# ---- design 1 ----
$ cat config.mk
export PLATFORM = sky130hd
export DESIGN_NAME = dpkt_pe_multi
export DESIGN_NICKNAME = d
export VERILOG_FILES = /design/src/rtl/dpkt_pe_multi.sv
export SDC_FILE = /design/constraint.sdc
export NUM_CORES = 1
export LEC_CHECK = 0
export CELL_PAD_IN_SITES_DETAIL_PLACEMENT = 1
export CELL_PAD_IN_SITES_GLOBAL_PLACEMENT = 2
export CORE_UTILIZATION = 32
export DETAILED_ROUTE_END_ITERATION = 10
export DONT_BUFFER_PORTS = 1
export PLACE_DENSITY_LB_ADDON = 0.1
export SLEW_MARGIN = 5
export SYNTH_ARGS = -nofsm -noshare
export SYNTH_HDL_FRONTEND = slang
export SYNTH_SLANG_ARGS = --single-unit
$ cat constraint.sdc
create_clock -name clk -period 2.34 [get_ports clk]
set_input_delay 0.702 -clock clk [delete_from_list [all_inputs] [get_ports clk]]
set_output_delay 0.702 -clock clk [all_outputs]
set_load 0.01 [all_outputs]
$ cat src/rtl/dpkt_pe_multi.sv
// Packet de-packetiser at the NoC-to-PE boundary: filters on destination,
// routes filter/ifmap/psum payloads to PE ports and issues row tokens.
module dpkt_pe_multi #(
  parameter int PAY_W    = 24,
  parameter int ADDR_W   = 4,
  parameter int MY_ADDR  = 0,
  parameter int FILTER_W = 8,
  parameter int IFMAP_W  = 1,
  parameter int KERNEL   = 3,
  parameter int NUM_ROWS = 3,
  localparam int PKT_W   = 2 + 2*ADDR_W + PAY_W,
  localparam int RW      = (NUM_ROWS > 1) ? $clog2(NUM_ROWS) : 1,
  localparam int FW      = KERNEL*FILTER_W,
  localparam int IW      = KERNEL*KERNEL*IFMAP_W
) (
  input  logic             clk,
  input  logic             reset,
  input  logic             pkt_valid,
  output logic             pkt_ready,
  input  logic [PKT_W-1:0] pkt_data,
  output logic             filt_valid,
  input  logic             filt_ready,
  output logic [FW-1:0]    filt_data,
  output logic             ifm_valid,
  input  logic             ifm_ready,
  output logic [IW-1:0]    ifm_data,
  output logic             psum_valid,
  input  logic             psum_ready,
  output logic [PAY_W-1:0] psum_data,
  output logic             ctrl_valid,
  input  logic             ctrl_ready,
  output logic [RW:0]      ctrl_data,
  output logic             load_done,
  output logic             type_err,
  output logic [7:0]       drop_cnt,
  output logic             state_dbg
);

  // Handshakes: a transfer happens on a rising edge where valid & ready are
  // both high; valid and data are held stable until that transfer.
  typedef enum logic {IDLE, EMIT} state_t;

  localparam logic [1:0] T_FILT = 2'b00;
  localparam logic [1:0] T_IFM  = 2'b01;
  localparam logic [1:0] T_PSUM = 2'b10;
  localparam logic [1:0] T_RSV  = 2'b11;
  localparam logic [RW-1:0] ROW_LAST = RW'(NUM_ROWS - 1);

  state_t            state;
  logic [1:0]        sel;
  logic              data_done;
  logic              ctrl_done;
  logic [RW-1:0]     frow, irow;
  logic              f_full, i_full;

  logic [1:0]        pkt_type;
  logic [ADDR_W-1:0] pkt_dst;
  logic [ADDR_W-1:0] pkt_src;
  logic [PAY_W-1:0]  payload;
  logic              unused_src;
  logic              accept;
  logic              data_hs, ctrl_hs;
  logic              data_done_n, ctrl_done_n;
  logic [RW-1:0]     frow_n, irow_n;
  logic              f_full_n, i_full_n;

  assign pkt_type   = pkt_data[PKT_W-1 -: 2];
  assign pkt_dst    = pkt_data[PKT_W-3 -: ADDR_W];
  assign pkt_src    = pkt_data[PKT_W-3-ADDR_W -: ADDR_W];
  assign payload    = pkt_data[PAY_W-1:0];
  assign unused_src = ^pkt_src;

  assign pkt_ready  = (state == IDLE);
  assign state_dbg  = (state == EMIT);
  assign accept     = pkt_valid && pkt_ready;

  // Valids decode from state and done flags so a completed side drops at once.
  assign filt_valid = (state == EMIT) && (sel == T_FILT) && !data_done;
  assign ifm_valid  = (state == EMIT) && (sel == T_IFM)  && !data_done;
  assign psum_valid = (state == EMIT) && (sel == T_PSUM) && !data_done;
  assign ctrl_valid = (state == EMIT) && !ctrl_done;

  assign data_hs = (filt_valid && filt_ready) || (ifm_valid && ifm_ready) ||
                   (psum_valid && psum_ready);
  assign ctrl_hs = ctrl_valid && ctrl_ready;
  assign data_done_n = data_done || data_hs;
  assign ctrl_done_n = ctrl_done || ctrl_hs;

  always_comb begin
    frow_n   = frow;
    irow_n   = irow;
    f_full_n = f_full;
    i_full_n = i_full;
    if (ctrl_hs) begin
      if (!ctrl_data[RW]) begin
        if (frow == ROW_LAST) begin
          frow_n   = '0;
          f_full_n = 1'b1;
        end else begin
          frow_n = frow + 1'b1;
        end
      end else begin
        if (irow == ROW_LAST) begin
          irow_n   = '0;
          i_full_n = 1'b1;
        end else begin
          irow_n = irow + 1'b1;
        end
      end
    end
  end

  always_ff @(posedge clk) begin
    if (reset) begin
      state     <= IDLE;
      sel       <= T_FILT;
      data_done <= 1'b0;
      ctrl_done <= 1'b0;
      frow      <= '0;
      irow      <= '0;
      f_full    <= 1'b0;
      i_full    <= 1'b0;
      drop_cnt  <= '0;
      type_err  <= 1'b0;
      load_done <= 1'b0;
      filt_data <= '0;
      ifm_data  <= '0;
      psum_data <= '0;
      ctrl_data <= '0;
    end else begin
      type_err  <= 1'b0;
      load_done <= 1'b0;
      frow      <= frow_n;
      irow      <= irow_n;
      // A token that completes both loads pulses load_done and rearms the flags.
      if (ctrl_hs && f_full_n && i_full_n) begin
        load_done <= 1'b1;
        f_full    <= 1'b0;
        i_full    <= 1'b0;
      end else begin
        f_full <= f_full_n;
        i_full <= i_full_n;
      end

      case (state)
        IDLE: begin
          if (accept) begin
            if (pkt_dst != ADDR_W'(MY_ADDR) || pkt_type == T_RSV) begin
              if (drop_cnt != 8'hFF) drop_cnt <= drop_cnt + 8'd1;
              type_err <= (pkt_dst == ADDR_W'(MY_ADDR));
            end else begin
              state     <= EMIT;
              sel       <= pkt_type;
              data_done <= 1'b0;
              ctrl_done <= (pkt_type == T_PSUM);
              case (pkt_type)
                T_FILT: begin
                  filt_data <= payload[FW-1:0];
                  ctrl_data <= {1'b0, frow};
                end
                T_IFM: begin
                  ifm_data  <= payload[IW-1:0];
                  ctrl_data <= {1'b1, irow};
                end
                default: psum_data <= payload;
              endcase
            end
          end
        end
        EMIT: begin
          data_done <= data_done_n;
          ctrl_done <= ctrl_done_n;
          if (data_done_n && ctrl_done_n) state <= IDLE;
        end
        default: state <= IDLE;
      endcase
    end
  end

endmodule

# ---- design 2 ----
### src/rtl/division_pkg.sv
// Shared definitions for the sequential restoring divider.
// Contents:
//   MAX_W    - widest operand the helper functions handle (32 bits)
//   state_t  - control FSM states (IDLE, LOAD, CALC, FIX, DONE)
//   abs_val  - magnitude of an operand in signed or unsigned mode
//   neg_if   - conditional two's-complement negation
// The helpers work on MAX_W-bit vectors. Callers zero-extend their WIDTH-bit
// operand and truncate the result back to WIDTH bits. The low WIDTH bits of a
// two's-complement negation do not depend on the upper bits, so this is exact.
package division_pkg;

    localparam int MAX_W = 32;

    typedef enum logic [2:0] {
        IDLE = 3'd0,
        LOAD = 3'd1,
        CALC = 3'd2,
        FIX  = 3'd3,
        DONE = 3'd4
    } state_t;

    // msb is the operand's own sign bit (bit WIDTH-1 at the caller's width).
    function automatic logic [MAX_W-1:0] abs_val(input logic [MAX_W-1:0] x,
                                                 input logic             signed_en,
                                                 input logic             msb);
        if (signed_en && msb) begin
            return ~x + MAX_W'(1);
        end
        return x;
    endfunction

    function automatic logic [MAX_W-1:0] neg_if(input logic [MAX_W-1:0] x,
                                                input logic             cond);
        if (cond) begin
            return ~x + MAX_W'(1);
        end
        return x;
    endfunction

endpackage

### src/rtl/division_step.sv
// One combinational restoring-division iteration.
// Ports:
//   rem_in   - partial remainder before this step (always < divisor)
//   quo_in   - dividend/quotient shift register before this step
//   divisor  - divisor magnitude
//   rem_out  - partial remainder after this step
//   quo_out  - shift register after this step; the new quotient bit is in the LSB
// The shifted remainder is WIDTH+1 bits wide. It can reach 2*divisor-1, which
// does not fit in WIDTH bits. The trial difference carries one more bit so
// that its sign is unambiguous.
module division_step
    import division_pkg::*;
#(
    parameter int WIDTH = 8
) (
    input  logic [WIDTH-1:0] rem_in,
    input  logic [WIDTH-1:0] quo_in,
    input  logic [WIDTH-1:0] divisor,
    output logic [WIDTH-1:0] rem_out,
    output logic [WIDTH-1:0] quo_out
);

    logic [WIDTH:0]   rem_sh;
    logic [WIDTH+1:0] diff;
    logic             fits;

    always_comb begin
        rem_sh  = {rem_in, quo_in[WIDTH-1]};
        diff    = {1'b0, rem_sh} - {2'b00, divisor};
        fits    = ~diff[WIDTH+1];
        // A restored remainder is below the divisor, so its top bit is zero.
        rem_out = fits ? diff[WIDTH-1:0] : rem_sh[WIDTH-1:0];
        quo_out = {quo_in[WIDTH-2:0], fits};
    end

endmodule

### src/rtl/division_seq_param.sv
// Parameterised multi-cycle restoring divider with run-time signed/unsigned mode.
// Ports:
//   sys_clock   - clock, rising edge
//   reset_n     - asynchronous active-low reset
//   start       - request; only a rising edge seen in IDLE launches an operation
//   signed_op   - 1 = two's-complement operands; latched with the operands
//   dividend_in - dividend
//   divisor_in  - divisor
//   busy        - high from the accept edge until the done cycle ends
//   done        - one-cycle pulse when the results are valid
//   Quotient    - quotient; held until the next result is written
//   Remainder   - remainder; held until the next result is written
//   div_by_zero - divisor was zero; cleared on the next accept
//   overflow    - signed MIN / -1; cleared on the next accept
// Handshake: an operation is accepted on the edge where start is high, start
// was low on the previous edge, and the FSM is in IDLE. Edges seen while busy
// are dropped, not queued. done is asserted for exactly one cycle per
// accepted operation. Quotient and Remainder stay stable from done until the
// next operation writes new results.
module division_seq_param
    import division_pkg::*;
#(
    parameter int WIDTH = 8,
    parameter int CNT_W = $clog2(WIDTH + 1)
) (
    input  logic             sys_clock,
    input  logic             reset_n,
    input  logic             start,
    input  logic             signed_op,
    input  logic [WIDTH-1:0] dividend_in,
    input  logic [WIDTH-1:0] divisor_in,
    output logic             busy,
    output logic             done,
    output logic [WIDTH-1:0] Quotient,
    output logic [WIDTH-1:0] Remainder,
    output logic             div_by_zero,
    output logic             overflow
);

    localparam logic [WIDTH-1:0] MIN_VAL = {1'b1, {(WIDTH-1){1'b0}}};

    state_t state, next_state;

    logic             start_q;
    logic             accept;
    logic [WIDTH-1:0] op_a, op_b;
    logic             op_signed;
    logic [WIDTH-1:0] rem_r, quo_r, div_r;
    logic [CNT_W-1:0] cnt;
    logic             sign_q, sign_r;

    logic [WIDTH-1:0] mag_a, mag_b;
    logic             zero_div, ovf_case;
    logic [WIDTH-1:0] rem_next, quo_next;
    logic [WIDTH-1:0] quo_fix, rem_fix;

    assign accept = start & ~start_q & (state == IDLE);
    assign busy   = (state != IDLE);
    assign done   = (state == DONE);

    always_comb begin
        mag_a    = WIDTH'(abs_val(MAX_W'(op_a), op_signed, op_a[WIDTH-1]));
        mag_b    = WIDTH'(abs_val(MAX_W'(op_b), op_signed, op_b[WIDTH-1]));
        zero_div = (op_b == '0);
        ovf_case = op_signed && (op_a == MIN_VAL) && (op_b == '1);
        // The sign registers are only set in signed mode, so they gate the fix-up.
        quo_fix  = WIDTH'(neg_if(MAX_W'(quo_r), sign_q));
        rem_fix  = WIDTH'(neg_if(MAX_W'(rem_r), sign_r));
    end

    division_step #(.WIDTH(WIDTH)) u_step (
        .rem_in  (rem_r),
        .quo_in  (quo_r),
        .divisor (div_r),
        .rem_out (rem_next),
        .quo_out (quo_next)
    );

    // State register
    always_ff @(posedge sys_clock or negedge reset_n) begin
        if (!reset_n) begin
            state <= IDLE;
        end else begin
            state <= next_state;
        end
    end

    // Next-state logic
    always_comb begin
        next_state = state;
        case (state)
            IDLE: if (accept) next_state = LOAD;
            LOAD: begin
                if (zero_div || ovf_case) begin
                    next_state = DONE;
                end else begin
                    next_state = CALC;
                end
            end
            CALC: if (cnt == CNT_W'(1)) next_state = FIX;
            FIX:  next_state = DONE;
            DONE: next_state = IDLE;
            default: next_state = IDLE;
        endcase
    end

    // Datapath and result registers
    always_ff @(posedge sys_clock or negedge reset_n) begin
        if (!reset_n) begin
            start_q     <= 1'b0;
            op_a        <= '0;
            op_b        <= '0;
            op_signed   <= 1'b0;
            rem_r       <= '0;
            quo_r       <= '0;
            div_r       <= '0;
            cnt         <= '0;
            sign_q      <= 1'b0;
            sign_r      <= 1'b0;
            Quotient    <= '0;
            Remainder   <= '0;
            div_by_zero <= 1'b0;
            overflow    <= 1'b0;
        end else begin
            start_q <= start;
            case (state)
                IDLE: begin
                    if (accept) begin
                        op_a        <= dividend_in;
                        op_b        <= divisor_in;
                        op_signed   <= signed_op;
                        div_by_zero <= 1'b0;
                        overflow    <= 1'b0;
                    end
                end
                LOAD: begin
                    quo_r  <= mag_a;
                    div_r  <= mag_b;
                    rem_r  <= '0;
                    cnt    <= CNT_W'(WIDTH);
                    sign_q <= op_signed & (op_a[WIDTH-1] ^ op_b[WIDTH-1]);
                    sign_r <= op_signed & op_a[WIDTH-1];
                    if (zero_div) begin
                        Quotient    <= '1;
                        Remainder   <= op_a;
                        div_by_zero <= 1'b1;
                    end else if (ovf_case) begin
                        Quotient  <= MIN_VAL;
                        Remainder <= '0;
                        overflow  <= 1'b1;
                    end
                end
                CALC: begin
                    rem_r <= rem_next;
                    quo_r <= quo_next;
                    cnt   <= cnt - CNT_W'(1);
                end
                FIX: begin
                    Quotient  <= quo_fix;
                    Remainder <= rem_fix;
                end
                default: ;
            endcase
        end
    end

endmodule

### config.mk
export PLATFORM = sky130hd
export DESIGN_NAME = division_seq_param
export DESIGN_NICKNAME = d
export VERILOG_FILES = /design/src/rtl/division_pkg.sv /design/src/rtl/division_step.sv /design/src/rtl/division_seq_param.sv
export SDC_FILE = /design/constraint.sdc
export NUM_CORES = 1
export LEC_CHECK = 0
export CAP_MARGIN = 5
export CORE_ASPECT_RATIO = 2
export CORE_UTILIZATION = 45
export DETAILED_ROUTE_END_ITERATION = 8
export GPL_TIMING_DRIVEN = 0
export HOLD_SLACK_MARGIN = 0.05
export PLACE_DENSITY = 0.72
export SLEW_MARGIN = 20
export SYNTH_ARGS = -nofsm -noshare
export SYNTH_HDL_FRONTEND = slang
export SYNTH_SLANG_ARGS = --single-unit
### constraint.sdc
create_clock -name sys_clock -period 2.53 [get_ports sys_clock]
set_input_delay 0.253 -clock sys_clock [delete_from_list [all_inputs] [get_ports sys_clock]]
set_output_delay 0.253 -clock sys_clock [all_outputs]
set_load 0.01 [all_outputs]
# ---- design 3 ----
## src/rtl/imem_dmem_arbiter_if.sv

```systemverilog
// Shared-memory arbiter bus: fetch port, load/store port and downstream port.
// slave = arbiter view, master = requesters/memory view.
interface imem_dmem_arbiter_if #(
  parameter int ADDR_W = 32,
  parameter int DATA_W = 32
);
  logic              i_req_i;
  logic [ADDR_W-1:0] i_addr_i;
  logic              i_gnt_o;
  logic              i_rvalid_o;
  logic [DATA_W-1:0] i_rdata_o;
  logic              i_err_o;

  logic              d_req_i;
  logic              d_we_i;
  logic [ADDR_W-1:0] d_addr_i;
  logic [DATA_W-1:0] d_wdata_i;
  logic              d_gnt_o;
  logic              d_rvalid_o;
  logic [DATA_W-1:0] d_rdata_o;
  logic              d_err_o;

  logic              mem_req_o;
  logic              mem_we_o;
  logic [ADDR_W-1:0] mem_addr_o;
  logic [DATA_W-1:0] mem_wdata_o;
  logic              mem_ack_i;
  logic [DATA_W-1:0] mem_rdata_i;

  modport slave (
    input  i_req_i, i_addr_i,
    input  d_req_i, d_we_i, d_addr_i, d_wdata_i,
    input  mem_ack_i, mem_rdata_i,
    output i_gnt_o, i_rvalid_o, i_rdata_o, i_err_o,
    output d_gnt_o, d_rvalid_o, d_rdata_o, d_err_o,
    output mem_req_o, mem_we_o, mem_addr_o, mem_wdata_o
  );

  modport master (
    output i_req_i, i_addr_i,
    output d_req_i, d_we_i, d_addr_i, d_wdata_i,
    output mem_ack_i, mem_rdata_i,
    input  i_gnt_o, i_rvalid_o, i_rdata_o, i_err_o,
    input  d_gnt_o, d_rvalid_o, d_rdata_o, d_err_o,
    input  mem_req_o, mem_we_o, mem_addr_o, mem_wdata_o
  );
endinterface

```

## src/rtl/imem_dmem_arbiter.sv

```systemverilog
// Fetch / load-store arbiter onto one memory port, one transaction in flight.
// ARB_RR_EN selects round-robin ties; default is fixed D-over-I priority.
module imem_dmem_arbiter #(
  parameter int ADDR_W  = 32,
  parameter int DATA_W  = 32,
  parameter int TIMEOUT = 16
) (
  input logic clk_i,
  input logic rst_i,
  imem_dmem_arbiter_if.slave bus
);
  localparam int CNT_W = (TIMEOUT > 1) ? $clog2(TIMEOUT) : 1;
  localparam logic [CNT_W-1:0] CNT_LAST =
    CNT_W'((TIMEOUT > 0) ? TIMEOUT - 1 : 0);
  localparam bit WD_EN = (TIMEOUT > 0);

  typedef enum logic {IDLE, BUSY} state_t;

  state_t            state;
  logic              owner_d;
  logic [CNT_W-1:0]  cnt;

  logic              mem_req;
  logic              mem_we;
  logic [ADDR_W-1:0] mem_addr;
  logic [DATA_W-1:0] mem_wdata;

  logic              i_rvalid;
  logic [DATA_W-1:0] i_rdata;
  logic              i_err;
  logic              d_rvalid;
  logic [DATA_W-1:0] d_rdata;
  logic              d_err;

  logic              idle;
  logic              gnt_i;
  logic              gnt_d;
  logic              expire;
  logic              done;
  logic [DATA_W-1:0] rsp_data;

  assign idle = (state == IDLE);

`ifdef ARB_RR_EN
  logic last_d;

  // On a tie the port that did not win last time is served.
  always_comb begin
    gnt_i = 1'b0;
    gnt_d = 1'b0;
    if (idle) begin
      if (bus.i_req_i && bus.d_req_i) begin
        gnt_i = last_d;
        gnt_d = ~last_d;
      end else begin
        gnt_i = bus.i_req_i;
        gnt_d = bus.d_req_i;
      end
    end
  end
`else
  // D first so a stalled memory stage never waits behind fetch.
  assign gnt_d = idle & bus.d_req_i;
  assign gnt_i = idle & bus.i_req_i & ~bus.d_req_i;
`endif

  assign expire = WD_EN && !bus.mem_ack_i && (cnt == CNT_LAST);
  assign done   = bus.mem_ack_i | expire;

  assign rsp_data = (expire || mem_we) ? '0 : bus.mem_rdata_i;

  always_ff @(posedge clk_i or negedge rst_i) begin
    if (!rst_i) begin
      state     <= IDLE;
      owner_d   <= 1'b0;
      cnt       <= '0;
      mem_req   <= 1'b0;
      mem_we    <= 1'b0;
      mem_addr  <= '0;
      mem_wdata <= '0;
      i_rvalid  <= 1'b0;
      i_rdata   <= '0;
      i_err     <= 1'b0;
      d_rvalid  <= 1'b0;
      d_rdata   <= '0;
      d_err     <= 1'b0;
`ifdef ARB_RR_EN
      last_d    <= 1'b1;
`endif
    end else begin
      i_rvalid <= 1'b0;
      i_err    <= 1'b0;
      d_rvalid <= 1'b0;
      d_err    <= 1'b0;
      unique case (state)
        IDLE: begin
          if (gnt_i || gnt_d) begin
            state     <= BUSY;
            owner_d   <= gnt_d;
            cnt       <= '0;
            mem_req   <= 1'b1;
            mem_we    <= gnt_d & bus.d_we_i;
            mem_addr  <= gnt_d ? bus.d_addr_i : bus.i_addr_i;
            mem_wdata <= gnt_d ? bus.d_wdata_i : '0;
`ifdef ARB_RR_EN
            last_d    <= gnt_d;
`endif
          end
        end
        BUSY: begin
          if (done) begin
            state   <= IDLE;
            mem_req <= 1'b0;
            if (owner_d) begin
              d_rvalid <= 1'b1;
              d_err    <= expire;
              d_rdata  <= rsp_data;
            end else begin
              i_rvalid <= 1'b1;
              i_err    <= expire;
              i_rdata  <= rsp_data;
            end
          end else begin
            cnt <= cnt + CNT_W'(1);
          end
        end
        default: state <= IDLE;
      endcase
    end
  end

  assign bus.i_gnt_o     = gnt_i;
  assign bus.d_gnt_o     = gnt_d;
  assign bus.mem_req_o   = mem_req;
  assign bus.mem_we_o    = mem_we;
  assign bus.mem_addr_o  = mem_addr;
  assign bus.mem_wdata_o = mem_wdata;
  assign bus.i_rvalid_o  = i_rvalid;
  assign bus.i_rdata_o   = i_rdata;
  assign bus.i_err_o     = i_err;
  assign bus.d_rvalid_o  = d_rvalid;
  assign bus.d_rdata_o   = d_rdata;
  assign bus.d_err_o     = d_err;
endmodule
```

## src/flat_wrapper.sv

```systemverilog
// flat-port wrapper written by rule: the top's interface ports become plain ports
module imem_dmem_arbiter_flat 
#(
  parameter int ADDR_W  = 32,
  parameter int DATA_W  = 32,
  parameter int TIMEOUT = 16
)
  (clk_i, rst_i, bus_i_req_i, bus_i_addr_i, bus_d_req_i, bus_d_we_i, bus_d_addr_i, bus_d_wdata_i, bus_mem_ack_i, bus_mem_rdata_i, bus_i_gnt_o, bus_i_rvalid_o, bus_i_rdata_o, bus_i_err_o, bus_d_gnt_o, bus_d_rvalid_o, bus_d_rdata_o, bus_d_err_o, bus_mem_req_o, bus_mem_we_o, bus_mem_addr_o, bus_mem_wdata_o);
  imem_dmem_arbiter_if #(.ADDR_W(ADDR_W), .DATA_W(DATA_W)) bus_i ();
  input logic clk_i;
  input logic rst_i;
  input wire logic [$bits(bus_i.i_req_i)-1:0] bus_i_req_i;
  input wire logic [$bits(bus_i.i_addr_i)-1:0] bus_i_addr_i;
  input wire logic [$bits(bus_i.d_req_i)-1:0] bus_d_req_i;
  input wire logic [$bits(bus_i.d_we_i)-1:0] bus_d_we_i;
  input wire logic [$bits(bus_i.d_addr_i)-1:0] bus_d_addr_i;
  input wire logic [$bits(bus_i.d_wdata_i)-1:0] bus_d_wdata_i;
  input wire logic [$bits(bus_i.mem_ack_i)-1:0] bus_mem_ack_i;
  input wire logic [$bits(bus_i.mem_rdata_i)-1:0] bus_mem_rdata_i;
  output wire logic [$bits(bus_i.i_gnt_o)-1:0] bus_i_gnt_o;
  output wire logic [$bits(bus_i.i_rvalid_o)-1:0] bus_i_rvalid_o;
  output wire logic [$bits(bus_i.i_rdata_o)-1:0] bus_i_rdata_o;
  output wire logic [$bits(bus_i.i_err_o)-1:0] bus_i_err_o;
  output wire logic [$bits(bus_i.d_gnt_o)-1:0] bus_d_gnt_o;
  output wire logic [$bits(bus_i.d_rvalid_o)-1:0] bus_d_rvalid_o;
  output wire logic [$bits(bus_i.d_rdata_o)-1:0] bus_d_rdata_o;
  output wire logic [$bits(bus_i.d_err_o)-1:0] bus_d_err_o;
  output wire logic [$bits(bus_i.mem_req_o)-1:0] bus_mem_req_o;
  output wire logic [$bits(bus_i.mem_we_o)-1:0] bus_mem_we_o;
  output wire logic [$bits(bus_i.mem_addr_o)-1:0] bus_mem_addr_o;
  output wire logic [$bits(bus_i.mem_wdata_o)-1:0] bus_mem_wdata_o;
  assign bus_i.i_req_i = bus_i_req_i;
  assign bus_i.i_addr_i = bus_i_addr_i;
  assign bus_i.d_req_i = bus_d_req_i;
  assign bus_i.d_we_i = bus_d_we_i;
  assign bus_i.d_addr_i = bus_d_addr_i;
  assign bus_i.d_wdata_i = bus_d_wdata_i;
  assign bus_i.mem_ack_i = bus_mem_ack_i;
  assign bus_i.mem_rdata_i = bus_mem_rdata_i;
  assign bus_i_gnt_o = bus_i.i_gnt_o;
  assign bus_i_rvalid_o = bus_i.i_rvalid_o;
  assign bus_i_rdata_o = bus_i.i_rdata_o;
  assign bus_i_err_o = bus_i.i_err_o;
  assign bus_d_gnt_o = bus_i.d_gnt_o;
  assign bus_d_rvalid_o = bus_i.d_rvalid_o;
  assign bus_d_rdata_o = bus_i.d_rdata_o;
  assign bus_d_err_o = bus_i.d_err_o;
  assign bus_mem_req_o = bus_i.mem_req_o;
  assign bus_mem_we_o = bus_i.mem_we_o;
  assign bus_mem_addr_o = bus_i.mem_addr_o;
  assign bus_mem_wdata_o = bus_i.mem_wdata_o;
  imem_dmem_arbiter #(.ADDR_W(ADDR_W), .DATA_W(DATA_W), .TIMEOUT(TIMEOUT)) u_core (.clk_i(clk_i), .rst_i(rst_i), .bus(bus_i));
endmodule
```

## config.mk

```make
export PLATFORM = sky130hd
export DESIGN_NAME = imem_dmem_arbiter_flat
export DESIGN_NICKNAME = d
export VERILOG_FILES = /design/src/rtl/imem_dmem_arbiter_if.sv /design/src/rtl/imem_dmem_arbiter.sv /design/src/flat_wrapper.sv
export SDC_FILE = /design/constraint.sdc
export NUM_CORES = 1
export LEC_CHECK = 0
export CAP_MARGIN = 20
export CORE_UTILIZATION = 36
export CTS_CLUSTER_SIZE = 25
export DETAILED_ROUTE_END_ITERATION = 16
export PLACE_DENSITY = 0.8
export SETUP_SLACK_MARGIN = 0.1
export SLEW_MARGIN = 20
export SYNTH_ARGS = -nofsm -noshare
export SYNTH_HDL_FRONTEND = slang
export SYNTH_SLANG_ARGS = --single-unit
```

## constraint.sdc

```tcl
create_clock -name clk_i -period 1.7 [get_ports clk_i]
set_clock_uncertainty 0.15 [all_clocks]
set_input_delay 0.255 -clock clk_i [delete_from_list [all_inputs] [get_ports clk_i]]
set_output_delay 0.255 -clock clk_i [all_outputs]
set_load 0.05 [all_outputs]
```


==> screenshots <==
Clock wiring as the flow saved it.
image #1
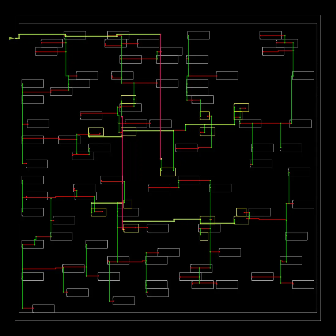
image #2
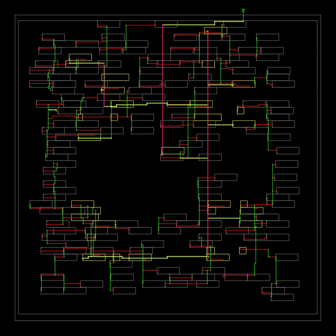
image #3
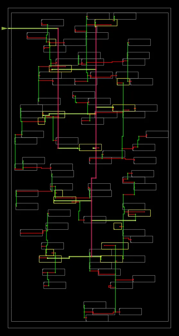
- most clock buffers: image #2
- most sequential cells: image #2
- image #1 = design 1
- image #3 = design 2
- image #2 = design 3

Fig. 1: design 2, layout detail
Window x 14 to 54, y 46 to 86 um. Cells in gray, sequential cells in the stronger gray; small squares are vias.
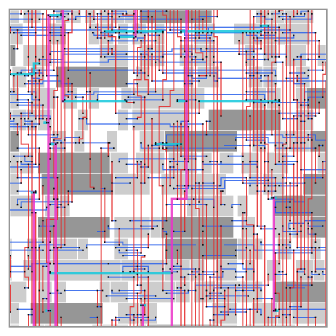
[blue] met1
[red] met2
[cyan] met3
[magenta] met4
cells with their middle in the window: 132
sequential cells in the window: 12
most frequent: nand3_1 (22), dfrtp_1 (12), nand2_1 (10)
netlist names of flops here include: `div_r` (4), `rem_r` (3), `Remainder` (2)

==> flow_results.org, design 2 <==
#+TITLE: Physical design notes

** Status
- Outcome :: finished, final reports clean

** Finish
- Post-Route Utilization :: 56.68%
- The repair_antennas step left the layout with diodes totalling 0.
- Area occupied by registers :: 1727 um2
- Logic share of the area :: 40.89%
- Of the total standard cell area in the layout, the sequential portion is 36.74%.
- Comb gate area :: 1922 um2

** Power and ir drop
- Clk network pwr share :: 19.5%

** Placed design
- DP Area :: 4373 um2
- Placed wire-length estimate after detailed placement :: 6663 um
- Worst Setup Slack post-DPL :: 141.2 ps

** Routing
- Once detail routing completed, the nets flagged for antenna violations numbered 0.
- After detailed routing, the number of remaining DRC violations is 0.
- Wire segments on met3 add up to 229 um in the final route.
- The wire length recorded after detailed routing is 8603 um.

** Logic synthesis
- Counting instances in the post-synthesis netlist gives the leading cell types as dfrtp_1 (69), nand2_1 (31), o21ai_0 (30), nand3_1 (29).
- Of the total synthesized cell area, the portion taken by AND, OR, NAND and NOR gates is 14.78%.

** Clock network
- Cts repair resizes :: 0
- Buffer levels on the longest clock path :: 2
- Post-CTS Setup Inserts :: 0

** Die
- 40 I/O pins were placed.
- Per the OpenROAD floorplan log, the area of the core is 8292 um2.

** Timing
- Setup repair after global routing left no endpoint under its margin.

** Setup path
- Per the post-run analysis, buffers plus inverters along the critical path come to 1.

** GRT
- Initial antenna violation count :: 0
Fig. 2: design 1, wiring heat map
Scale bar: 20 um. 21 x 21 tiles, from white (low) to dark blue (high), scaled to the fullest tile. Values are wire area over tile area, all layers added.
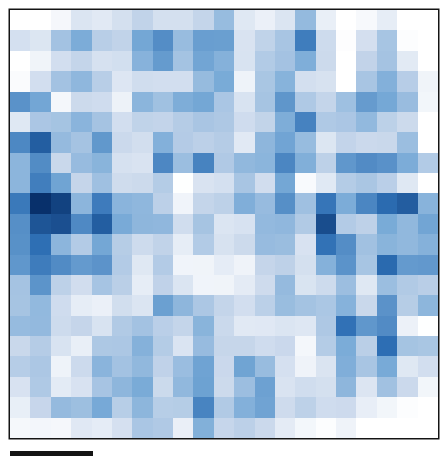
nearly empty tiles: 5.4%
fullest tile: 0.42
densest ninth of the die: left middle
tiles over half the peak: 17%
mean over tiles: 0.14
total track usage: 16.88%
post-detailed-route wirelength per cell: 17.13 um

==> flow_results.org, design 1 <==
#+TITLE: Physical design notes

** Status
- Outcome :: finished, final reports clean

** Finish
- The layout has 10 clock buffers.
- By area, sequential cells come first.
- The most common logic cells in the final layout are nand2_1 (87), dfxtp_1 (81), a21oi_1 (44).
- Most common cell after layout, fill and taps aside :: nand2_1
- Design Area, Final :: 3652 um2
- The largest registers in the layout are filt_data (24), psum_data (24), ifm_data (9).

** Power and ir drop
- Comb pwr share :: 2.2%
- The share of total power dissipated in the clock network is 39.3%.
- The completed layout was analyzed and its total power is 2.391 mW.
- Proportion of total power due to net switching :: 23.67%

** Setup path
- The report shows a maximum critical-path fanout of 6.
- Critical path data required time :: 1640 ps

** Clock network
- Cts hold-fix bufs :: 0
- Clock Sink Count :: 81
- H-tree levels :: 3
- Clock Root Buffer :: clkbuf_8

** Timing
- Pins over their slew limit in the final report were tallied at 0.

** Logic synthesis
- Syn_area_per_cell :: 8.732 um2
- Number of synthesized register bits :: 81
- The Yosys step of the flow raised 0 warnings.
- The post-synth count of flops with an enable pin is 0.

** GRT
- The first global-routing pass estimated 13,390 um of wire.
- Routing resource usage on met2 recorded by global route was 28.53%.

** Die
- Standard cell core area :: 9864 um2
Fig. 3: design 3, layout detail
Window x 42 to 82, y 42 to 82 um. Cells in gray, sequential cells in the stronger gray; small squares are vias.
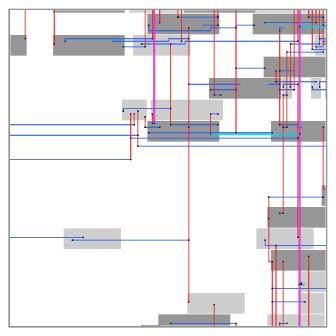
[magenta] met4
[blue] met1
[red] met2
[cyan] met3
most frequent: dfrtp_1 (9), buf_12 (5), nand2_1 (2)
netlist names of flops here include: `u_core.cnt` (3), `u_core.bus.i_rdata_o` (2), `u_core.bus.mem_wdata_o` (2)
cells with their middle in the window: 21
sequential cells in the window: 10

Fig. 4: design 3, signal wires on met3
Cells faint in the background.
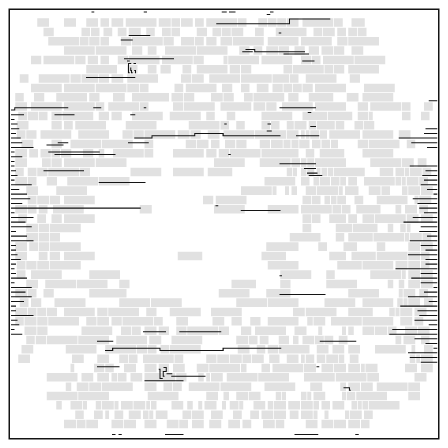
nets with wire on the layer: 136
longest straight run: 37.5 um
vias: 4,548
Final Routed Wirelength: 16,320 um

==> flow_results.org, design 3 <==
#+TITLE: Physical design notes

** Power and ir drop
- Internal :: 10.54 mW
- Net switching is 45.82% of the power.
- Power per cell area :: 2165 nW/um2
- Power group with the largest share :: combinational logic

** Die
- Standard cell core area :: 14,590 um2
- Row cnt :: 44

** Setup path
- For the worst flop-to-flop path, the logic depth is 4.
- Worst path buffer plus inverter count :: 1
- STA classifies the critical path startpoint as a register.

** Finish
- After routing the design area is 8986 um2.
- Layout fillers :: 1,114
- By area, the class that comes first in the final layout consists of sequential cells.
- Measured on the final layout, buffering overhead outside the clock network stands at 32.00%.
- The final layout contains 835 nets.

** GRT
- Largest net degree at the start of global routing :: 60
- Congestion Overflow GR :: 0

** Clock network
- Buffer levels on the longest clock path :: 2

** Logic synthesis
- Compound Share, Synth :: 20.27%
- The main area contributors are dfrtp_1 (65%), a22o_1 (16%), mux2i_1 (5.9%).

** Status
- Outcome :: finished, final reports clean

** Routing
- Met2 Routed Length :: 8284 um

# ---- design 4 ----
Fig. 5: design 4, layout detail
Window x 28 to 68, y 28 to 68 um. Cells in gray, sequential cells in the stronger gray; small squares are vias.
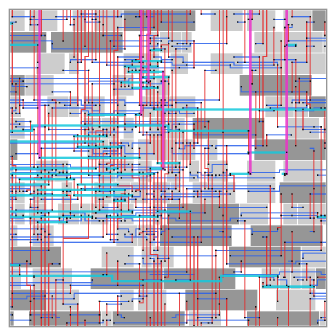

--- src/rtl/dual_rail_rx_pkg.sv ---
// Shared types and constants for the dual-rail result-channel receiver.
package dual_rail_rx_pkg;

  // Handshake phase of the 4-phase dual-rail protocol as seen by the receiver.
  typedef enum logic [0:0] {
    WAIT_DATA   = 1'b0,
    WAIT_SPACER = 1'b1
  } rx_state_e;

  localparam int unsigned DR_W_DEF   = 32;
  localparam int unsigned CNT_W_DEF  = 16;
  localparam int unsigned FIFO_DEPTH = 2;

endpackage

--- src/rtl/dr_sync2.sv ---
// Two-flop synchroniser bringing an asynchronous level into the clk domain.
module dr_sync2 (
  input  logic clk,
  input  logic reset_n,
  input  logic d,
  output logic q
);

  logic meta_r;
  logic sync_r;

  // Two-stage shift register; the first stage may go metastable.
  always_ff @(posedge clk or negedge reset_n) begin
    if (!reset_n) begin
      meta_r <= 1'b0;
      sync_r <= 1'b0;
    end else begin
      meta_r <= d;
      sync_r <= meta_r;
    end
  end

  assign q = sync_r;

endmodule

--- src/rtl/dual_rail_rx.sv ---
// Clocked receiver for a 4-phase dual-rail channel: synchronised completion and
// spacer detection, 2-entry capture FIFO, sticky illegal-codeword flag and a
// received-word counter.
module dual_rail_rx
  import dual_rail_rx_pkg::*;
#(
  parameter int W     = DR_W_DEF,
  parameter int CNT_W = CNT_W_DEF
) (
  input  logic             clk,
  input  logic             reset_n,
  input  logic [W-1:0]     a_0r0,
  input  logic [W-1:0]     a_0r1,
  output logic             a_0a,
  output logic [W-1:0]     out_data,
  output logic             out_valid,
  input  logic             out_ready,
  output logic             err,
  input  logic             err_clr,
  output logic [CNT_W-1:0] rx_count
);

  // A bit with both rails high is not a legal dual-rail code.
  function automatic logic both_rails_high(input logic [W-1:0] r0, input logic [W-1:0] r1);
    return |(r0 & r1);
  endfunction

  logic       complete_raw_s;
  logic       spacer_raw_s;
  logic       complete_s;
  logic       spacer_s;
  rx_state_e  state_r;
  rx_state_e  state_nxt_s;
  logic       push_s;
  logic       pop_s;
  logic       ack_r;
  logic [W-1:0] head_r;
  logic [W-1:0] tail_r;
  logic [W-1:0] head_nxt_s;
  logic [W-1:0] tail_nxt_s;
  logic [1:0] count_r;
  logic [1:0] count_nxt_s;
  logic       valid_r;
  logic       full_r;
  logic       err_r;
  logic [CNT_W-1:0] cnt_r;

  assign complete_raw_s = &(a_0r0 | a_0r1);
  assign spacer_raw_s   = ~|(a_0r0 | a_0r1);

  dr_sync2 u_sync_complete (
    .clk     (clk),
    .reset_n (reset_n),
    .d       (complete_raw_s),
    .q       (complete_s)
  );

  dr_sync2 u_sync_spacer (
    .clk     (clk),
    .reset_n (reset_n),
    .d       (spacer_raw_s),
    .q       (spacer_s)
  );

  // Handshake FSM: capture on completion when there is room, release on spacer.
  always_comb begin
    state_nxt_s = state_r;
    push_s      = 1'b0;
    case (state_r)
      WAIT_DATA: begin
        if (complete_s && !full_r) begin
          push_s      = 1'b1;
          state_nxt_s = WAIT_SPACER;
        end else begin
          state_nxt_s = WAIT_DATA;
        end
      end
      WAIT_SPACER: begin
        if (spacer_s) begin
          state_nxt_s = WAIT_DATA;
        end else begin
          state_nxt_s = WAIT_SPACER;
        end
      end
      default: begin
        state_nxt_s = WAIT_DATA;
      end
    endcase
  end

  // State register; ack is high exactly while waiting for the spacer.
  always_ff @(posedge clk or negedge reset_n) begin
    if (!reset_n) begin
      state_r <= WAIT_DATA;
      ack_r   <= 1'b0;
    end else begin
      state_r <= state_nxt_s;
      ack_r   <= (state_nxt_s == WAIT_SPACER);
    end
  end

  assign pop_s = valid_r & out_ready;

  // FIFO next state: head_r is always the oldest word so out_data stays registered.
  always_comb begin
    head_nxt_s  = head_r;
    tail_nxt_s  = tail_r;
    count_nxt_s = count_r;
    case (count_r)
      2'd0: begin
        if (push_s) begin
          head_nxt_s  = a_0r1;
          count_nxt_s = 2'd1;
        end else begin
          count_nxt_s = 2'd0;
        end
      end
      2'd1: begin
        if (push_s && pop_s) begin
          head_nxt_s  = a_0r1;
          count_nxt_s = 2'd1;
        end else if (push_s) begin
          tail_nxt_s  = a_0r1;
          count_nxt_s = 2'd2;
        end else if (pop_s) begin
          count_nxt_s = 2'd0;
        end else begin
          count_nxt_s = 2'd1;
        end
      end
      2'd2: begin
        if (pop_s) begin
          head_nxt_s  = tail_r;
          count_nxt_s = 2'd1;
        end else begin
          count_nxt_s = 2'd2;
        end
      end
      default: begin
        count_nxt_s = 2'd0;
      end
    endcase
  end

  // FIFO storage plus registered valid/full flags derived from the next count.
  always_ff @(posedge clk or negedge reset_n) begin
    if (!reset_n) begin
      head_r  <= {W{1'b0}};
      tail_r  <= {W{1'b0}};
      count_r <= 2'd0;
      valid_r <= 1'b0;
      full_r  <= 1'b0;
    end else begin
      head_r  <= head_nxt_s;
      tail_r  <= tail_nxt_s;
      count_r <= count_nxt_s;
      valid_r <= (count_nxt_s != 2'd0);
      full_r  <= (count_nxt_s == 2'(FIFO_DEPTH));
    end
  end

  // Sticky error flag; a new error wins over a simultaneous clear.
  always_ff @(posedge clk or negedge reset_n) begin
    if (!reset_n) begin
      err_r <= 1'b0;
    end else begin
      err_r <= (err_r & ~err_clr) | (push_s & both_rails_high(a_0r0, a_0r1));
    end
  end

  // Received-word counter, wraps naturally.
  always_ff @(posedge clk or negedge reset_n) begin
    if (!reset_n) begin
      cnt_r <= {CNT_W{1'b0}};
    end else if (push_s) begin
      cnt_r <= cnt_r + {{(CNT_W-1){1'b0}}, 1'b1};
    end else begin
      cnt_r <= cnt_r;
    end
  end

  assign a_0a      = ack_r;
  assign out_data  = head_r;
  assign out_valid = valid_r;
  assign err       = err_r;
  assign rx_count  = cnt_r;

endmodule

--- config.mk ---
export PLATFORM = sky130hd
export DESIGN_NAME = dual_rail_rx
export DESIGN_NICKNAME = d
export VERILOG_FILES = /design/src/rtl/dual_rail_rx_pkg.sv /design/src/rtl/dr_sync2.sv /design/src/rtl/dual_rail_rx.sv
export SDC_FILE = /design/constraint.sdc
export NUM_CORES = 1
export LEC_CHECK = 0
export ABC_CLOCK_PERIOD_IN_PS = 5000
export CAP_MARGIN = 20
export CORE_MARGIN = 2
export CORE_UTILIZATION = 50
export CTS_CLUSTER_SIZE = 25
export DETAILED_ROUTE_END_ITERATION = 16
export PLACE_DENSITY_LB_ADDON = 0.15
export RECOVER_POWER = 50
export SLEW_MARGIN = 5
export SYNTH_ARGS = -nofsm -noshare
export SYNTH_HDL_FRONTEND = slang
export SYNTH_SLANG_ARGS = --single-unit
--- constraint.sdc ---
create_clock -name clk -period 5 [get_ports clk]
set_clock_uncertainty 0.05 [all_clocks]
set_input_delay 0.75 -clock clk [delete_from_list [all_inputs] [get_ports clk]]
set_output_delay 0.75 -clock clk [all_outputs]
set_load 0.01 [all_outputs]
# ---- design 5 ----
$ cat config.mk
export PLATFORM = sky130hd
export DESIGN_NAME = fifo_reader
export DESIGN_NICKNAME = d
export VERILOG_FILES = /design/src/rtl/fifo_reader_pkg.sv /design/src/rtl/fifo_reader.sv
export SDC_FILE = /design/constraint.sdc
export NUM_CORES = 1
export LEC_CHECK = 0
export CORE_UTILIZATION = 39
export CTS_BUF_LIST = sky130_fd_sc_hd__clkbuf_2
export DETAILED_ROUTE_END_ITERATION = 12
export PLACE_DENSITY_LB_ADDON = 0.3
export SETUP_SLACK_MARGIN = 0.4
export SKIP_LAST_GASP = 1
export SYNTH_ARGS = -nofsm -noshare
export SYNTH_HDL_FRONTEND = slang
export SYNTH_SLANG_ARGS = --single-unit
$ cat constraint.sdc
create_clock -name clk -period 1.5 [get_ports clk]
set_clock_uncertainty 0.2 [all_clocks]
set_input_delay 0.3 -clock clk [delete_from_list [all_inputs] [get_ports clk]]
set_output_delay 0.3 -clock clk [all_outputs]
set_load 0.1 [all_outputs]
$ cat src/rtl/fifo_reader_pkg.sv
`default_nettype none
// +----------------------------------------------------------------------+
// | fifo_reader_pkg : shared FIFO reader state encodings and defaults    |
// | Revision: 1.0                                                        |
// +----------------------------------------------------------------------+
package fifo_reader_pkg;

    localparam int DATA_BITS_DEFAULT = 10;
    localparam int CNT_BITS_DEFAULT  = 8;

    localparam logic [1:0] ST_IDLE  = 2'd0;
    localparam logic [1:0] ST_DRAIN = 2'd1;
    localparam logic [1:0] ST_ERR   = 2'd2;

endpackage : fifo_reader_pkg
`default_nettype wire

$ cat src/rtl/fifo_reader.sv
`default_nettype none
// +----------------------------------------------------------------------+
// | fifo_reader : drains a FIFO between its high and low limits, with a  |
// |               fixed one-cycle read pipeline and a sticky error state |
// | Revision: 1.0                                                        |
// +----------------------------------------------------------------------+
module fifo_reader
    import fifo_reader_pkg::*;
#(
    parameter int DATA_BITS = DATA_BITS_DEFAULT,
    parameter int CNT_BITS  = CNT_BITS_DEFAULT
) (
    input  logic                 clk,
    input  logic                 reset,
    input  logic [DATA_BITS-1:0] fifo_data_out,
    input  logic                 fifo_empty_out,
    input  logic                 fifo_almost_full,
    input  logic                 fifo_almost_empty,
    input  logic                 error_fifo_out,
    input  logic                 pause_in,
    input  logic                 flush_in,
    output logic                 fifo_read,
    output logic [DATA_BITS-1:0] data_out,
    output logic                 valid_out,
    output logic [CNT_BITS-1:0]  read_count,
    output logic                 error_out,
    output logic                 busy_out
);

    logic [1:0]           r_state;
    logic [1:0]           w_next_state;
    logic                 r_pending;
    logic [DATA_BITS-1:0] r_hold;
    logic [CNT_BITS-1:0]  r_count;
    logic                 r_error;

    always_comb begin
        w_next_state = r_state;
        case (r_state)
            ST_IDLE: begin
                if (fifo_almost_full || (flush_in && !fifo_empty_out))
                    w_next_state = ST_DRAIN;
            end
            ST_DRAIN: begin
                // almost_full wins over almost_empty when both are reported
                if (fifo_almost_full)
                    w_next_state = ST_DRAIN;
                else if (fifo_empty_out || (fifo_almost_empty && !flush_in))
                    w_next_state = ST_IDLE;
            end
            ST_ERR:  w_next_state = ST_ERR;
            default: w_next_state = ST_IDLE;
        endcase
        if (error_fifo_out)
            w_next_state = ST_ERR;
    end

    assign fifo_read = !reset && (r_state == ST_DRAIN) && !fifo_empty_out
                       && !pause_in && !error_fifo_out;

    always_ff @(posedge clk) begin
        if (reset) begin
            r_state   <= ST_IDLE;
            r_pending <= 1'b0;
            r_hold    <= '0;
            r_count   <= '0;
            r_error   <= 1'b0;
        end else begin
            r_state   <= w_next_state;
            r_pending <= fifo_read;
            if (r_pending) begin
                r_hold  <= fifo_data_out;
                r_count <= r_count + CNT_BITS'(1);
            end
            if (error_fifo_out)
                r_error <= 1'b1;
        end
    end

    // FIFO data arrives the cycle after the pop, so the delivered word is
    // taken straight from the FIFO port and held afterwards; a reset in the
    // delivery cycle suppresses the pulse.
    assign valid_out  = r_pending && !reset;
    assign data_out   = valid_out ? fifo_data_out : r_hold;
    assign read_count = r_count;
    assign error_out  = r_error;
    assign busy_out   = (r_state == ST_DRAIN);

endmodule : fifo_reader
`default_nettype wire

Fig. 6: design 5, wiring by layer
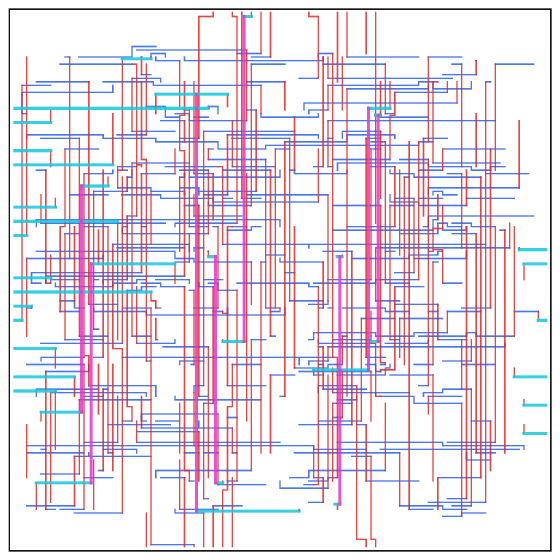
[cyan] met3 | wire length: 147 um
[blue] met1 | wire length: 1,470 um
[red] met2 | wire length: 2,000 um
[magenta] met4 | wire length: 207 um

==> flow_results.org, design 5 <==
#+TITLE: Physical design notes

** Status
- The flow ran to the end, but the final reports show violations.
- Violations in the final reports :: setup timing

** Finish
- Bufs w/o clock :: 67
- Measured on the final layout, buffering overhead outside the clock network stands at 42.82%.
- Comb gate area :: 675.6 um2
- Across the whole layout, storage elements account for 478.0 um2.

** Power and ir drop
- Internal power comes to 723.0 uW.
- Flip-flop and latch power :: 583 uW
- Seq pwr share :: 56.9%

** Hold path
- Hold Path Class :: in -> reg

** GRT
- Grt met1 use :: 27.55%

** Clock network
- Post-CTS Setup Inserts :: 11
- In this run, post-CTS repair resized a total of 20 instances.

** Timing
- Smallest hold slack :: 232.5 ps
- Shortest clock period the worst path allows after layout :: 2059 ps
- Post-route setup slack :: -559.0 ps
- Final-report setup violation count :: 23

** Logic synthesis
- The area fraction of the largest cell type after synthesis is 45.24%.

** Die
- Core Util at FP :: 42.77%
Fig. 7: design 4, clock wiring as the flow saved it
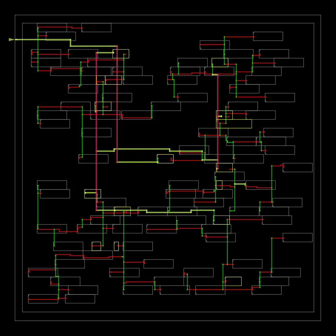
Clock Sink Count: 90
count of clock-net buffers in the final layout: 12

Fig. 8: design 4, signal wires on met3
Cells faint in the background.
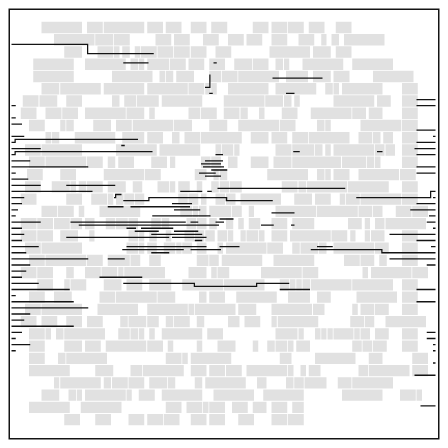
wire length on this layer: 824 um
share of all routed wire: 7.6%
nets with wire on the layer: 109
longest straight run: 30.8 um
main direction: horizontal
met3 usage in global routing: 7.194%
vias: 3,449
Final Routed Wirelength: 10,790 um

About Fig. 5:
[cyan] met3
[red] met2
[blue] met1
[magenta] met4
sequential cells in the window: 19
cells with their middle in the window: 114
most frequent: nor2_1 (20), dfrtp_1 (19), a22oi_1 (11)
netlist names of flops here include: `tail_r` (11), `out_data` (2)

==> flow_results.org, design 4 <==
#+TITLE: Physical design notes

** Status
- The run finished, with violations left.
- Violations in the final reports :: capacitance limit, slew limit

** Run
- Across the run, the number of max-cap violations was 1.

** Setup path
- The critical path contains buffers and inverters numbering 2 combined.
- The timing report lists the critical path depth as 6 cells.
- Data arrival time at the worst-slack endpoint :: 3140 ps
- At the worst endpoint, the required time is 5230 ps.
- In this run the critical path is formed by dlygate4sd3_1, a21boi_0, o31ai_1, buf_4, nor2_1, a21oi_1.

** Clock network
- In this run the post-CTS setup repair buffer count came out at 0.

** Power and ir drop
- Summed over all nets, the switching power comes to 342.2 uW.
- In this run switching power makes up 23.92% of total power.

** Timing
- Counting pins that exceed their max-slew limit in the final report gives 43.
- Final sum of negative setup slack :: 0 ps

** GRT
- The first global-routing pass estimated 16,870 um of wire.

** Die
- Standard cell core area :: 8134 um2
- In this run the count of I/O pins placed on the die edge is 119.

** Hold path
- In the hold report, the worst path ends at u_sync_spacer.q.

** Finish
- The layout summary lists the proportion of cells stronger than drive strength 1 as 10.75%.

# ---- design 6 ----
Fig. 9: design 6, layout detail
Window x 17 to 57, y 17 to 57 um. Cells in gray, sequential cells in the stronger gray; small squares are vias.
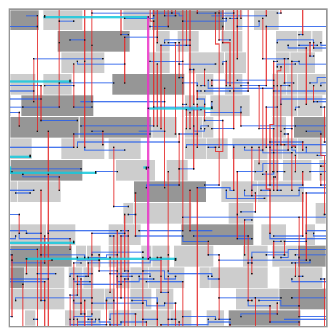

`config.mk`:
```
export PLATFORM = sky130hd
export DESIGN_NAME = fetch_sequencer
export DESIGN_NICKNAME = d
export VERILOG_FILES = /design/src/rtl/fetch_pkg.sv /design/src/rtl/fetch_sequencer_pc_counter.sv /design/src/rtl/fetch_sequencer.sv
export SDC_FILE = /design/constraint.sdc
export NUM_CORES = 1
export LEC_CHECK = 0
export CAP_MARGIN = 20
export CORE_UTILIZATION = 39
export CTS_CLUSTER_DIAMETER = 120
export DETAILED_ROUTE_END_ITERATION = 6
export PLACE_DENSITY = 0.71
export SLEW_MARGIN = 20
export SYNTH_ARGS = -nofsm -noshare
export SYNTH_HDL_FRONTEND = slang
export SYNTH_SLANG_ARGS = --single-unit
export TNS_END_PERCENT = 30
```
`constraint.sdc`:
```
create_clock -name clk -period 1.6 [get_ports clk]
set_input_delay 0.24 -clock clk [delete_from_list [all_inputs] [get_ports clk]]
set_output_delay 0.24 -clock clk [all_outputs]
set_load 0.01 [all_outputs]
```
`src/rtl/fetch_pkg.sv`:
```
// Shared types and defaults for the fetch sequencer and its PC counter.
package fetch_pkg;

    localparam int unsigned FETCH_ADDR_W   = 12;
    localparam int unsigned FETCH_DATA_W   = 16;
    localparam logic [11:0] FETCH_RESET_PC = 12'h000;

    typedef enum logic [1:0] {
        IDLE = 2'd0,
        ADDR = 2'd1,
        REQ  = 2'd2,
        HOLD = 2'd3
    } state_t;

endpackage

```
`src/rtl/fetch_sequencer_pc_counter.sv`:
```
// Program counter register: reset value, branch load, and increment that wraps at 2^ADDR_W.
module pc_counter
    import fetch_pkg::*;
#(
    parameter int unsigned       ADDR_W   = FETCH_ADDR_W,
    parameter logic [ADDR_W-1:0] RESET_PC = ADDR_W'(FETCH_RESET_PC)
) (
    input  logic              clk,
    input  logic              reset,
    input  logic              load,
    input  logic              inc,
    input  logic [ADDR_W-1:0] load_val,
    output logic [ADDR_W-1:0] pc,
    output logic [ADDR_W-1:0] pc_next_c
);

    // Load wins over increment; the increment wraps naturally at the register width.
    always_comb begin
        pc_next_c = pc;
        if (load) begin
            pc_next_c = load_val;
        end else if (inc) begin
            pc_next_c = pc + ADDR_W'(1);
        end
    end

    always_ff @(posedge clk or posedge reset) begin
        if (reset) begin
            pc <= RESET_PC;
        end else begin
            pc <= pc_next_c;
        end
    end

endmodule

```
`src/rtl/fetch_sequencer.sv`:
```
// PC / instruction-fetch sequencer feeding the MA stage, with req/ack memory reads and valid/ready handoff.
// Optional fetch timeout is enabled by defining FETCH_TIMEOUT_EN.
module fetch_sequencer
    import fetch_pkg::*;
#(
    parameter int unsigned       ADDR_W   = FETCH_ADDR_W,
    parameter int unsigned       DATA_W   = FETCH_DATA_W,
    parameter logic [ADDR_W-1:0] RESET_PC = ADDR_W'(FETCH_RESET_PC)
`ifdef FETCH_TIMEOUT_EN
    ,
    parameter int unsigned       TIMEOUT_CYC = 15
`endif
) (
    input  logic              clk,
    input  logic              reset,
    input  logic              start,
    input  logic              halt,
    input  logic              br_valid,
    input  logic [ADDR_W-1:0] br_addr,
    output logic [ADDR_W-1:0] ma_addr,
    output logic              ma_enable,
    output logic              mem_rd_req,
    input  logic              mem_rd_ack,
    input  logic [DATA_W-1:0] mem_rdata,
    output logic [DATA_W-1:0] ir_out,
    output logic              ir_valid,
    input  logic              ir_ready,
    output logic [ADDR_W-1:0] pc_out,
    output logic              fetch_err
);

    state_t              state_q;
    state_t              state_d;
    logic                discard;
    logic                discard_d;
    logic [DATA_W-1:0]   ir_out_d;
    logic                ir_valid_d;
    logic                req_d;
    logic                ma_enable_d;
    logic [ADDR_W-1:0]   ma_addr_d;
    logic                pc_load;
    logic                pc_inc;
    logic [ADDR_W-1:0]   pc_next_c;
    logic                timeout_c;

    pc_counter #(
        .ADDR_W   (ADDR_W),
        .RESET_PC (RESET_PC)
    ) u_pc (
        .clk       (clk),
        .reset     (reset),
        .load      (pc_load),
        .inc       (pc_inc),
        .load_val  (br_addr),
        .pc        (pc_out),
        .pc_next_c (pc_next_c)
    );

`ifdef FETCH_TIMEOUT_EN
    localparam int unsigned CNT_W = $clog2(TIMEOUT_CYC + 1);

    logic [CNT_W-1:0] req_cnt;

    assign timeout_c = (state_q == REQ) && !mem_rd_ack && (req_cnt == CNT_W'(TIMEOUT_CYC - 1));

    // Counts cycles spent in REQ; zero whenever outside it, so every REQ entry starts from zero.
    always_ff @(posedge clk or posedge reset) begin
        if (reset) begin
            req_cnt   <= '0;
            fetch_err <= 1'b0;
        end else begin
            req_cnt <= (state_q == REQ) ? req_cnt + CNT_W'(1) : '0;
            if (timeout_c) begin
                fetch_err <= 1'b1;
            end
        end
    end
`else
    assign timeout_c = 1'b0;
    assign fetch_err = 1'b0;
`endif

    // State and registered outputs.
    always_ff @(posedge clk or posedge reset) begin
        if (reset) begin
            state_q    <= IDLE;
            ma_addr    <= RESET_PC;
            ma_enable  <= 1'b0;
            mem_rd_req <= 1'b0;
            ir_out     <= '0;
            ir_valid   <= 1'b0;
            discard    <= 1'b0;
        end else begin
            state_q    <= state_d;
            ma_addr    <= ma_addr_d;
            ma_enable  <= ma_enable_d;
            mem_rd_req <= req_d;
            ir_out     <= ir_out_d;
            ir_valid   <= ir_valid_d;
            discard    <= discard_d;
        end
    end

    // Next-state logic.
    always_comb begin
        state_d = state_q;
        case (state_q)
            IDLE: begin
                if (start && !halt) begin
                    state_d = ADDR;
                end
            end
            ADDR: begin
                state_d = br_valid ? ADDR : REQ;
            end
            REQ: begin
                if (mem_rd_ack) begin
                    state_d = (discard || br_valid) ? ADDR : HOLD;
                end else if (timeout_c) begin
                    state_d = IDLE;
                end
            end
            HOLD: begin
                if (ir_ready) begin
                    state_d = halt ? IDLE : ADDR;
                end else if (br_valid) begin
                    state_d = ADDR;
                end
            end
            default: state_d = IDLE;
        endcase
    end

    // The MA strobe fires on every entry into ADDR, carrying the PC that will be current there.
    assign ma_enable_d = (state_d == ADDR);
    assign ma_addr_d   = (state_d == ADDR) ? pc_next_c : ma_addr;

    // Output / datapath next values.
    always_comb begin
        ir_out_d   = ir_out;
        ir_valid_d = ir_valid;
        discard_d  = discard;
        pc_load    = 1'b0;
        pc_inc     = 1'b0;
        req_d      = (state_d == REQ);
        case (state_q)
            ADDR: begin
                pc_load = br_valid;
            end
            REQ: begin
                pc_load = br_valid;
                if (mem_rd_ack) begin
                    discard_d = 1'b0;
                    if (!discard && !br_valid) begin
                        ir_out_d   = mem_rdata;
                        ir_valid_d = 1'b1;
                    end
                end else if (timeout_c) begin
                    discard_d = 1'b0;
                end else if (br_valid) begin
                    discard_d = 1'b1;
                end
            end
            HOLD: begin
                if (ir_ready) begin
                    ir_valid_d = 1'b0;
                    pc_load    = br_valid;
                    pc_inc     = !br_valid;
                end else if (br_valid) begin
                    pc_load    = 1'b1;
                    ir_valid_d = 1'b0;
                end
            end
            default: ;
        endcase
    end

endmodule

```
# ---- design 7 ----
==> src/rtl/seg_scan_ctrl.sv <==
// ---------------------------------------------------------------------------
// SegScanCtrl -- time-multiplexing scan controller for an up-to-8-digit
// 7-segment display.
//
// Holds one segment pattern per digit in a small register file and scans
// the digits one slot at a time. Each slot starts with a blanking gap to
// suppress ghosting. Every output is a register.
//
// Parameters
//   N_DIGIT  : number of scanned digits (1..8)
//   SCAN_DIV : clock cycles per digit slot (>= 2)
//   BLANK    : blanked cycles at the start of each slot (0..SCAN_DIV-1)
//
// Ports
//   clk      : system clock, rising edge
//   nrst     : synchronous reset, ACTIVE-HIGH despite the name
//   en       : scan enable; low blanks the display and freezes the scan
//   wr_en    : digit write strobe
//   wr_addr  : digit index to write (writes at or above N_DIGIT are ignored)
//   wr_data  : segment pattern, bit i = segment i, active-high
//   o_com    : digit select, active-low one-hot (8'hFF = no digit)
//   o_ens    : segment enables, active-high
//   o_frame  : one-cycle pulse when the scan wraps from the last digit to 0
// ---------------------------------------------------------------------------
module seg_scan_ctrl #(
    parameter int N_DIGIT  = 8,
    parameter int SCAN_DIV = 2500,
    parameter int BLANK    = 1
) (
    input  logic       clk,
    input  logic       nrst,
    input  logic       en,
    input  logic       wr_en,
    input  logic [2:0] wr_addr,
    input  logic [7:0] wr_data,
    output logic [7:0] o_com,
    output logic [7:0] o_ens,
    output logic       o_frame
);

    localparam int              CNTW     = (SCAN_DIV > 1) ? $clog2(SCAN_DIV) : 1;
    localparam logic [CNTW-1:0] CNT_LAST = CNTW'(SCAN_DIV - 1);
    localparam logic [2:0]      IDX_LAST = 3'(N_DIGIT - 1);

    // ST_IDLE: scan not running (after reset or while en is low).
    // ST_SCAN: scan advancing one count per cycle.
    typedef enum logic {
        ST_IDLE = 1'b0,
        ST_SCAN = 1'b1
    } state_t;

    state_t          state_q, state_d;
    logic [CNTW-1:0] cnt_q,   cnt_d;
    logic [2:0]      idx_q,   idx_d;
    logic [7:0]      shd_q,   shd_d;
    logic [7:0]      com_q,   com_d;
    logic [7:0]      ens_q,   ens_d;
    logic            frame_q, frame_d;

    // Eight entries regardless of N_DIGIT. Entries at or above N_DIGIT are
    // never written and never selected, because idx stays below N_DIGIT.
    logic [7:0]      digit_q [8];

    assign o_com   = com_q;
    assign o_ens   = ens_q;
    assign o_frame = frame_q;

    // Digit register file. Writes are accepted whenever strobed, whatever
    // the scan state.
    always_ff @(posedge clk) begin
        if (nrst) begin
            for (int i = 0; i < 8; i++) begin
                digit_q[i] <= 8'h00;
            end
        end else if (wr_en && (int'(wr_addr) < N_DIGIT)) begin
            digit_q[wr_addr] <= wr_data;
        end
    end

    // Scan state and output registers.
    always_ff @(posedge clk) begin
        if (nrst) begin
            state_q <= ST_IDLE;
            cnt_q   <= '0;
            idx_q   <= 3'd0;
            shd_q   <= 8'h00;
            com_q   <= 8'hFF;
            ens_q   <= 8'h00;
            frame_q <= 1'b0;
        end else begin
            state_q <= state_d;
            cnt_q   <= cnt_d;
            idx_q   <= idx_d;
            shd_q   <= shd_d;
            com_q   <= com_d;
            ens_q   <= ens_d;
            frame_q <= frame_d;
        end
    end

    // Next-state logic and output decode.
    // The shadow register reads digit_q before this edge's write takes
    // effect. A write that lands on a slot-start edge is therefore shown
    // only at that digit's next slot.
    // Leaving ST_IDLE restarts the current digit at cnt=0, so every
    // resume begins with a full blanking gap and never pulses o_frame.
    always_comb begin
        state_d = state_q;
        cnt_d   = cnt_q;
        idx_d   = idx_q;
        shd_d   = shd_q;
        com_d   = 8'hFF;
        ens_d   = 8'h00;
        frame_d = 1'b0;

        if (!en) begin
            state_d = ST_IDLE;
        end else begin
            state_d = ST_SCAN;
            case (state_q)
                ST_IDLE: begin
                    cnt_d = '0;
                    shd_d = digit_q[idx_q];
                end
                default: begin
                    if (cnt_q == CNT_LAST) begin
                        cnt_d = '0;
                        if (idx_q == IDX_LAST) begin
                            idx_d   = 3'd0;
                            frame_d = 1'b1;
                        end else begin
                            idx_d = idx_q + 3'd1;
                        end
                        shd_d = digit_q[idx_d];
                    end else begin
                        cnt_d = cnt_q + 1'b1;
                    end
                end
            endcase

            if (int'(cnt_d) >= BLANK) begin
                com_d = ~(8'd1 << idx_d);
                ens_d = shd_d;
            end
        end
    end

endmodule

==> config.mk <==
export PLATFORM = sky130hd
export DESIGN_NAME = seg_scan_ctrl
export DESIGN_NICKNAME = d
export VERILOG_FILES = /design/src/rtl/seg_scan_ctrl.sv
export SDC_FILE = /design/constraint.sdc
export NUM_CORES = 1
export LEC_CHECK = 0
export ABC_AREA = 1
export CAP_MARGIN = 20
export CORE_MARGIN = 2
export CORE_UTILIZATION = 50
export DETAILED_ROUTE_END_ITERATION = 10
export GPL_TIMING_DRIVEN = 0
export PLACE_DENSITY = 0.69
export SYNTH_ARGS = -nofsm -noshare
export SYNTH_HDL_FRONTEND = slang
export SYNTH_SLANG_ARGS = --single-unit
==> constraint.sdc <==
create_clock -name clk -period 1.8 [get_ports clk]
set_clock_uncertainty 0.05 [all_clocks]
set_input_delay 0.18 -clock clk [delete_from_list [all_inputs] [get_ports clk]]
set_output_delay 0.18 -clock clk [all_outputs]
set_load 0.01 [all_outputs]
# ---- design 8 ----
--- src/rtl/bellek_hakemi.sv ---
// bellek_hakemi: arbitrates the instruction-cache refill port and the core
// data port onto a single shared memory master (iomem) port.
//
// Ports:
//   clk_i, rst_i          clock, asynchronous active-high reset
//   ib_valid_i, ib_addr_i instruction refill request and address
//   ib_ready_o            one-cycle completion pulse for the refill
//   ib_rdata_o            refill word; held until the next instruction completion
//   l1v_sec_n_i           data request select (active low)
//   l1v_yaz_gecerli_i     1 = write, 0 = read
//   l1v_adr_i             data address
//   l1v_veri_maske_i      byte write mask
//   l1v_veri_i            write data
//   l1v_veri_o            read word; held until the next data read completion
//   l1v_durdur_o          core stall: requested and not yet completed
//   iomem_*               shared memory master port (valid/ready handshake)
//   zaman_asimi_o         one-cycle pulse when a transaction is aborted
//
// Configuration:
//   BELLEK_HAKEMI_ZAMAN_ASIMI_EN  when defined, a watchdog aborts a bus cycle
//   that has waited ZAMAN_ASIMI cycles without iomem_ready_i and completes it
//   to the requester with a zero read word. When undefined, bus cycles wait
//   indefinitely and zaman_asimi_o is tied to 0.
module bellek_hakemi #(
  parameter int ZAMAN_ASIMI = 255
) (
  input  logic        clk_i,
  input  logic        rst_i,
  input  logic        ib_valid_i,
  input  logic [31:0] ib_addr_i,
  output logic        ib_ready_o,
  output logic [31:0] ib_rdata_o,
  input  logic        l1v_sec_n_i,
  input  logic        l1v_yaz_gecerli_i,
  input  logic [31:0] l1v_adr_i,
  input  logic [3:0]  l1v_veri_maske_i,
  input  logic [31:0] l1v_veri_i,
  output logic [31:0] l1v_veri_o,
  output logic        l1v_durdur_o,
  output logic        iomem_valid_o,
  input  logic        iomem_ready_i,
  output logic [3:0]  iomem_wstrb_o,
  output logic [31:0] iomem_addr_o,
  output logic [31:0] iomem_wdata_o,
  input  logic [31:0] iomem_rdata_i,
  output logic        zaman_asimi_o
);

  localparam logic [1:0] BOSTA  = 2'd0;
  localparam logic [1:0] BUYRUK = 2'd1;
  localparam logic [1:0] VERI   = 2'd2;

  logic [1:0]  durum_q, durum_d;
  logic [31:0] adr_q, adr_d;
  logic [31:0] wdata_q, wdata_d;
  logic [3:0]  wstrb_q, wstrb_d;
  logic        yaz_q, yaz_d;
  // 1: the data side wins the next simultaneous request.
  logic        veri_sira_q, veri_sira_d;
  logic        ib_ready_q, ib_ready_d;
  logic [31:0] ib_rdata_q, ib_rdata_d;
  logic        done_q, done_d;
  logic [31:0] l1v_veri_q, l1v_veri_d;

  logic        ib_istek;
  logic        v_istek;
  logic        veri_sec;
  logic        bitti;
  logic [31:0] okunan;

`ifdef BELLEK_HAKEMI_ZAMAN_ASIMI_EN
  localparam logic [7:0] SINIR = 8'(ZAMAN_ASIMI);
  logic [7:0] sayac_q, sayac_d;
  logic       zaman_asimi_q, zaman_asimi_d;
`else
  logic       unused_zaman_sinir;
  assign unused_zaman_sinir = ^(8'(ZAMAN_ASIMI));
`endif

  // A side whose completion pulse is visible this cycle is not re-issued.
  assign ib_istek = ib_valid_i & ~ib_ready_q;
  assign v_istek  = ~l1v_sec_n_i & ~done_q;
  assign veri_sec = v_istek & (~ib_istek | veri_sira_q);

  always_comb begin
    durum_d     = durum_q;
    adr_d       = adr_q;
    wdata_d     = wdata_q;
    wstrb_d     = wstrb_q;
    yaz_d       = yaz_q;
    veri_sira_d = veri_sira_q;
    ib_ready_d  = 1'b0;
    ib_rdata_d  = ib_rdata_q;
    done_d      = 1'b0;
    l1v_veri_d  = l1v_veri_q;
    bitti       = 1'b0;
    okunan      = iomem_rdata_i;
`ifdef BELLEK_HAKEMI_ZAMAN_ASIMI_EN
    sayac_d       = sayac_q;
    zaman_asimi_d = 1'b0;
`endif

    case (durum_q)
      BOSTA: begin
        if (veri_sec) begin
          durum_d     = VERI;
          adr_d       = l1v_adr_i;
          yaz_d       = l1v_yaz_gecerli_i;
          wdata_d     = l1v_yaz_gecerli_i ? l1v_veri_i : 32'd0;
          wstrb_d     = l1v_yaz_gecerli_i ? l1v_veri_maske_i : 4'b0000;
          veri_sira_d = 1'b0;
`ifdef BELLEK_HAKEMI_ZAMAN_ASIMI_EN
          sayac_d     = 8'd0;
`endif
        end else if (ib_istek) begin
          durum_d     = BUYRUK;
          adr_d       = ib_addr_i;
          yaz_d       = 1'b0;
          wdata_d     = 32'd0;
          wstrb_d     = 4'b0000;
          veri_sira_d = 1'b1;
`ifdef BELLEK_HAKEMI_ZAMAN_ASIMI_EN
          sayac_d     = 8'd0;
`endif
        end
      end
      BUYRUK, VERI: begin
        bitti = iomem_ready_i;
`ifdef BELLEK_HAKEMI_ZAMAN_ASIMI_EN
        if (!iomem_ready_i) begin
          sayac_d = sayac_q + 8'd1;
          // The abort lands on the edge that ends the ZAMAN_ASIMI-th wait cycle.
          if (sayac_d == SINIR) begin
            bitti         = 1'b1;
            okunan        = 32'd0;
            zaman_asimi_d = 1'b1;
          end
        end
`endif
      end
      default: durum_d = BOSTA;
    endcase

    if (bitti) begin
      durum_d = BOSTA;
      if (durum_q == BUYRUK) begin
        ib_ready_d = 1'b1;
        ib_rdata_d = okunan;
      end else begin
        done_d = 1'b1;
        if (!yaz_q) begin
          l1v_veri_d = okunan;
        end
      end
    end
  end

  always_ff @(posedge clk_i or posedge rst_i) begin
    if (rst_i) begin
      durum_q     <= BOSTA;
      adr_q       <= 32'd0;
      wdata_q     <= 32'd0;
      wstrb_q     <= 4'b0000;
      yaz_q       <= 1'b0;
      veri_sira_q <= 1'b1;
      ib_ready_q  <= 1'b0;
      ib_rdata_q  <= 32'd0;
      done_q      <= 1'b0;
      l1v_veri_q  <= 32'd0;
    end else begin
      durum_q     <= durum_d;
      adr_q       <= adr_d;
      wdata_q     <= wdata_d;
      wstrb_q     <= wstrb_d;
      yaz_q       <= yaz_d;
      veri_sira_q <= veri_sira_d;
      ib_ready_q  <= ib_ready_d;
      ib_rdata_q  <= ib_rdata_d;
      done_q      <= done_d;
      l1v_veri_q  <= l1v_veri_d;
    end
  end

`ifdef BELLEK_HAKEMI_ZAMAN_ASIMI_EN
  always_ff @(posedge clk_i or posedge rst_i) begin
    if (rst_i) begin
      sayac_q       <= 8'd0;
      zaman_asimi_q <= 1'b0;
    end else begin
      sayac_q       <= sayac_d;
      zaman_asimi_q <= zaman_asimi_d;
    end
  end
  assign zaman_asimi_o = zaman_asimi_q;
`else
  assign zaman_asimi_o = 1'b0;
`endif

  // Valid is decoded from the state so that reset drops it immediately.
  assign iomem_valid_o = (durum_q != BOSTA);
  assign iomem_addr_o  = adr_q;
  assign iomem_wdata_o = wdata_q;
  assign iomem_wstrb_o = wstrb_q;
  assign ib_ready_o    = ib_ready_q;
  assign ib_rdata_o    = ib_rdata_q;
  assign l1v_veri_o    = l1v_veri_q;
  assign l1v_durdur_o  = ~l1v_sec_n_i & ~done_q;

endmodule

--- config.mk ---
export PLATFORM = sky130hd
export DESIGN_NAME = bellek_hakemi
export DESIGN_NICKNAME = d
export VERILOG_FILES = /design/src/rtl/bellek_hakemi.sv
export SDC_FILE = /design/constraint.sdc
export NUM_CORES = 1
export LEC_CHECK = 0
export ABC_AREA = 1
export CORE_ASPECT_RATIO = 0.7
export CORE_UTILIZATION = 45
export DETAILED_ROUTE_END_ITERATION = 8
export HOLD_SLACK_MARGIN = 0.06
export PLACE_DENSITY = 0.93
export SYNTH_ARGS = -nofsm -noshare
export SYNTH_HDL_FRONTEND = slang
export SYNTH_SLANG_ARGS = --single-unit
--- constraint.sdc ---
create_clock -name clk_i -period 9 [get_ports clk_i]
set_input_delay 0.9 -clock clk_i [delete_from_list [all_inputs] [get_ports clk_i]]
set_output_delay 0.9 -clock clk_i [all_outputs]
set_load 0.01 [all_outputs]

==> gallery <==
Clock wiring as the flow saved it.
shot_01.png
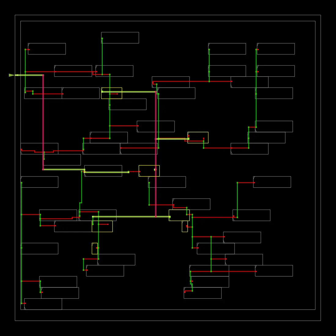
shot_02.png
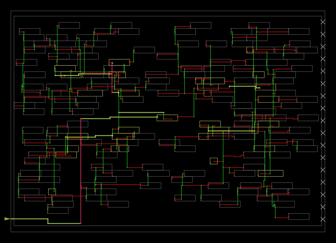
shot_03.png
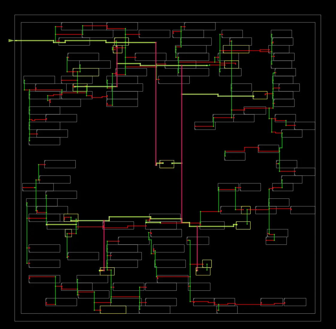
shot_02.png -> design 8
shot_03.png -> design 7
shot_01.png -> design 6

Fig. 10: design 6, wiring heat map
Scale bar: 20 um. 15 x 15 tiles, from white (low) to dark blue (high), scaled to the fullest tile. Values are wire area over tile area, all layers added.
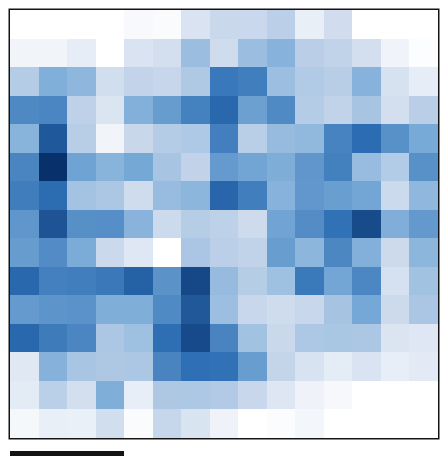
fullest tile: 0.38
mean over tiles: 0.14
densest ninth of the die: left middle

Fig. 11: design 6, clock distribution
Scale bar: 20 um.
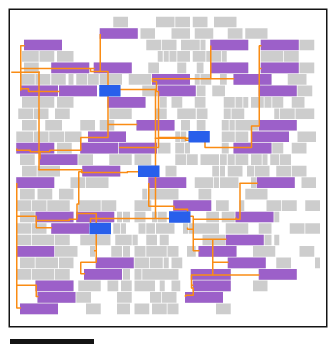
[blue] cells driving clock nets | count: 5
[purple] flip-flops | count: 46
[orange] clock wires | length: 535 um
routed clock nets: 6
Clk network pwr share: 10.1%
post-route clock skew: 3.144 ps
power drawn by the clock network: 651 uW
clock network latency to the later pin of the worst-skew pair: 290 ps

Notes on Fig. 9 above:
[red] met2
[magenta] met4
[cyan] met3
[blue] met1
sequential cells in the window: 12
cells with their middle in the window: 100
most frequent: dfrtp_1 (12), buf_4 (12)
netlist names of flops here include: `u_pc.pc` (5), `ir_out` (3), `ma_addr` (3)

==> flow_results.org, design 6 <==
#+TITLE: Physical design notes

** Status
- The flow ran to the end, but the final reports show violations.
- Violations in the final reports :: setup timing

** Power and ir drop
- Flip-flop and latch power :: 2.13 mW
- Internal :: 4.293 mW

** Die
- I/O pin count :: 79
- Full die area :: 5615 um2

** GRT
- Global routing used 19.23% of the available tracks across all layers.
- Wire length of the first global-routing pass :: 7935 um

** Setup path
- Origin of the critical flop-to-flop path :: state_q[0]

** Timing
- The smallest clock period supported by the final layout is computed as 1760 ps.
- In the post-route analysis, the smallest setup slack over all paths is -159.7 ps.
- Final-report setup violation count :: 21

** Logic synthesis
- Async set-reset flop share out of synthesis :: 100.0%
- For this design, Yosys synthesis ends with a cell count of 169.
- Syn Std Cell Area :: 2074 um2
- Synth Area in Adders :: 0.6031%
- Top cell type by total area after synthesis :: dfrtp_1

** Finish
- Count of non-CTS inverters in the layout :: 6

** Hold path
- Hold Path Class :: in -> async
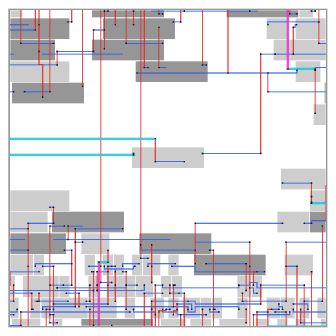
Fig. 12. Layout detail (design 8).
Window x 49 to 89, y 29 to 69 um. Cells in gray, sequential cells in the stronger gray; small squares are vias.
[red] met2
[blue] met1
[magenta] met4
[cyan] met3
sequential cells in the window: 10
most frequent: nand2_1 (11), dfrtp_1 (10), inv_1 (7)
netlist names of flops here include: `ib_rdata_o` (4), `l1v_veri_o` (2)
cells with their middle in the window: 53

Fig. 13: design 8, clock distribution
Scale bar: 50 um.
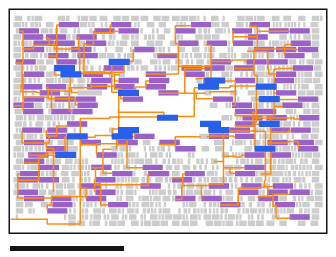
[purple] flip-flops | count: 138
[blue] cells driving clock nets | count: 17
[orange] clock wires | length: 1,760 um
routed clock nets: 18

==> flow_results.org, design 8 <==
#+TITLE: Physical design notes

** GRT
- Global routing consumed, on the met1 layer, 30.72% of the routing resources.

** Routing
- After detailed routing, the number of remaining DRC violations is 34.
- In the per-layer summary, the met1 wirelength comes to 6790 um.

** Placed design
- Count of buffers from port buffering :: 272
- Cell total after placement :: 1,112

** Status
- Violations in the final reports :: DRC
- Outcome :: finished, violations left

** Clock network
- Counting the buffers created by CTS gives 17.
- Clock Sink Count :: 138
- Post-CTS repair changed the size of 0 cells.

** Logic synthesis
- Syn Std Cell Area :: 5867 um2
- EDFF count, synth :: 0

** Power and ir drop
- Switching power as a fraction of the total was reported as 35.99%.

** Die
- Full die area :: 13,510 um2

** Setup path
- Per the timing report, the most critical flop-to-flop path originates at done_q.

** Run
- In this run the tools logged warnings totalling 27.

** Finish
- The repair_antennas step left the layout with diodes totalling 0.
- Count of non-CTS inverters in the layout :: 108
- Sequential fraction of total cell area :: 37.29%

** Timing
- Least-Margin Pin Slew :: 1136 ps
- Of the available clock period, the critical path in the final layout requires 40.35%.
Fig. 14: design 7, wiring heat map
Scale bar: 20 um. 22 x 22 tiles, from white (low) to dark blue (high), scaled to the fullest tile. Values are wire area over tile area, all layers added.
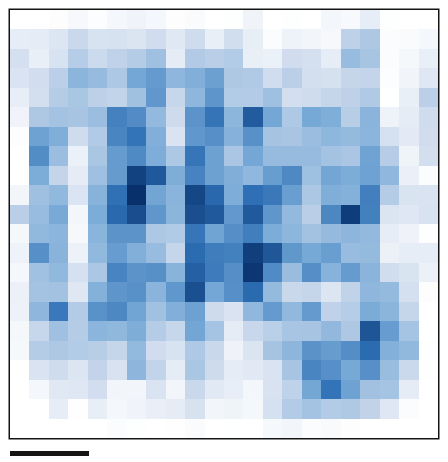
fullest tile: 0.72
tiles over half the peak: 22%
mean over tiles: 0.23
densest ninth of the die: middle
nearly empty tiles: 10%

==> flow_results.org, design 7 <==
#+TITLE: Physical design notes

** Logic synthesis
- EDFF count, synth :: 64
- Unique cell types :: 32
- The commonest cells after synthesis are nor2_1 (120), nand2_1 (108), o21ai_0 (70), inv_1 (69), edfxtp_1 (64).
- After synthesis the cells add up to 5487 um2.

** Routing
- Detailed routing placed a total of 1033 um of wire on met3.
- Drt first pass iters :: 5

** Power and ir drop
- In the power breakdown, the internal column shows 3.891 mW.
- Power drawn by the clock network :: 1.66 mW
- The power report puts the leakage power at 2.693 nW.

** Timing
- Post-route setup slack :: -248.5 ps
- Final-report setup violation count :: 24
- In the final timing run, aggregate negative setup slack is -2752 ps.
- Shortest clock period the worst path allows after layout :: 2049 ps

** Setup path
- In this run the critical register-to-register path is captured at o_ens[0].
- Across all register-to-register paths, the minimum setup slack is -250 ps.
- Cell breakdown of the critical path :: ha_4, ha_4, nor2_4, buf_6, buf_8, buf_6, o211ai_1, nand3_1, nand3_2, and3_4, nor2_2
- Looking at the critical path, the highest net fanout was 6.
- In this run the worst setup path terminates at o_ens[0].
- R2r worst-path depth :: 11

** GRT
- Via count of the first global-routing pass :: 4,781

** Clock network
- Per the TritonCTS log, the buffer count is 9.

** Placed design
- In the placement report, post-DP HPWL is listed as 11,430 um.

** Finish
- Layout cells sized above 1 :: 22.49%
- The filler cells instantiated in the layout total 928.
- Multi-input logic cell count :: 472
- The layout has 88 buffers outside the clock class.

** Die
- Die boundary height :: 108.8 um

** Status
- The run finished, with violations left.
- Violations in the final reports :: setup timing

# ---- design 9 ----
Fig. 15: design 9, clock distribution
Scale bar: 20 um.
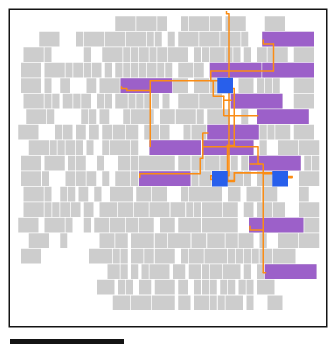

<file path="config.mk">
export PLATFORM = sky130hd
export DESIGN_NAME = rr_mux_collector_flat
export DESIGN_NICKNAME = d
export VERILOG_FILES = /design/src/rtl/rr_mux_collector_if.sv /design/src/rtl/rr_mux_collector.sv /design/src/flat_wrapper.sv
export SDC_FILE = /design/constraint.sdc
export NUM_CORES = 1
export LEC_CHECK = 0
export ABC_AREA = 1
export ABC_CLOCK_PERIOD_IN_PS = 2100
export CORE_UTILIZATION = 41
export CTS_CLUSTER_DIAMETER = 150
export DETAILED_ROUTE_END_ITERATION = 12
export PLACE_DENSITY = 0.84
export SLEW_MARGIN = 10
export SYNTH_ARGS = -nofsm -noshare
export SYNTH_HDL_FRONTEND = slang
export SYNTH_SLANG_ARGS = --single-unit
</file>
<file path="constraint.sdc">
create_clock -name clk -period 2.1 [get_ports clk]
set_input_delay 0.42 -clock clk [delete_from_list [all_inputs] [get_ports clk]]
set_output_delay 0.42 -clock clk [all_outputs]
set_load 0.01 [all_outputs]
</file>
<file path="src/rtl/rr_mux_collector_if.sv">
// Handshake bundle for rr_mux_collector: per-source valid/ready/data inputs and
// the single registered output channel with its source index and arbiter pointer.
interface rr_mux_collector_if #(
  parameter int BIT_WIDTH   = 8,
  parameter int NUM_SOURCES = 4
);
  localparam int SEL_W = $clog2(NUM_SOURCES);

  logic [NUM_SOURCES-1:0] in_valid;
  logic [BIT_WIDTH-1:0]   in_data [NUM_SOURCES];
  logic [NUM_SOURCES-1:0] in_ready;
  logic                   out_valid;
  logic [BIT_WIDTH-1:0]   out_data;
  logic [SEL_W-1:0]       out_sel;
  logic                   out_ready;
  logic [SEL_W-1:0]       rr_ptr;

  modport master (
    output in_valid, in_data, out_ready,
    input  in_ready, out_valid, out_data, out_sel, rr_ptr
  );

  modport slave (
    input  in_valid, in_data, out_ready,
    output in_ready, out_valid, out_data, out_sel, rr_ptr
  );
endinterface

</file>
<file path="src/rtl/rr_mux_collector.sv">
// Registered N-to-1 round-robin collector with valid/ready on every port.
// Define RR_MUX_FIXED_PRIO_EN for fixed lowest-index-wins priority (rr_ptr held at 0).
module rr_mux_collector #(
  parameter  int BIT_WIDTH   = 8,
  parameter  int NUM_SOURCES = 4,
  localparam int SEL_W       = $clog2(NUM_SOURCES)
) (
  input logic              clk,
  input logic              rst_n,
  rr_mux_collector_if.slave bus
);

  logic             free;
  logic             found;
  logic [SEL_W-1:0] grant;
  logic [SEL_W-1:0] start;
  int               idx;

  assign free = !bus.out_valid || bus.out_ready;

`ifdef RR_MUX_FIXED_PRIO_EN
  assign start = '0;
`else
  assign start = bus.rr_ptr;
`endif

  // Scan from the priority pointer with wrap; the first valid source wins.
  always_comb begin
    found = 1'b0;
    grant = '0;
    idx   = 0;
    for (int k = 0; k < NUM_SOURCES; k++) begin
      idx = int'(start) + k;
      if (idx >= NUM_SOURCES)
        idx = idx - NUM_SOURCES;
      if (!found && bus.in_valid[idx]) begin
        found = 1'b1;
        grant = SEL_W'(idx);
      end
    end
  end

  always_comb begin
    bus.in_ready = '0;
    if (found && free)
      bus.in_ready[grant] = 1'b1;
  end

  always_ff @(posedge clk or negedge rst_n) begin
    if (!rst_n) begin
      bus.out_valid <= 1'b0;
      bus.out_data  <= '0;
      bus.out_sel   <= '0;
      bus.rr_ptr    <= '0;
    end else if (found && free) begin
      bus.out_valid <= 1'b1;
      bus.out_data  <= bus.in_data[grant];
      bus.out_sel   <= grant;
`ifdef RR_MUX_FIXED_PRIO_EN
      bus.rr_ptr    <= '0;
`else
      bus.rr_ptr    <= (grant == SEL_W'(NUM_SOURCES - 1)) ? '0 : grant + SEL_W'(1);
`endif
    end else if (bus.out_ready) begin
      // Drain without refill keeps the last word and index visible.
      bus.out_valid <= 1'b0;
    end
  end

endmodule
</file>
<file path="src/flat_wrapper.sv">
// flat-port wrapper written by rule: the top's interface ports become plain ports
module rr_mux_collector_flat 
#(
  parameter  int BIT_WIDTH   = 8,
  parameter  int NUM_SOURCES = 4,
  localparam int SEL_W       = $clog2(NUM_SOURCES)
)
  (clk, rst_n, bus_in_valid, bus_in_data, bus_out_ready, bus_in_ready, bus_out_valid, bus_out_data, bus_out_sel, bus_rr_ptr);
  rr_mux_collector_if #(.BIT_WIDTH(BIT_WIDTH), .NUM_SOURCES(NUM_SOURCES)) bus_i ();
  input logic clk;
  input logic rst_n;
  input wire logic [$bits(bus_i.in_valid)-1:0] bus_in_valid;
  input wire logic [$bits(bus_i.in_data)-1:0] bus_in_data;
  input wire logic [$bits(bus_i.out_ready)-1:0] bus_out_ready;
  output wire logic [$bits(bus_i.in_ready)-1:0] bus_in_ready;
  output wire logic [$bits(bus_i.out_valid)-1:0] bus_out_valid;
  output wire logic [$bits(bus_i.out_data)-1:0] bus_out_data;
  output wire logic [$bits(bus_i.out_sel)-1:0] bus_out_sel;
  output wire logic [$bits(bus_i.rr_ptr)-1:0] bus_rr_ptr;
  assign bus_i.in_valid = bus_in_valid;
  assign bus_i.in_data = {>>{bus_in_data}};
  assign bus_i.out_ready = bus_out_ready;
  assign bus_in_ready = bus_i.in_ready;
  assign bus_out_valid = bus_i.out_valid;
  assign bus_out_data = bus_i.out_data;
  assign bus_out_sel = bus_i.out_sel;
  assign bus_rr_ptr = bus_i.rr_ptr;
  rr_mux_collector #(.BIT_WIDTH(BIT_WIDTH), .NUM_SOURCES(NUM_SOURCES)) u_core (.clk(clk), .rst_n(rst_n), .bus(bus_i));
endmodule
</file>
# ---- design 10 ----
<file path="src/rtl/pipe_ctrl_if.sv">
// Handshake/control bundle between the pipeline sequencer and fetch/decode.
// The master side owns the decode/execute status. The slave side is pipe_ctrl.
interface pipe_ctrl_if;
   logic        start;
   logic [3:0]  dec_op;
   logic [3:0]  dec_rd;
   logic [3:0]  dec_rs;
   logic        exe_is_mem_read;
   logic [3:0]  exe_rd;
   logic        do_branch;
   logic        do_jump;
   logic        pc_stall;
   logic        dec_stall;
   logic        dec_flush;
   logic        fetch_flush;
   logic [1:0]  pc_sel;
   logic        running;
   logic        halted;
   logic [15:0] stall_cnt;
   logic [15:0] flush_cnt;

   modport master (
      output start, dec_op, dec_rd, dec_rs, exe_is_mem_read, exe_rd, do_branch, do_jump,
      input  pc_stall, dec_stall, dec_flush, fetch_flush, pc_sel, running, halted,
             stall_cnt, flush_cnt
   );

   modport slave (
      input  start, dec_op, dec_rd, dec_rs, exe_is_mem_read, exe_rd, do_branch, do_jump,
      output pc_stall, dec_stall, dec_flush, fetch_flush, pc_sel, running, halted,
             stall_cnt, flush_cnt
   );
endinterface

</file>
<file path="src/rtl/pipe_ctrl.sv">
// Pipeline sequencer: start-up, load-use interlock, branch/jump flush, halt drain.
// Controls are Mealy (state + current inputs); state and counters are registered.
module pipe_ctrl #(
   parameter int BRANCH_PENALTY = 2,
   parameter int DRAIN_CYCLES   = 3
) (
   input logic        clk,
   input logic        rst,
   pipe_ctrl_if.slave bus
);

   typedef enum logic [2:0] {
      S_IDLE,
      S_RUN,
      S_FLUSH,
      S_DRAIN,
      S_HALTED
   } state_t;

   localparam logic [2:0] FLUSH_LD = 3'(BRANCH_PENALTY - 1);
   localparam logic [2:0] DRAIN_LD = 3'(DRAIN_CYCLES);
   localparam logic [15:0] SAT     = 16'hFFFF;

   state_t      state;
   logic [2:0]  cnt;
   logic [15:0] stall_cnt;
   logic [15:0] flush_cnt;

   logic uses_rd, uses_rs, load_use, halt_dec;
   logic active;

   always_comb begin
      uses_rd = 1'b0;
      case (bus.dec_op)
         4'd1, 4'd2, 4'd3, 4'd4, 4'd5, 4'd6, 4'd7, 4'd10, 4'd12, 4'd13: uses_rd = 1'b1;
         default: uses_rd = 1'b0;
      endcase
   end

   always_comb begin
      uses_rs = 1'b0;
      case (bus.dec_op)
         4'd1, 4'd2, 4'd3, 4'd4, 4'd9, 4'd10, 4'd12, 4'd13: uses_rs = 1'b1;
         default: uses_rs = 1'b0;
      endcase
   end

   assign load_use = bus.exe_is_mem_read &&
                     ((uses_rd && (bus.dec_rd == bus.exe_rd)) ||
                      (uses_rs && (bus.dec_rs == bus.exe_rd)));
   assign halt_dec = (bus.dec_op == 4'b1111);
   assign active   = (state == S_RUN) || (state == S_FLUSH) || (state == S_DRAIN);

   // Mealy control decode; do_branch preempts everything in the active states.
   always_comb begin
      bus.pc_stall    = 1'b0;
      bus.dec_stall   = 1'b0;
      bus.dec_flush   = 1'b0;
      bus.fetch_flush = 1'b0;
      bus.pc_sel      = 2'd0;
      case (state)
         S_RUN: begin
            if (bus.do_branch) begin
               bus.pc_sel      = 2'd2;
               bus.fetch_flush = 1'b1;
               bus.dec_flush   = 1'b1;
            end else if (bus.do_jump) begin
               bus.pc_sel      = 2'd1;
               bus.fetch_flush = 1'b1;
            end else if (load_use) begin
               bus.pc_stall    = 1'b1;
               bus.dec_stall   = 1'b1;
               bus.dec_flush   = 1'b1;
            end else if (halt_dec) begin
               bus.pc_stall    = 1'b1;
               bus.fetch_flush = 1'b1;
            end
         end
         S_FLUSH: begin
            bus.fetch_flush = 1'b1;
            bus.dec_flush   = 1'b1;
            if (bus.do_branch) bus.pc_sel = 2'd2;
         end
         S_DRAIN: begin
            if (bus.do_branch) begin
               bus.pc_sel      = 2'd2;
               bus.fetch_flush = 1'b1;
               bus.dec_flush   = 1'b1;
            end else begin
               bus.pc_stall    = 1'b1;
               bus.dec_stall   = 1'b1;
               bus.dec_flush   = 1'b1;
            end
         end
         default: begin
            bus.pc_stall  = 1'b1;
            bus.dec_stall = 1'b1;
            bus.dec_flush = 1'b1;
         end
      endcase
   end

   assign bus.running   = active;
   assign bus.halted    = (state == S_HALTED);
   assign bus.stall_cnt = stall_cnt;
   assign bus.flush_cnt = flush_cnt;

   always_ff @(posedge clk or negedge rst) begin
      if (!rst) begin
         state     <= S_IDLE;
         cnt       <= 3'd0;
         stall_cnt <= 16'd0;
         flush_cnt <= 16'd0;
      end else begin
         case (state)
            S_IDLE: begin
               if (bus.start) state <= S_RUN;
            end
            S_RUN, S_FLUSH, S_DRAIN: begin
               if (bus.do_branch) begin
                  if (flush_cnt != SAT) flush_cnt <= flush_cnt + 16'd1;
                  if (BRANCH_PENALTY > 1) begin
                     state <= S_FLUSH;
                     cnt   <= FLUSH_LD;
                  end else begin
                     state <= S_RUN;
                  end
               end else if (state == S_RUN) begin
                  if (bus.do_jump) begin
                     if (flush_cnt != SAT) flush_cnt <= flush_cnt + 16'd1;
                  end else if (load_use) begin
                     if (stall_cnt != SAT) stall_cnt <= stall_cnt + 16'd1;
                  end else if (halt_dec) begin
                     state <= S_DRAIN;
                     cnt   <= DRAIN_LD;
                  end
               end else begin
                  // cnt == 1 marks the last FLUSH/DRAIN cycle
                  cnt <= cnt - 3'd1;
                  if (cnt <= 3'd1) state <= (state == S_FLUSH) ? S_RUN : S_HALTED;
               end
            end
            default: state <= S_HALTED;
         endcase
      end
   end

endmodule

</file>
<file path="src/flat_wrapper.sv">
// flat-port wrapper written by rule: the top's interface ports become plain ports
module pipe_ctrl_flat 
#(
   parameter int BRANCH_PENALTY = 2,
   parameter int DRAIN_CYCLES   = 3
)
  (clk, rst, bus_start, bus_dec_op, bus_dec_rd, bus_dec_rs, bus_exe_is_mem_read, bus_exe_rd, bus_do_branch, bus_do_jump, bus_pc_stall, bus_dec_stall, bus_dec_flush, bus_fetch_flush, bus_pc_sel, bus_running, bus_halted, bus_stall_cnt, bus_flush_cnt);
  pipe_ctrl_if bus_i ();
  input logic clk;
  input logic rst;
  input wire logic [$bits(bus_i.start)-1:0] bus_start;
  input wire logic [$bits(bus_i.dec_op)-1:0] bus_dec_op;
  input wire logic [$bits(bus_i.dec_rd)-1:0] bus_dec_rd;
  input wire logic [$bits(bus_i.dec_rs)-1:0] bus_dec_rs;
  input wire logic [$bits(bus_i.exe_is_mem_read)-1:0] bus_exe_is_mem_read;
  input wire logic [$bits(bus_i.exe_rd)-1:0] bus_exe_rd;
  input wire logic [$bits(bus_i.do_branch)-1:0] bus_do_branch;
  input wire logic [$bits(bus_i.do_jump)-1:0] bus_do_jump;
  output wire logic [$bits(bus_i.pc_stall)-1:0] bus_pc_stall;
  output wire logic [$bits(bus_i.dec_stall)-1:0] bus_dec_stall;
  output wire logic [$bits(bus_i.dec_flush)-1:0] bus_dec_flush;
  output wire logic [$bits(bus_i.fetch_flush)-1:0] bus_fetch_flush;
  output wire logic [$bits(bus_i.pc_sel)-1:0] bus_pc_sel;
  output wire logic [$bits(bus_i.running)-1:0] bus_running;
  output wire logic [$bits(bus_i.halted)-1:0] bus_halted;
  output wire logic [$bits(bus_i.stall_cnt)-1:0] bus_stall_cnt;
  output wire logic [$bits(bus_i.flush_cnt)-1:0] bus_flush_cnt;
  assign bus_i.start = bus_start;
  assign bus_i.dec_op = bus_dec_op;
  assign bus_i.dec_rd = bus_dec_rd;
  assign bus_i.dec_rs = bus_dec_rs;
  assign bus_i.exe_is_mem_read = bus_exe_is_mem_read;
  assign bus_i.exe_rd = bus_exe_rd;
  assign bus_i.do_branch = bus_do_branch;
  assign bus_i.do_jump = bus_do_jump;
  assign bus_pc_stall = bus_i.pc_stall;
  assign bus_dec_stall = bus_i.dec_stall;
  assign bus_dec_flush = bus_i.dec_flush;
  assign bus_fetch_flush = bus_i.fetch_flush;
  assign bus_pc_sel = bus_i.pc_sel;
  assign bus_running = bus_i.running;
  assign bus_halted = bus_i.halted;
  assign bus_stall_cnt = bus_i.stall_cnt;
  assign bus_flush_cnt = bus_i.flush_cnt;
  pipe_ctrl #(.BRANCH_PENALTY(BRANCH_PENALTY), .DRAIN_CYCLES(DRAIN_CYCLES)) u_core (.clk(clk), .rst(rst), .bus(bus_i));
endmodule
</file>
<file path="config.mk">
export PLATFORM = sky130hd
export DESIGN_NAME = pipe_ctrl_flat
export DESIGN_NICKNAME = d
export VERILOG_FILES = /design/src/rtl/pipe_ctrl_if.sv /design/src/rtl/pipe_ctrl.sv /design/src/flat_wrapper.sv
export SDC_FILE = /design/constraint.sdc
export NUM_CORES = 1
export LEC_CHECK = 0
export ABC_AREA = 1
export CAP_MARGIN = 20
export CORE_ASPECT_RATIO = 0.6
export CORE_MARGIN = 5
export CORE_UTILIZATION = 46
export CTS_BUF_LIST = sky130_fd_sc_hd__clkbuf_16
export CTS_CLUSTER_DIAMETER = 30
export DETAILED_ROUTE_END_ITERATION = 6
export PLACE_DENSITY = 0.84
export SKIP_CTS_REPAIR_TIMING = 1
export SLEW_MARGIN = 20
export SYNTH_ARGS = -nofsm -noshare
export SYNTH_HDL_FRONTEND = slang
export SYNTH_SLANG_ARGS = --single-unit
</file>
<file path="constraint.sdc">
create_clock -name clk -period 1.72 [get_ports clk]
set_clock_uncertainty 0.05 [all_clocks]
set_input_delay 0.258 -clock clk [delete_from_list [all_inputs] [get_ports clk]]
set_output_delay 0.258 -clock clk [all_outputs]
set_load 0.01 [all_outputs]
</file>
# ---- design 11 ----
--- config.mk ---
export PLATFORM = sky130hd
export DESIGN_NAME = baud_gen_frac
export DESIGN_NICKNAME = d
export VERILOG_FILES = /design/src/rtl/baud_gen_frac.sv
export SDC_FILE = /design/constraint.sdc
export NUM_CORES = 1
export LEC_CHECK = 0
export CORE_MARGIN = 2
export CORE_UTILIZATION = 50
export DETAILED_ROUTE_END_ITERATION = 10
export PLACE_DENSITY = 0.82
export SYNTH_ARGS = -nofsm -noshare
export SYNTH_HDL_FRONTEND = slang
export SYNTH_SLANG_ARGS = --single-unit
export TNS_END_PERCENT = 5
--- constraint.sdc ---
create_clock -name clk -period 2.7 [get_ports clk]
set_input_delay 0.54 -clock clk [delete_from_list [all_inputs] [get_ports clk]]
set_output_delay 0.54 -clock clk [all_outputs]
set_load 0.1 [all_outputs]
--- src/rtl/baud_gen_frac.sv ---
// Fractional UART baud generator: oversample, bit and bit-centre ticks from a
// fixed-point divisor, with run-time reload and phase resynchronisation.
module baud_gen_frac #(
    parameter int CLK_FREQ    = 100_000_000,
    parameter int BAUD_RATE   = 9600,
    parameter int OVERSAMPLE  = 16,
    parameter int DIV_W       = 12,
    parameter int FRAC_W      = 4,
    parameter int DEFAULT_DIV = int'((64'(CLK_FREQ) * (64'd1 << FRAC_W)
                                      + (64'(BAUD_RATE) * 64'(OVERSAMPLE)) / 64'd2)
                                     / (64'(BAUD_RATE) * 64'(OVERSAMPLE)))
) (
    input  logic                                                clk,
    input  logic                                                rst,
    input  logic                                                en,
    input  logic                                                div_load,
    input  logic [DIV_W+FRAC_W-1:0]                             div_in,
    input  logic                                                resync,
    output logic                                                os_tick,
    output logic                                                baud_tick,
    output logic                                                mid_tick,
    output logic [((OVERSAMPLE > 1) ? $clog2(OVERSAMPLE) : 1)-1:0] os_phase,
    output logic [DIV_W+FRAC_W-1:0]                             div_cur
);

    localparam int DV_W  = DIV_W + FRAC_W;
    localparam int CNT_W = DIV_W + 1;
    localparam int PH_W  = (OVERSAMPLE > 1) ? $clog2(OVERSAMPLE) : 1;
    localparam logic [DV_W-1:0] DEF_DIV    = DV_W'(DEFAULT_DIV);
    localparam logic [PH_W-1:0] PH_LAST    = PH_W'(OVERSAMPLE - 1);
    localparam logic [PH_W-1:0] PH_MID     = PH_W'(OVERSAMPLE / 2);

    // Integer parts below 2 cannot produce a one-cycle-wide tick train.
    function automatic logic [DV_W-1:0] clamp_div(input logic [DV_W-1:0] d);
        logic [DV_W-1:0] r;
        r = d;
        if (d[DV_W-1:FRAC_W] < DIV_W'(2)) begin
            r[DV_W-1:FRAC_W] = DIV_W'(2);
        end else begin
            r = d;
        end
        return r;
    endfunction

    logic [DV_W-1:0]   div_q,   div_d;
    logic [CNT_W-1:0]  cnt_q,   cnt_d;
    logic [FRAC_W-1:0] acc_q,   acc_d;
    logic              ext_q,   ext_d;
    logic              first_q, first_d;
    logic [PH_W-1:0]   phase_q, phase_d;
    logic              os_q,    os_d;
    logic              baud_q,  baud_d;
    logic              mid_q,   mid_d;

    logic [CNT_W-1:0]  div_int_s;
    logic [FRAC_W-1:0] div_frac_s;
    logic [CNT_W-1:0]  tgt_s;
    logic              fire_s;
    logic [FRAC_W:0]   acc_sum_s;
    logic [PH_W-1:0]   phase_nxt_s;

    // Interval target: the post-restart interval is one cycle shorter in count
    // terms because the restart cycle itself consumes the first slot.
    always_comb begin
        div_int_s   = {1'b0, div_q[DV_W-1:FRAC_W]};
        div_frac_s  = div_q[FRAC_W-1:0];
        acc_sum_s   = {1'b0, acc_q} + {1'b0, div_frac_s};
        if (first_q) begin
            tgt_s = div_int_s - CNT_W'(2);
        end else begin
            tgt_s = div_int_s - CNT_W'(1) + {{DIV_W{1'b0}}, ext_q};
        end
        fire_s = (cnt_q == tgt_s);
        if (phase_q == PH_LAST) begin
            phase_nxt_s = '0;
        end else begin
            phase_nxt_s = phase_q + PH_W'(1);
        end
    end

    // Next-state selection in priority order: load, resync, enabled count.
    always_comb begin
        div_d   = div_q;
        cnt_d   = cnt_q;
        acc_d   = acc_q;
        ext_d   = ext_q;
        first_d = first_q;
        phase_d = phase_q;
        os_d    = 1'b0;
        baud_d  = 1'b0;
        mid_d   = 1'b0;
        if (div_load || resync) begin
            if (div_load) begin
                div_d = clamp_div(div_in);
            end else begin
                div_d = div_q;
            end
            cnt_d   = '0;
            acc_d   = '0;
            ext_d   = 1'b0;
            first_d = 1'b1;
            phase_d = '0;
        end else if (en) begin
            if (fire_s) begin
                cnt_d   = '0;
                acc_d   = acc_sum_s[FRAC_W-1:0];
                ext_d   = acc_sum_s[FRAC_W];
                first_d = 1'b0;
                phase_d = phase_nxt_s;
                os_d    = 1'b1;
                baud_d  = (phase_nxt_s == '0);
                mid_d   = (phase_nxt_s == PH_MID);
            end else begin
                cnt_d = cnt_q + CNT_W'(1);
            end
        end else begin
            cnt_d = cnt_q;
        end
    end

    // State and output registers with synchronous reset.
    always_ff @(posedge clk) begin
        if (rst) begin
            div_q   <= DEF_DIV;
            cnt_q   <= '0;
            acc_q   <= '0;
            ext_q   <= 1'b0;
            first_q <= 1'b1;
            phase_q <= '0;
            os_q    <= 1'b0;
            baud_q  <= 1'b0;
            mid_q   <= 1'b0;
        end else begin
            div_q   <= div_d;
            cnt_q   <= cnt_d;
            acc_q   <= acc_d;
            ext_q   <= ext_d;
            first_q <= first_d;
            phase_q <= phase_d;
            os_q    <= os_d;
            baud_q  <= baud_d;
            mid_q   <= mid_d;
        end
    end

    assign os_tick   = os_q;
    assign baud_tick = baud_q;
    assign mid_tick  = mid_q;
    assign os_phase  = phase_q;
    assign div_cur   = div_q;

endmodule

# ---- design 12 ----
`config.mk`:
```
export PLATFORM = sky130hd
export DESIGN_NAME = uart_instr_buffer
export DESIGN_NICKNAME = d
export VERILOG_FILES = /design/src/rtl/uart_instr_buffer.sv
export SDC_FILE = /design/constraint.sdc
export NUM_CORES = 2
export LEC_CHECK = 0
export ABC_AREA = 1
export CAP_MARGIN = 20
export CORE_MARGIN = 2
export CORE_UTILIZATION = 60
export DETAILED_ROUTE_END_ITERATION = 10
export PLACE_DENSITY = 0.87
export SYNTH_ARGS = -nofsm -noshare
export SYNTH_HDL_FRONTEND = slang
export SYNTH_SLANG_ARGS = --single-unit
```
`constraint.sdc`:
```
create_clock -name clk -period 8.8 [get_ports clk]
set_input_delay 2.64 -clock clk [delete_from_list [all_inputs] [get_ports clk]]
set_output_delay 2.64 -clock clk [all_outputs]
set_load 0.1 [all_outputs]
```
`src/rtl/uart_instr_buffer.sv`:
```
// UART-loaded 256-byte instruction buffer (device id 3): bytes arrive over 8N1 serial, fetches return registered words.
// Define UART_PARITY_EN to switch the receiver to 8E1 with parity checking.
module uart_instr_buffer #(
  parameter int CLK_HZ = 50_000_000,
  parameter int BAUD   = 115200,
  parameter int DEPTH  = 256
) (
  input  logic        clk,
  input  logic        reset,
  input  logic        uart_rx,
  input  logic [2:0]  instr_device,
  input  logic [7:0]  instr_addr_local,
  output logic [31:0] instr_data,
  output logic        instr_valid,
  output logic        load_busy,
  output logic        load_done,
  output logic        frame_error
);

  localparam int DIV = CLK_HZ / BAUD;
  localparam int CW  = $clog2(DIV + 1);
  localparam logic [CW-1:0] BIT_LAST  = CW'(DIV - 1);
  localparam logic [CW-1:0] HALF_LAST = CW'(DIV / 2 - 1);
  localparam logic [2:0]  MY_DEVICE = 3'd3;
  localparam logic [31:0] NOP_WORD  = 32'h0000_0013;

  typedef enum logic [2:0] {
    S_IDLE,
    S_START,
    S_DATA,
    S_PARITY,
    S_STOP,
    S_WAIT_IDLE
  } state_t;

  state_t          state;
  logic            rx_meta;
  logic            rx_sync;
  logic [CW-1:0]   clk_cnt;
  logic [2:0]      bit_cnt;
  logic [7:0]      shreg;
  logic [7:0]      wr_ptr;
  logic            par_err;
  logic            tick;
  logic            accept;
  logic [7:0]      mem [DEPTH];

  logic [5:0]      word_idx;
  logic            word_loaded;
  logic [31:0]     fetch_word;
  logic            fetch_req;
  logic            unused_addr_bits;

  always_ff @(posedge clk or posedge reset) begin
    if (reset) begin
      rx_meta <= 1'b1;
      rx_sync <= 1'b1;
    end else begin
      rx_meta <= uart_rx;
      rx_sync <= rx_meta;
    end
  end

  assign tick   = (clk_cnt == BIT_LAST);
  // Bytes arriving after the buffer filled are silently discarded.
  assign accept = (state == S_STOP) && tick && rx_sync && !par_err && !load_done;

  always_ff @(posedge clk or posedge reset) begin
    if (reset) begin
      state       <= S_IDLE;
      clk_cnt     <= '0;
      bit_cnt     <= '0;
      shreg       <= '0;
      wr_ptr      <= '0;
      load_done   <= 1'b0;
      load_busy   <= 1'b0;
      frame_error <= 1'b0;
    end else begin
      frame_error <= 1'b0;
      case (state)
        S_IDLE: begin
          if (!rx_sync) begin
            state     <= S_START;
            clk_cnt   <= '0;
            load_busy <= 1'b1;
          end
        end
        S_START: begin
          if (clk_cnt == HALF_LAST) begin
            clk_cnt <= '0;
            bit_cnt <= '0;
            if (!rx_sync) begin
              state <= S_DATA;
            end else begin
              state     <= S_IDLE;
              load_busy <= 1'b0;
            end
          end else begin
            clk_cnt <= clk_cnt + 1'b1;
          end
        end
        S_DATA: begin
          if (tick) begin
            clk_cnt <= '0;
            shreg   <= {rx_sync, shreg[7:1]};
            bit_cnt <= bit_cnt + 1'b1;
            if (bit_cnt == 3'd7) begin
`ifdef UART_PARITY_EN
              state <= S_PARITY;
`else
              state <= S_STOP;
`endif
            end
          end else begin
            clk_cnt <= clk_cnt + 1'b1;
          end
        end
`ifdef UART_PARITY_EN
        S_PARITY: begin
          if (tick) begin
            clk_cnt <= '0;
            state   <= S_STOP;
          end else begin
            clk_cnt <= clk_cnt + 1'b1;
          end
        end
`endif
        S_STOP: begin
          if (tick) begin
            clk_cnt <= '0;
            if (!rx_sync) begin
              frame_error <= 1'b1;
              state       <= S_WAIT_IDLE;
            end else begin
              frame_error <= par_err;
              state       <= S_IDLE;
              load_busy   <= 1'b0;
              if (accept) begin
                wr_ptr <= wr_ptr + 1'b1;
                if (wr_ptr == 8'hFF) begin
                  load_done <= 1'b1;
                end
              end
            end
          end else begin
            clk_cnt <= clk_cnt + 1'b1;
          end
        end
        S_WAIT_IDLE: begin
          if (rx_sync) begin
            state     <= S_IDLE;
            load_busy <= 1'b0;
          end
        end
        default: begin
          state     <= S_IDLE;
          load_busy <= 1'b0;
        end
      endcase
    end
  end

`ifdef UART_PARITY_EN
  // Even parity: the parity bit makes the total count of ones even.
  always_ff @(posedge clk or posedge reset) begin
    if (reset) begin
      par_err <= 1'b0;
    end else if (state == S_START) begin
      par_err <= 1'b0;
    end else if (state == S_PARITY && tick) begin
      par_err <= (rx_sync != ^shreg);
    end
  end
`else
  assign par_err = 1'b0;
`endif

  always_ff @(posedge clk) begin
    if (accept) begin
      mem[wr_ptr] <= shreg;
    end
  end

  // Reads see pre-write RAM and wr_ptr, so a word completing this cycle still returns NOP.
  assign word_idx         = instr_addr_local[7:2];
  assign unused_addr_bits = ^instr_addr_local[1:0];
  assign word_loaded      = load_done || (word_idx < wr_ptr[7:2]);
  assign fetch_req        = (instr_device == MY_DEVICE);
  assign fetch_word       = {mem[{word_idx, 2'b11}], mem[{word_idx, 2'b10}],
                             mem[{word_idx, 2'b01}], mem[{word_idx, 2'b00}]};

  always_ff @(posedge clk or posedge reset) begin
    if (reset) begin
      instr_valid <= 1'b0;
      instr_data  <= '0;
    end else begin
      instr_valid <= fetch_req;
      if (fetch_req) begin
        instr_data <= word_loaded ? fetch_word : NOP_WORD;
      end
    end
  end

endmodule

```

==> screenshots <==
Wiring heat map.
Plate I
Scale bar: 20 um. 11 x 11 tiles, from white (low) to dark blue (high), scaled to the fullest tile. Values are wire area over tile area, all layers added.
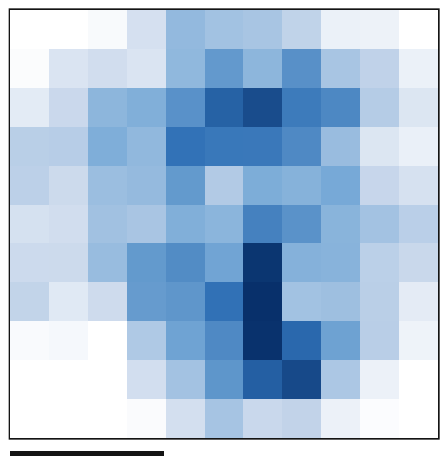
Plate II
Scale bar: 20 um. 22 x 14 tiles, from white (low) to dark blue (high), scaled to the fullest tile. Values are wire area over tile area, all layers added.
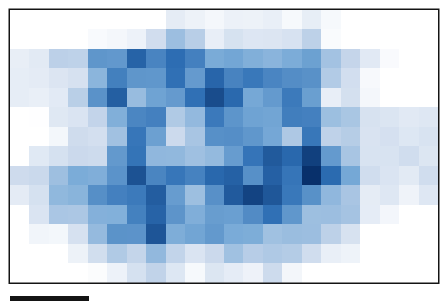
Plate III
Scale bar: 100 um. 38 x 38 tiles, from white (low) to dark blue (high), scaled to the fullest tile. Values are wire area over tile area, all layers added.
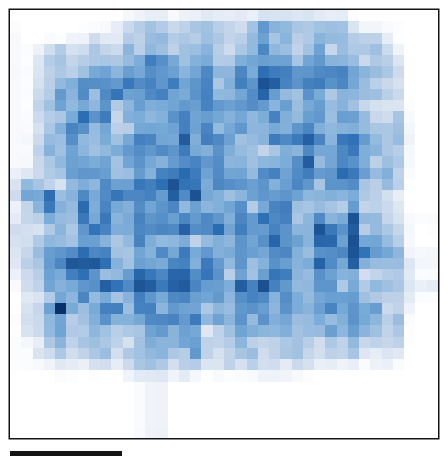
Plate IV
Scale bar: 20 um. 15 x 15 tiles, from white (low) to dark blue (high), scaled to the fullest tile. Values are wire area over tile area, all layers added.
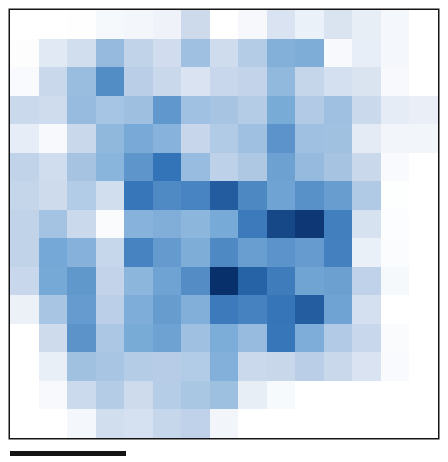
For design 10, see Plate II.
For design 12, see Plate III.
For design 9, see Plate I.
For design 11, see Plate IV.
The one with the smallest die is Plate I.

Key to Plate III:
tiles over half the peak: 30%
fullest tile: 0.80
densest ninth of the die: middle
nearly empty tiles: 21%
emptiest ninth of the die: bottom right

Fig. 16: design 12, clock distribution
Scale bar: 100 um.
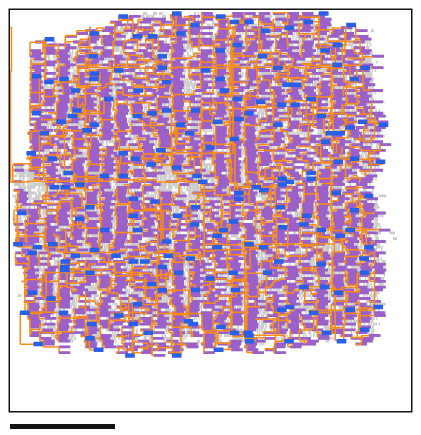
[orange] clock wires | length: 21.5 mm
[purple] flip-flops | count: 2,117
[blue] cells driving clock nets | count: 192
flops lie: widely spread

Fig. 17: design 12, signal wires on met3
Cells faint in the background.
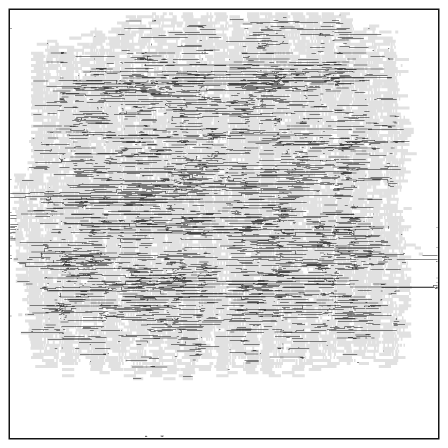
main direction: horizontal
longest straight run: 177 um
wire length on this layer: 30.6 mm
nets with wire on the layer: 1,004

==> flow_results.org, design 12 <==
#+TITLE: Physical design notes

** Logic synthesis
- Yosys reports the multiplexer fraction of the synthesized area as 0%.
- Area share of xor/xnor cells in the synthesized design :: 0.07120%
- After synthesis, the cell types taking the most area are edfxtp_1 (71%), nand3_1 (12%), nand2_1 (9.5%).
- The share of the Yosys chip area taken by registers is 73.43%.

** Power and ir drop
- Switching power summed over all nets :: 4.583 mW
- The design draws 20.37 mW.
- The clock network accounts for 40.3% of the total power.

** Hold path
- The path with the worst hold slack has its endpoint at rx_sync.

** Finish
- Logic share of the area :: 21.65%
- Number of flip-flops in the largest register :: 2,048
- The fraction of cell area in sequential cells is reported as 67.69%.

** Routing
- Final routed DRC violation total :: 2
- Routed length on met1 :: 72,870 um

** Die
- In this run the full chip footprint comes out at 146,600 um2.
- Standard cell core area :: 143,000 um2

** Status
- Outcome :: finished, violations left
- Violations in the final reports :: DRC

** Clock network
- Clock network latency to the later pin of the worst-skew pair :: 850 ps
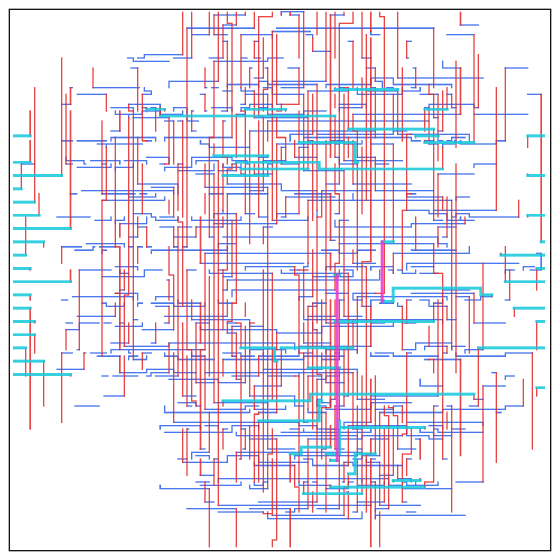
Fig. 18. Wiring by layer (design 9).
[cyan] met3 | wire length: 286 um
[blue] met1 | wire length: 1,640 um
[red] met2 | wire length: 2,030 um
[magenta] met4 | wire length: 25.2 um

Fig. 19: design 9, signal wires on met3
Cells faint in the background.
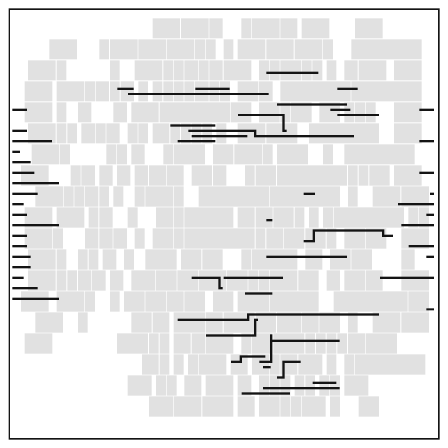
main direction: horizontal
nets with wire on the layer: 54

About Fig. 15:
[orange] clock wires | length: 198 um
[purple] flip-flops | count: 13
[blue] cells driving clock nets | count: 3
routed clock nets: 4

==> flow_results.org, design 9 <==
#+TITLE: Physical design notes

** Status
- The run finished, with violations left.
- The final reports fail on setup timing.

** Finish
- Count of non-CTS inverters in the layout :: 41
- Most common cell after layout, fill and taps aside :: nand2_1
- The register with the most flip-flops in the layout has 8 of them.
- The layout has 85 buffers outside the clock class.
- Area-dominant cell class after layout :: buffers
- Antenna diode instance count :: 0
- After the flow finishes, the layout carries non-filler instances totaling 314.

** Logic synthesis
- Unique cell types :: 21
- Among the non-sequential cells, simple AND/OR/NAND/NOR gates take the most area.
- After synthesis, the largest area contributor takes up 27.81% of total cell area.
- Compound Share, Synth :: 4.492%
- By count the netlist is led by nand2_1 (81), inv_1 (38), nand3_1 (32), dfrtp_1 (13), nor2_1 (8).
- Number of instances in the synthesized netlist :: 201

** Routing
- The detailed router reported a total wirelength of 3984 um.
- Ratio of routed vias to standard cells :: 4.939
- The detail route stage leaves a number of antenna-violating nets equal to 0.

** Timing
- Final-report setup violation count :: 4
- Post-route setup slack :: -360.4 ps
- Post-route clock skew :: 2.893 ps

** Die
- I/O pin count :: 56
- Before placement the cells fill 42.79% of the core.

** Setup path
- STA classifies the critical path endpoint as an output pin.

** Clock network
- Looking at the post-CTS report, the setup buffer insertion count equals 6.

** GRT
- The global routing report lists met2 layer usage as 44.41%.
- Met3 usage in global routing :: 1.874%
- In the global route stage, met1 resource usage came out at 29.71%.

** Placed design
- DP Area :: 1861 um2
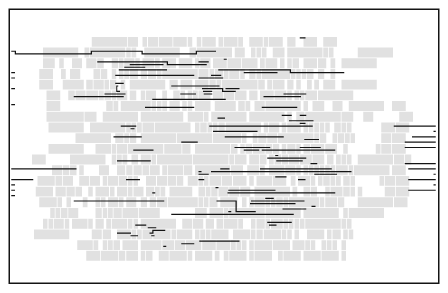
Fig. 20. Signal wires on met3 (design 10).
Cells faint in the background.
wire length on this layer: 768 um
longest straight run: 35.4 um
nets with wire on the layer: 78
met3 usage in global routing: 3.907%
vias: 3,200
Final Routed Wirelength: 9750 um

Fig. 21: design 10, clock wiring as the flow saved it
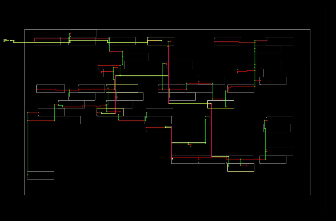
power drawn by the clock network: 1.06 mW
sequential cell count: 38
Clock Sink Count: 38

==> flow_results.org, design 10 <==
#+TITLE: Physical design notes

** Status
- The flow ran to the end, but the final reports show violations.
- Violations in the final reports :: hold timing, setup timing

** Setup path
- Destination of the critical timing path :: bus_pc_stall
- The worst register-to-register path ends at u_core.bus.stall_cnt[2].
- Per STA, the worst path is made up of buf_8, inv_6, ha_4, ha_4, nand2_2, o21ai_2, nand3_1, nand2_2, nand2_4, nor2_4, nand2_2, nand3_2, buf_6.

** GRT
- The global routing report lists met1 layer usage as 30.76%.

** Placed design
- DP Area :: 3835 um2

** Timing
- Endpoints failing hold :: 38
- Across all hold checks on the routed design, the worst slack comes to -38.10 ps.
- Final-report setup violation count :: 19
- Post-route setup slack :: -129.5 ps

** Finish
- The finished cells cover 4268 um2.
- Sequential fraction of total cell area :: 22.31%

** Die
- In this run the horizontal extent of the chip is 108.8 um.

** Logic synthesis
- Yosys-reported design area after synthesis :: 2696 um2

** Clock network
- Per the skew report, the later register of the worst-skew pair sees a clock latency of 290 ps.
Fig. 22: design 11, layout detail
Window x 17 to 57, y 17 to 57 um. Cells in gray, sequential cells in the stronger gray; small squares are vias.
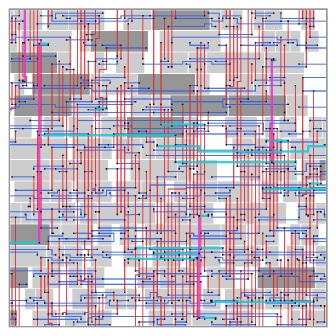
[magenta] met4
[cyan] met3
[blue] met1
[red] met2
cells with their middle in the window: 149
most frequent: nand2_1 (13), dfxtp_1 (11), xor2_1 (10)
sequential cells in the window: 11
netlist names of flops here include: `acc_q` (3), `cnt_q` (3), `div_cur` (2)

==> flow_results.org, design 11 <==
#+TITLE: Physical design notes

** Logic synthesis
- The stat command in Yosys gives a chip area of 2445 um2.
- Grouping non-sequential cells by family puts the most area in simple AND/OR/NAND/NOR gates.
- Simple-Gate Fraction of Synth Area :: 26.31%
- Top area contributor share :: 34.39%
- Per the post-synthesis stats, the area per cell is 9.123 um2.

** Power and ir drop
- Switching power summed over all nets :: 422.1 uW
- Flip-flop and latch power :: 656 uW
- For this design the ratio of total power to cell area is 441.1 nW/um2.

** Die
- Row cnt :: 25
- Core Util at FP :: 51.76%

** Setup path
- The timing report attributes the biggest portion of critical-path delay to simple AND/OR/NAND/NOR gates.
- Capture instance of the worst register-to-register path :: ext_q
- Slowest cell on the critical path :: nor4_4
- Destination of the critical timing path :: ext_q
- Worst path buffer plus inverter count :: 2

** Clock network
- In this run the clock root is driven by a clkbuf_8.
- Clock network latency to the later pin of the worst-skew pair :: 300 ps
- H-tree levels :: 2

** Timing
- Final-report setup violation count :: 0
- Setup slack on the critical path of the routed design comes to 120.8 ps.

** Finish
- Count of clock-net buffers in the final layout :: 7
- Per the cell usage report, the commonest logic cell in the layout is dfxtp_1.

** Routing
- Number of DRC violations after detailed-routing iteration 0 :: 135
- Ratio of routed vias to standard cells :: 5.545
- Final Routed Wirelength :: 5674 um

** Placed design
- Weighted congestion at the end of routability-driven global placement :: 0.8392

** Status
- Outcome :: finished, final reports clean


==> gallery <==
Wiring heat map.
(a)
Scale bar: 20 um. 13 x 27 tiles, from white (low) to dark blue (high), scaled to the fullest tile. Values are wire area over tile area, all layers added.
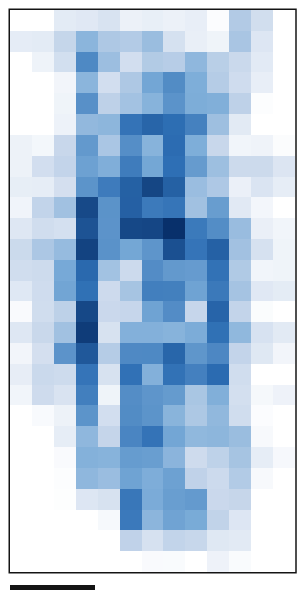
(b)
Scale bar: 50 um. 28 x 20 tiles, from white (low) to dark blue (high), scaled to the fullest tile. Values are wire area over tile area, all layers added.
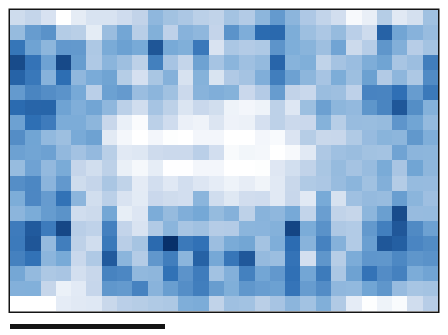
(c)
Scale bar: 20 um. 25 x 25 tiles, from white (low) to dark blue (high), scaled to the fullest tile. Values are wire area over tile area, all layers added.
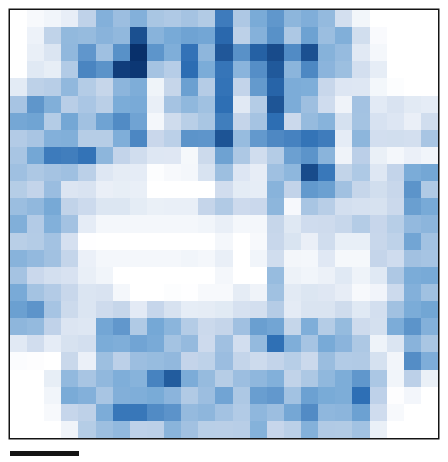
(d)
Scale bar: 20 um. 10 x 10 tiles, from white (low) to dark blue (high), scaled to the fullest tile. Values are wire area over tile area, all layers added.
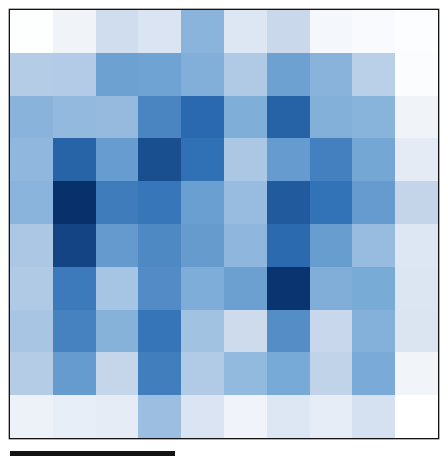
(e)
Scale bar: 20 um. 19 x 19 tiles, from white (low) to dark blue (high), scaled to the fullest tile. Values are wire area over tile area, all layers added.
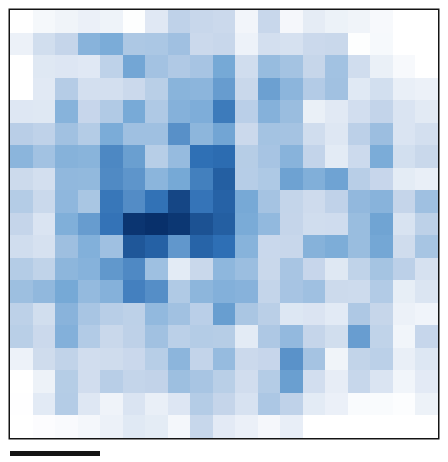
(d): design 5
(e): design 4
(c): design 3
(b): design 8
(a): design 2
Of these, largest die: (c)

Key to (d):
fullest tile: 0.54
nearly empty tiles: 3.0%
tiles over half the peak: 36%


==> layout pictures side by side <==
Clock wiring as the flow saved it.
panel A
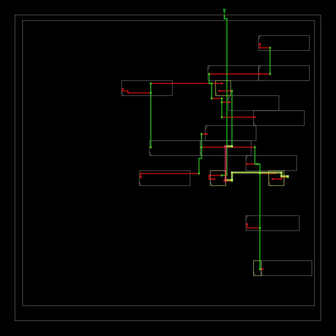
panel B
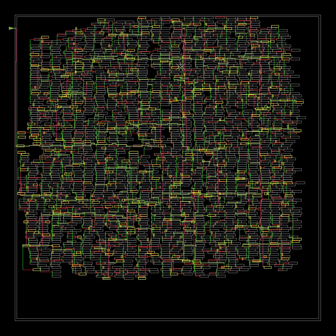
panel C
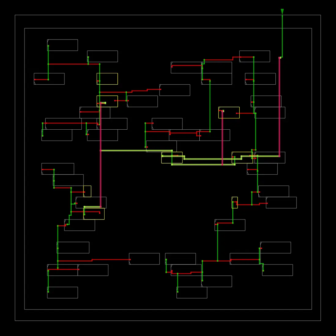
panel D
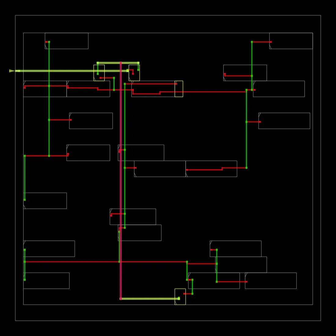
- most clock buffers: panel B
- most sequential cells: panel B
For design 11, see panel C.
For design 9, see panel A.
For design 5, see panel D.
For design 12, see panel B.

Power is estimated from default activity; no workload was simulated.
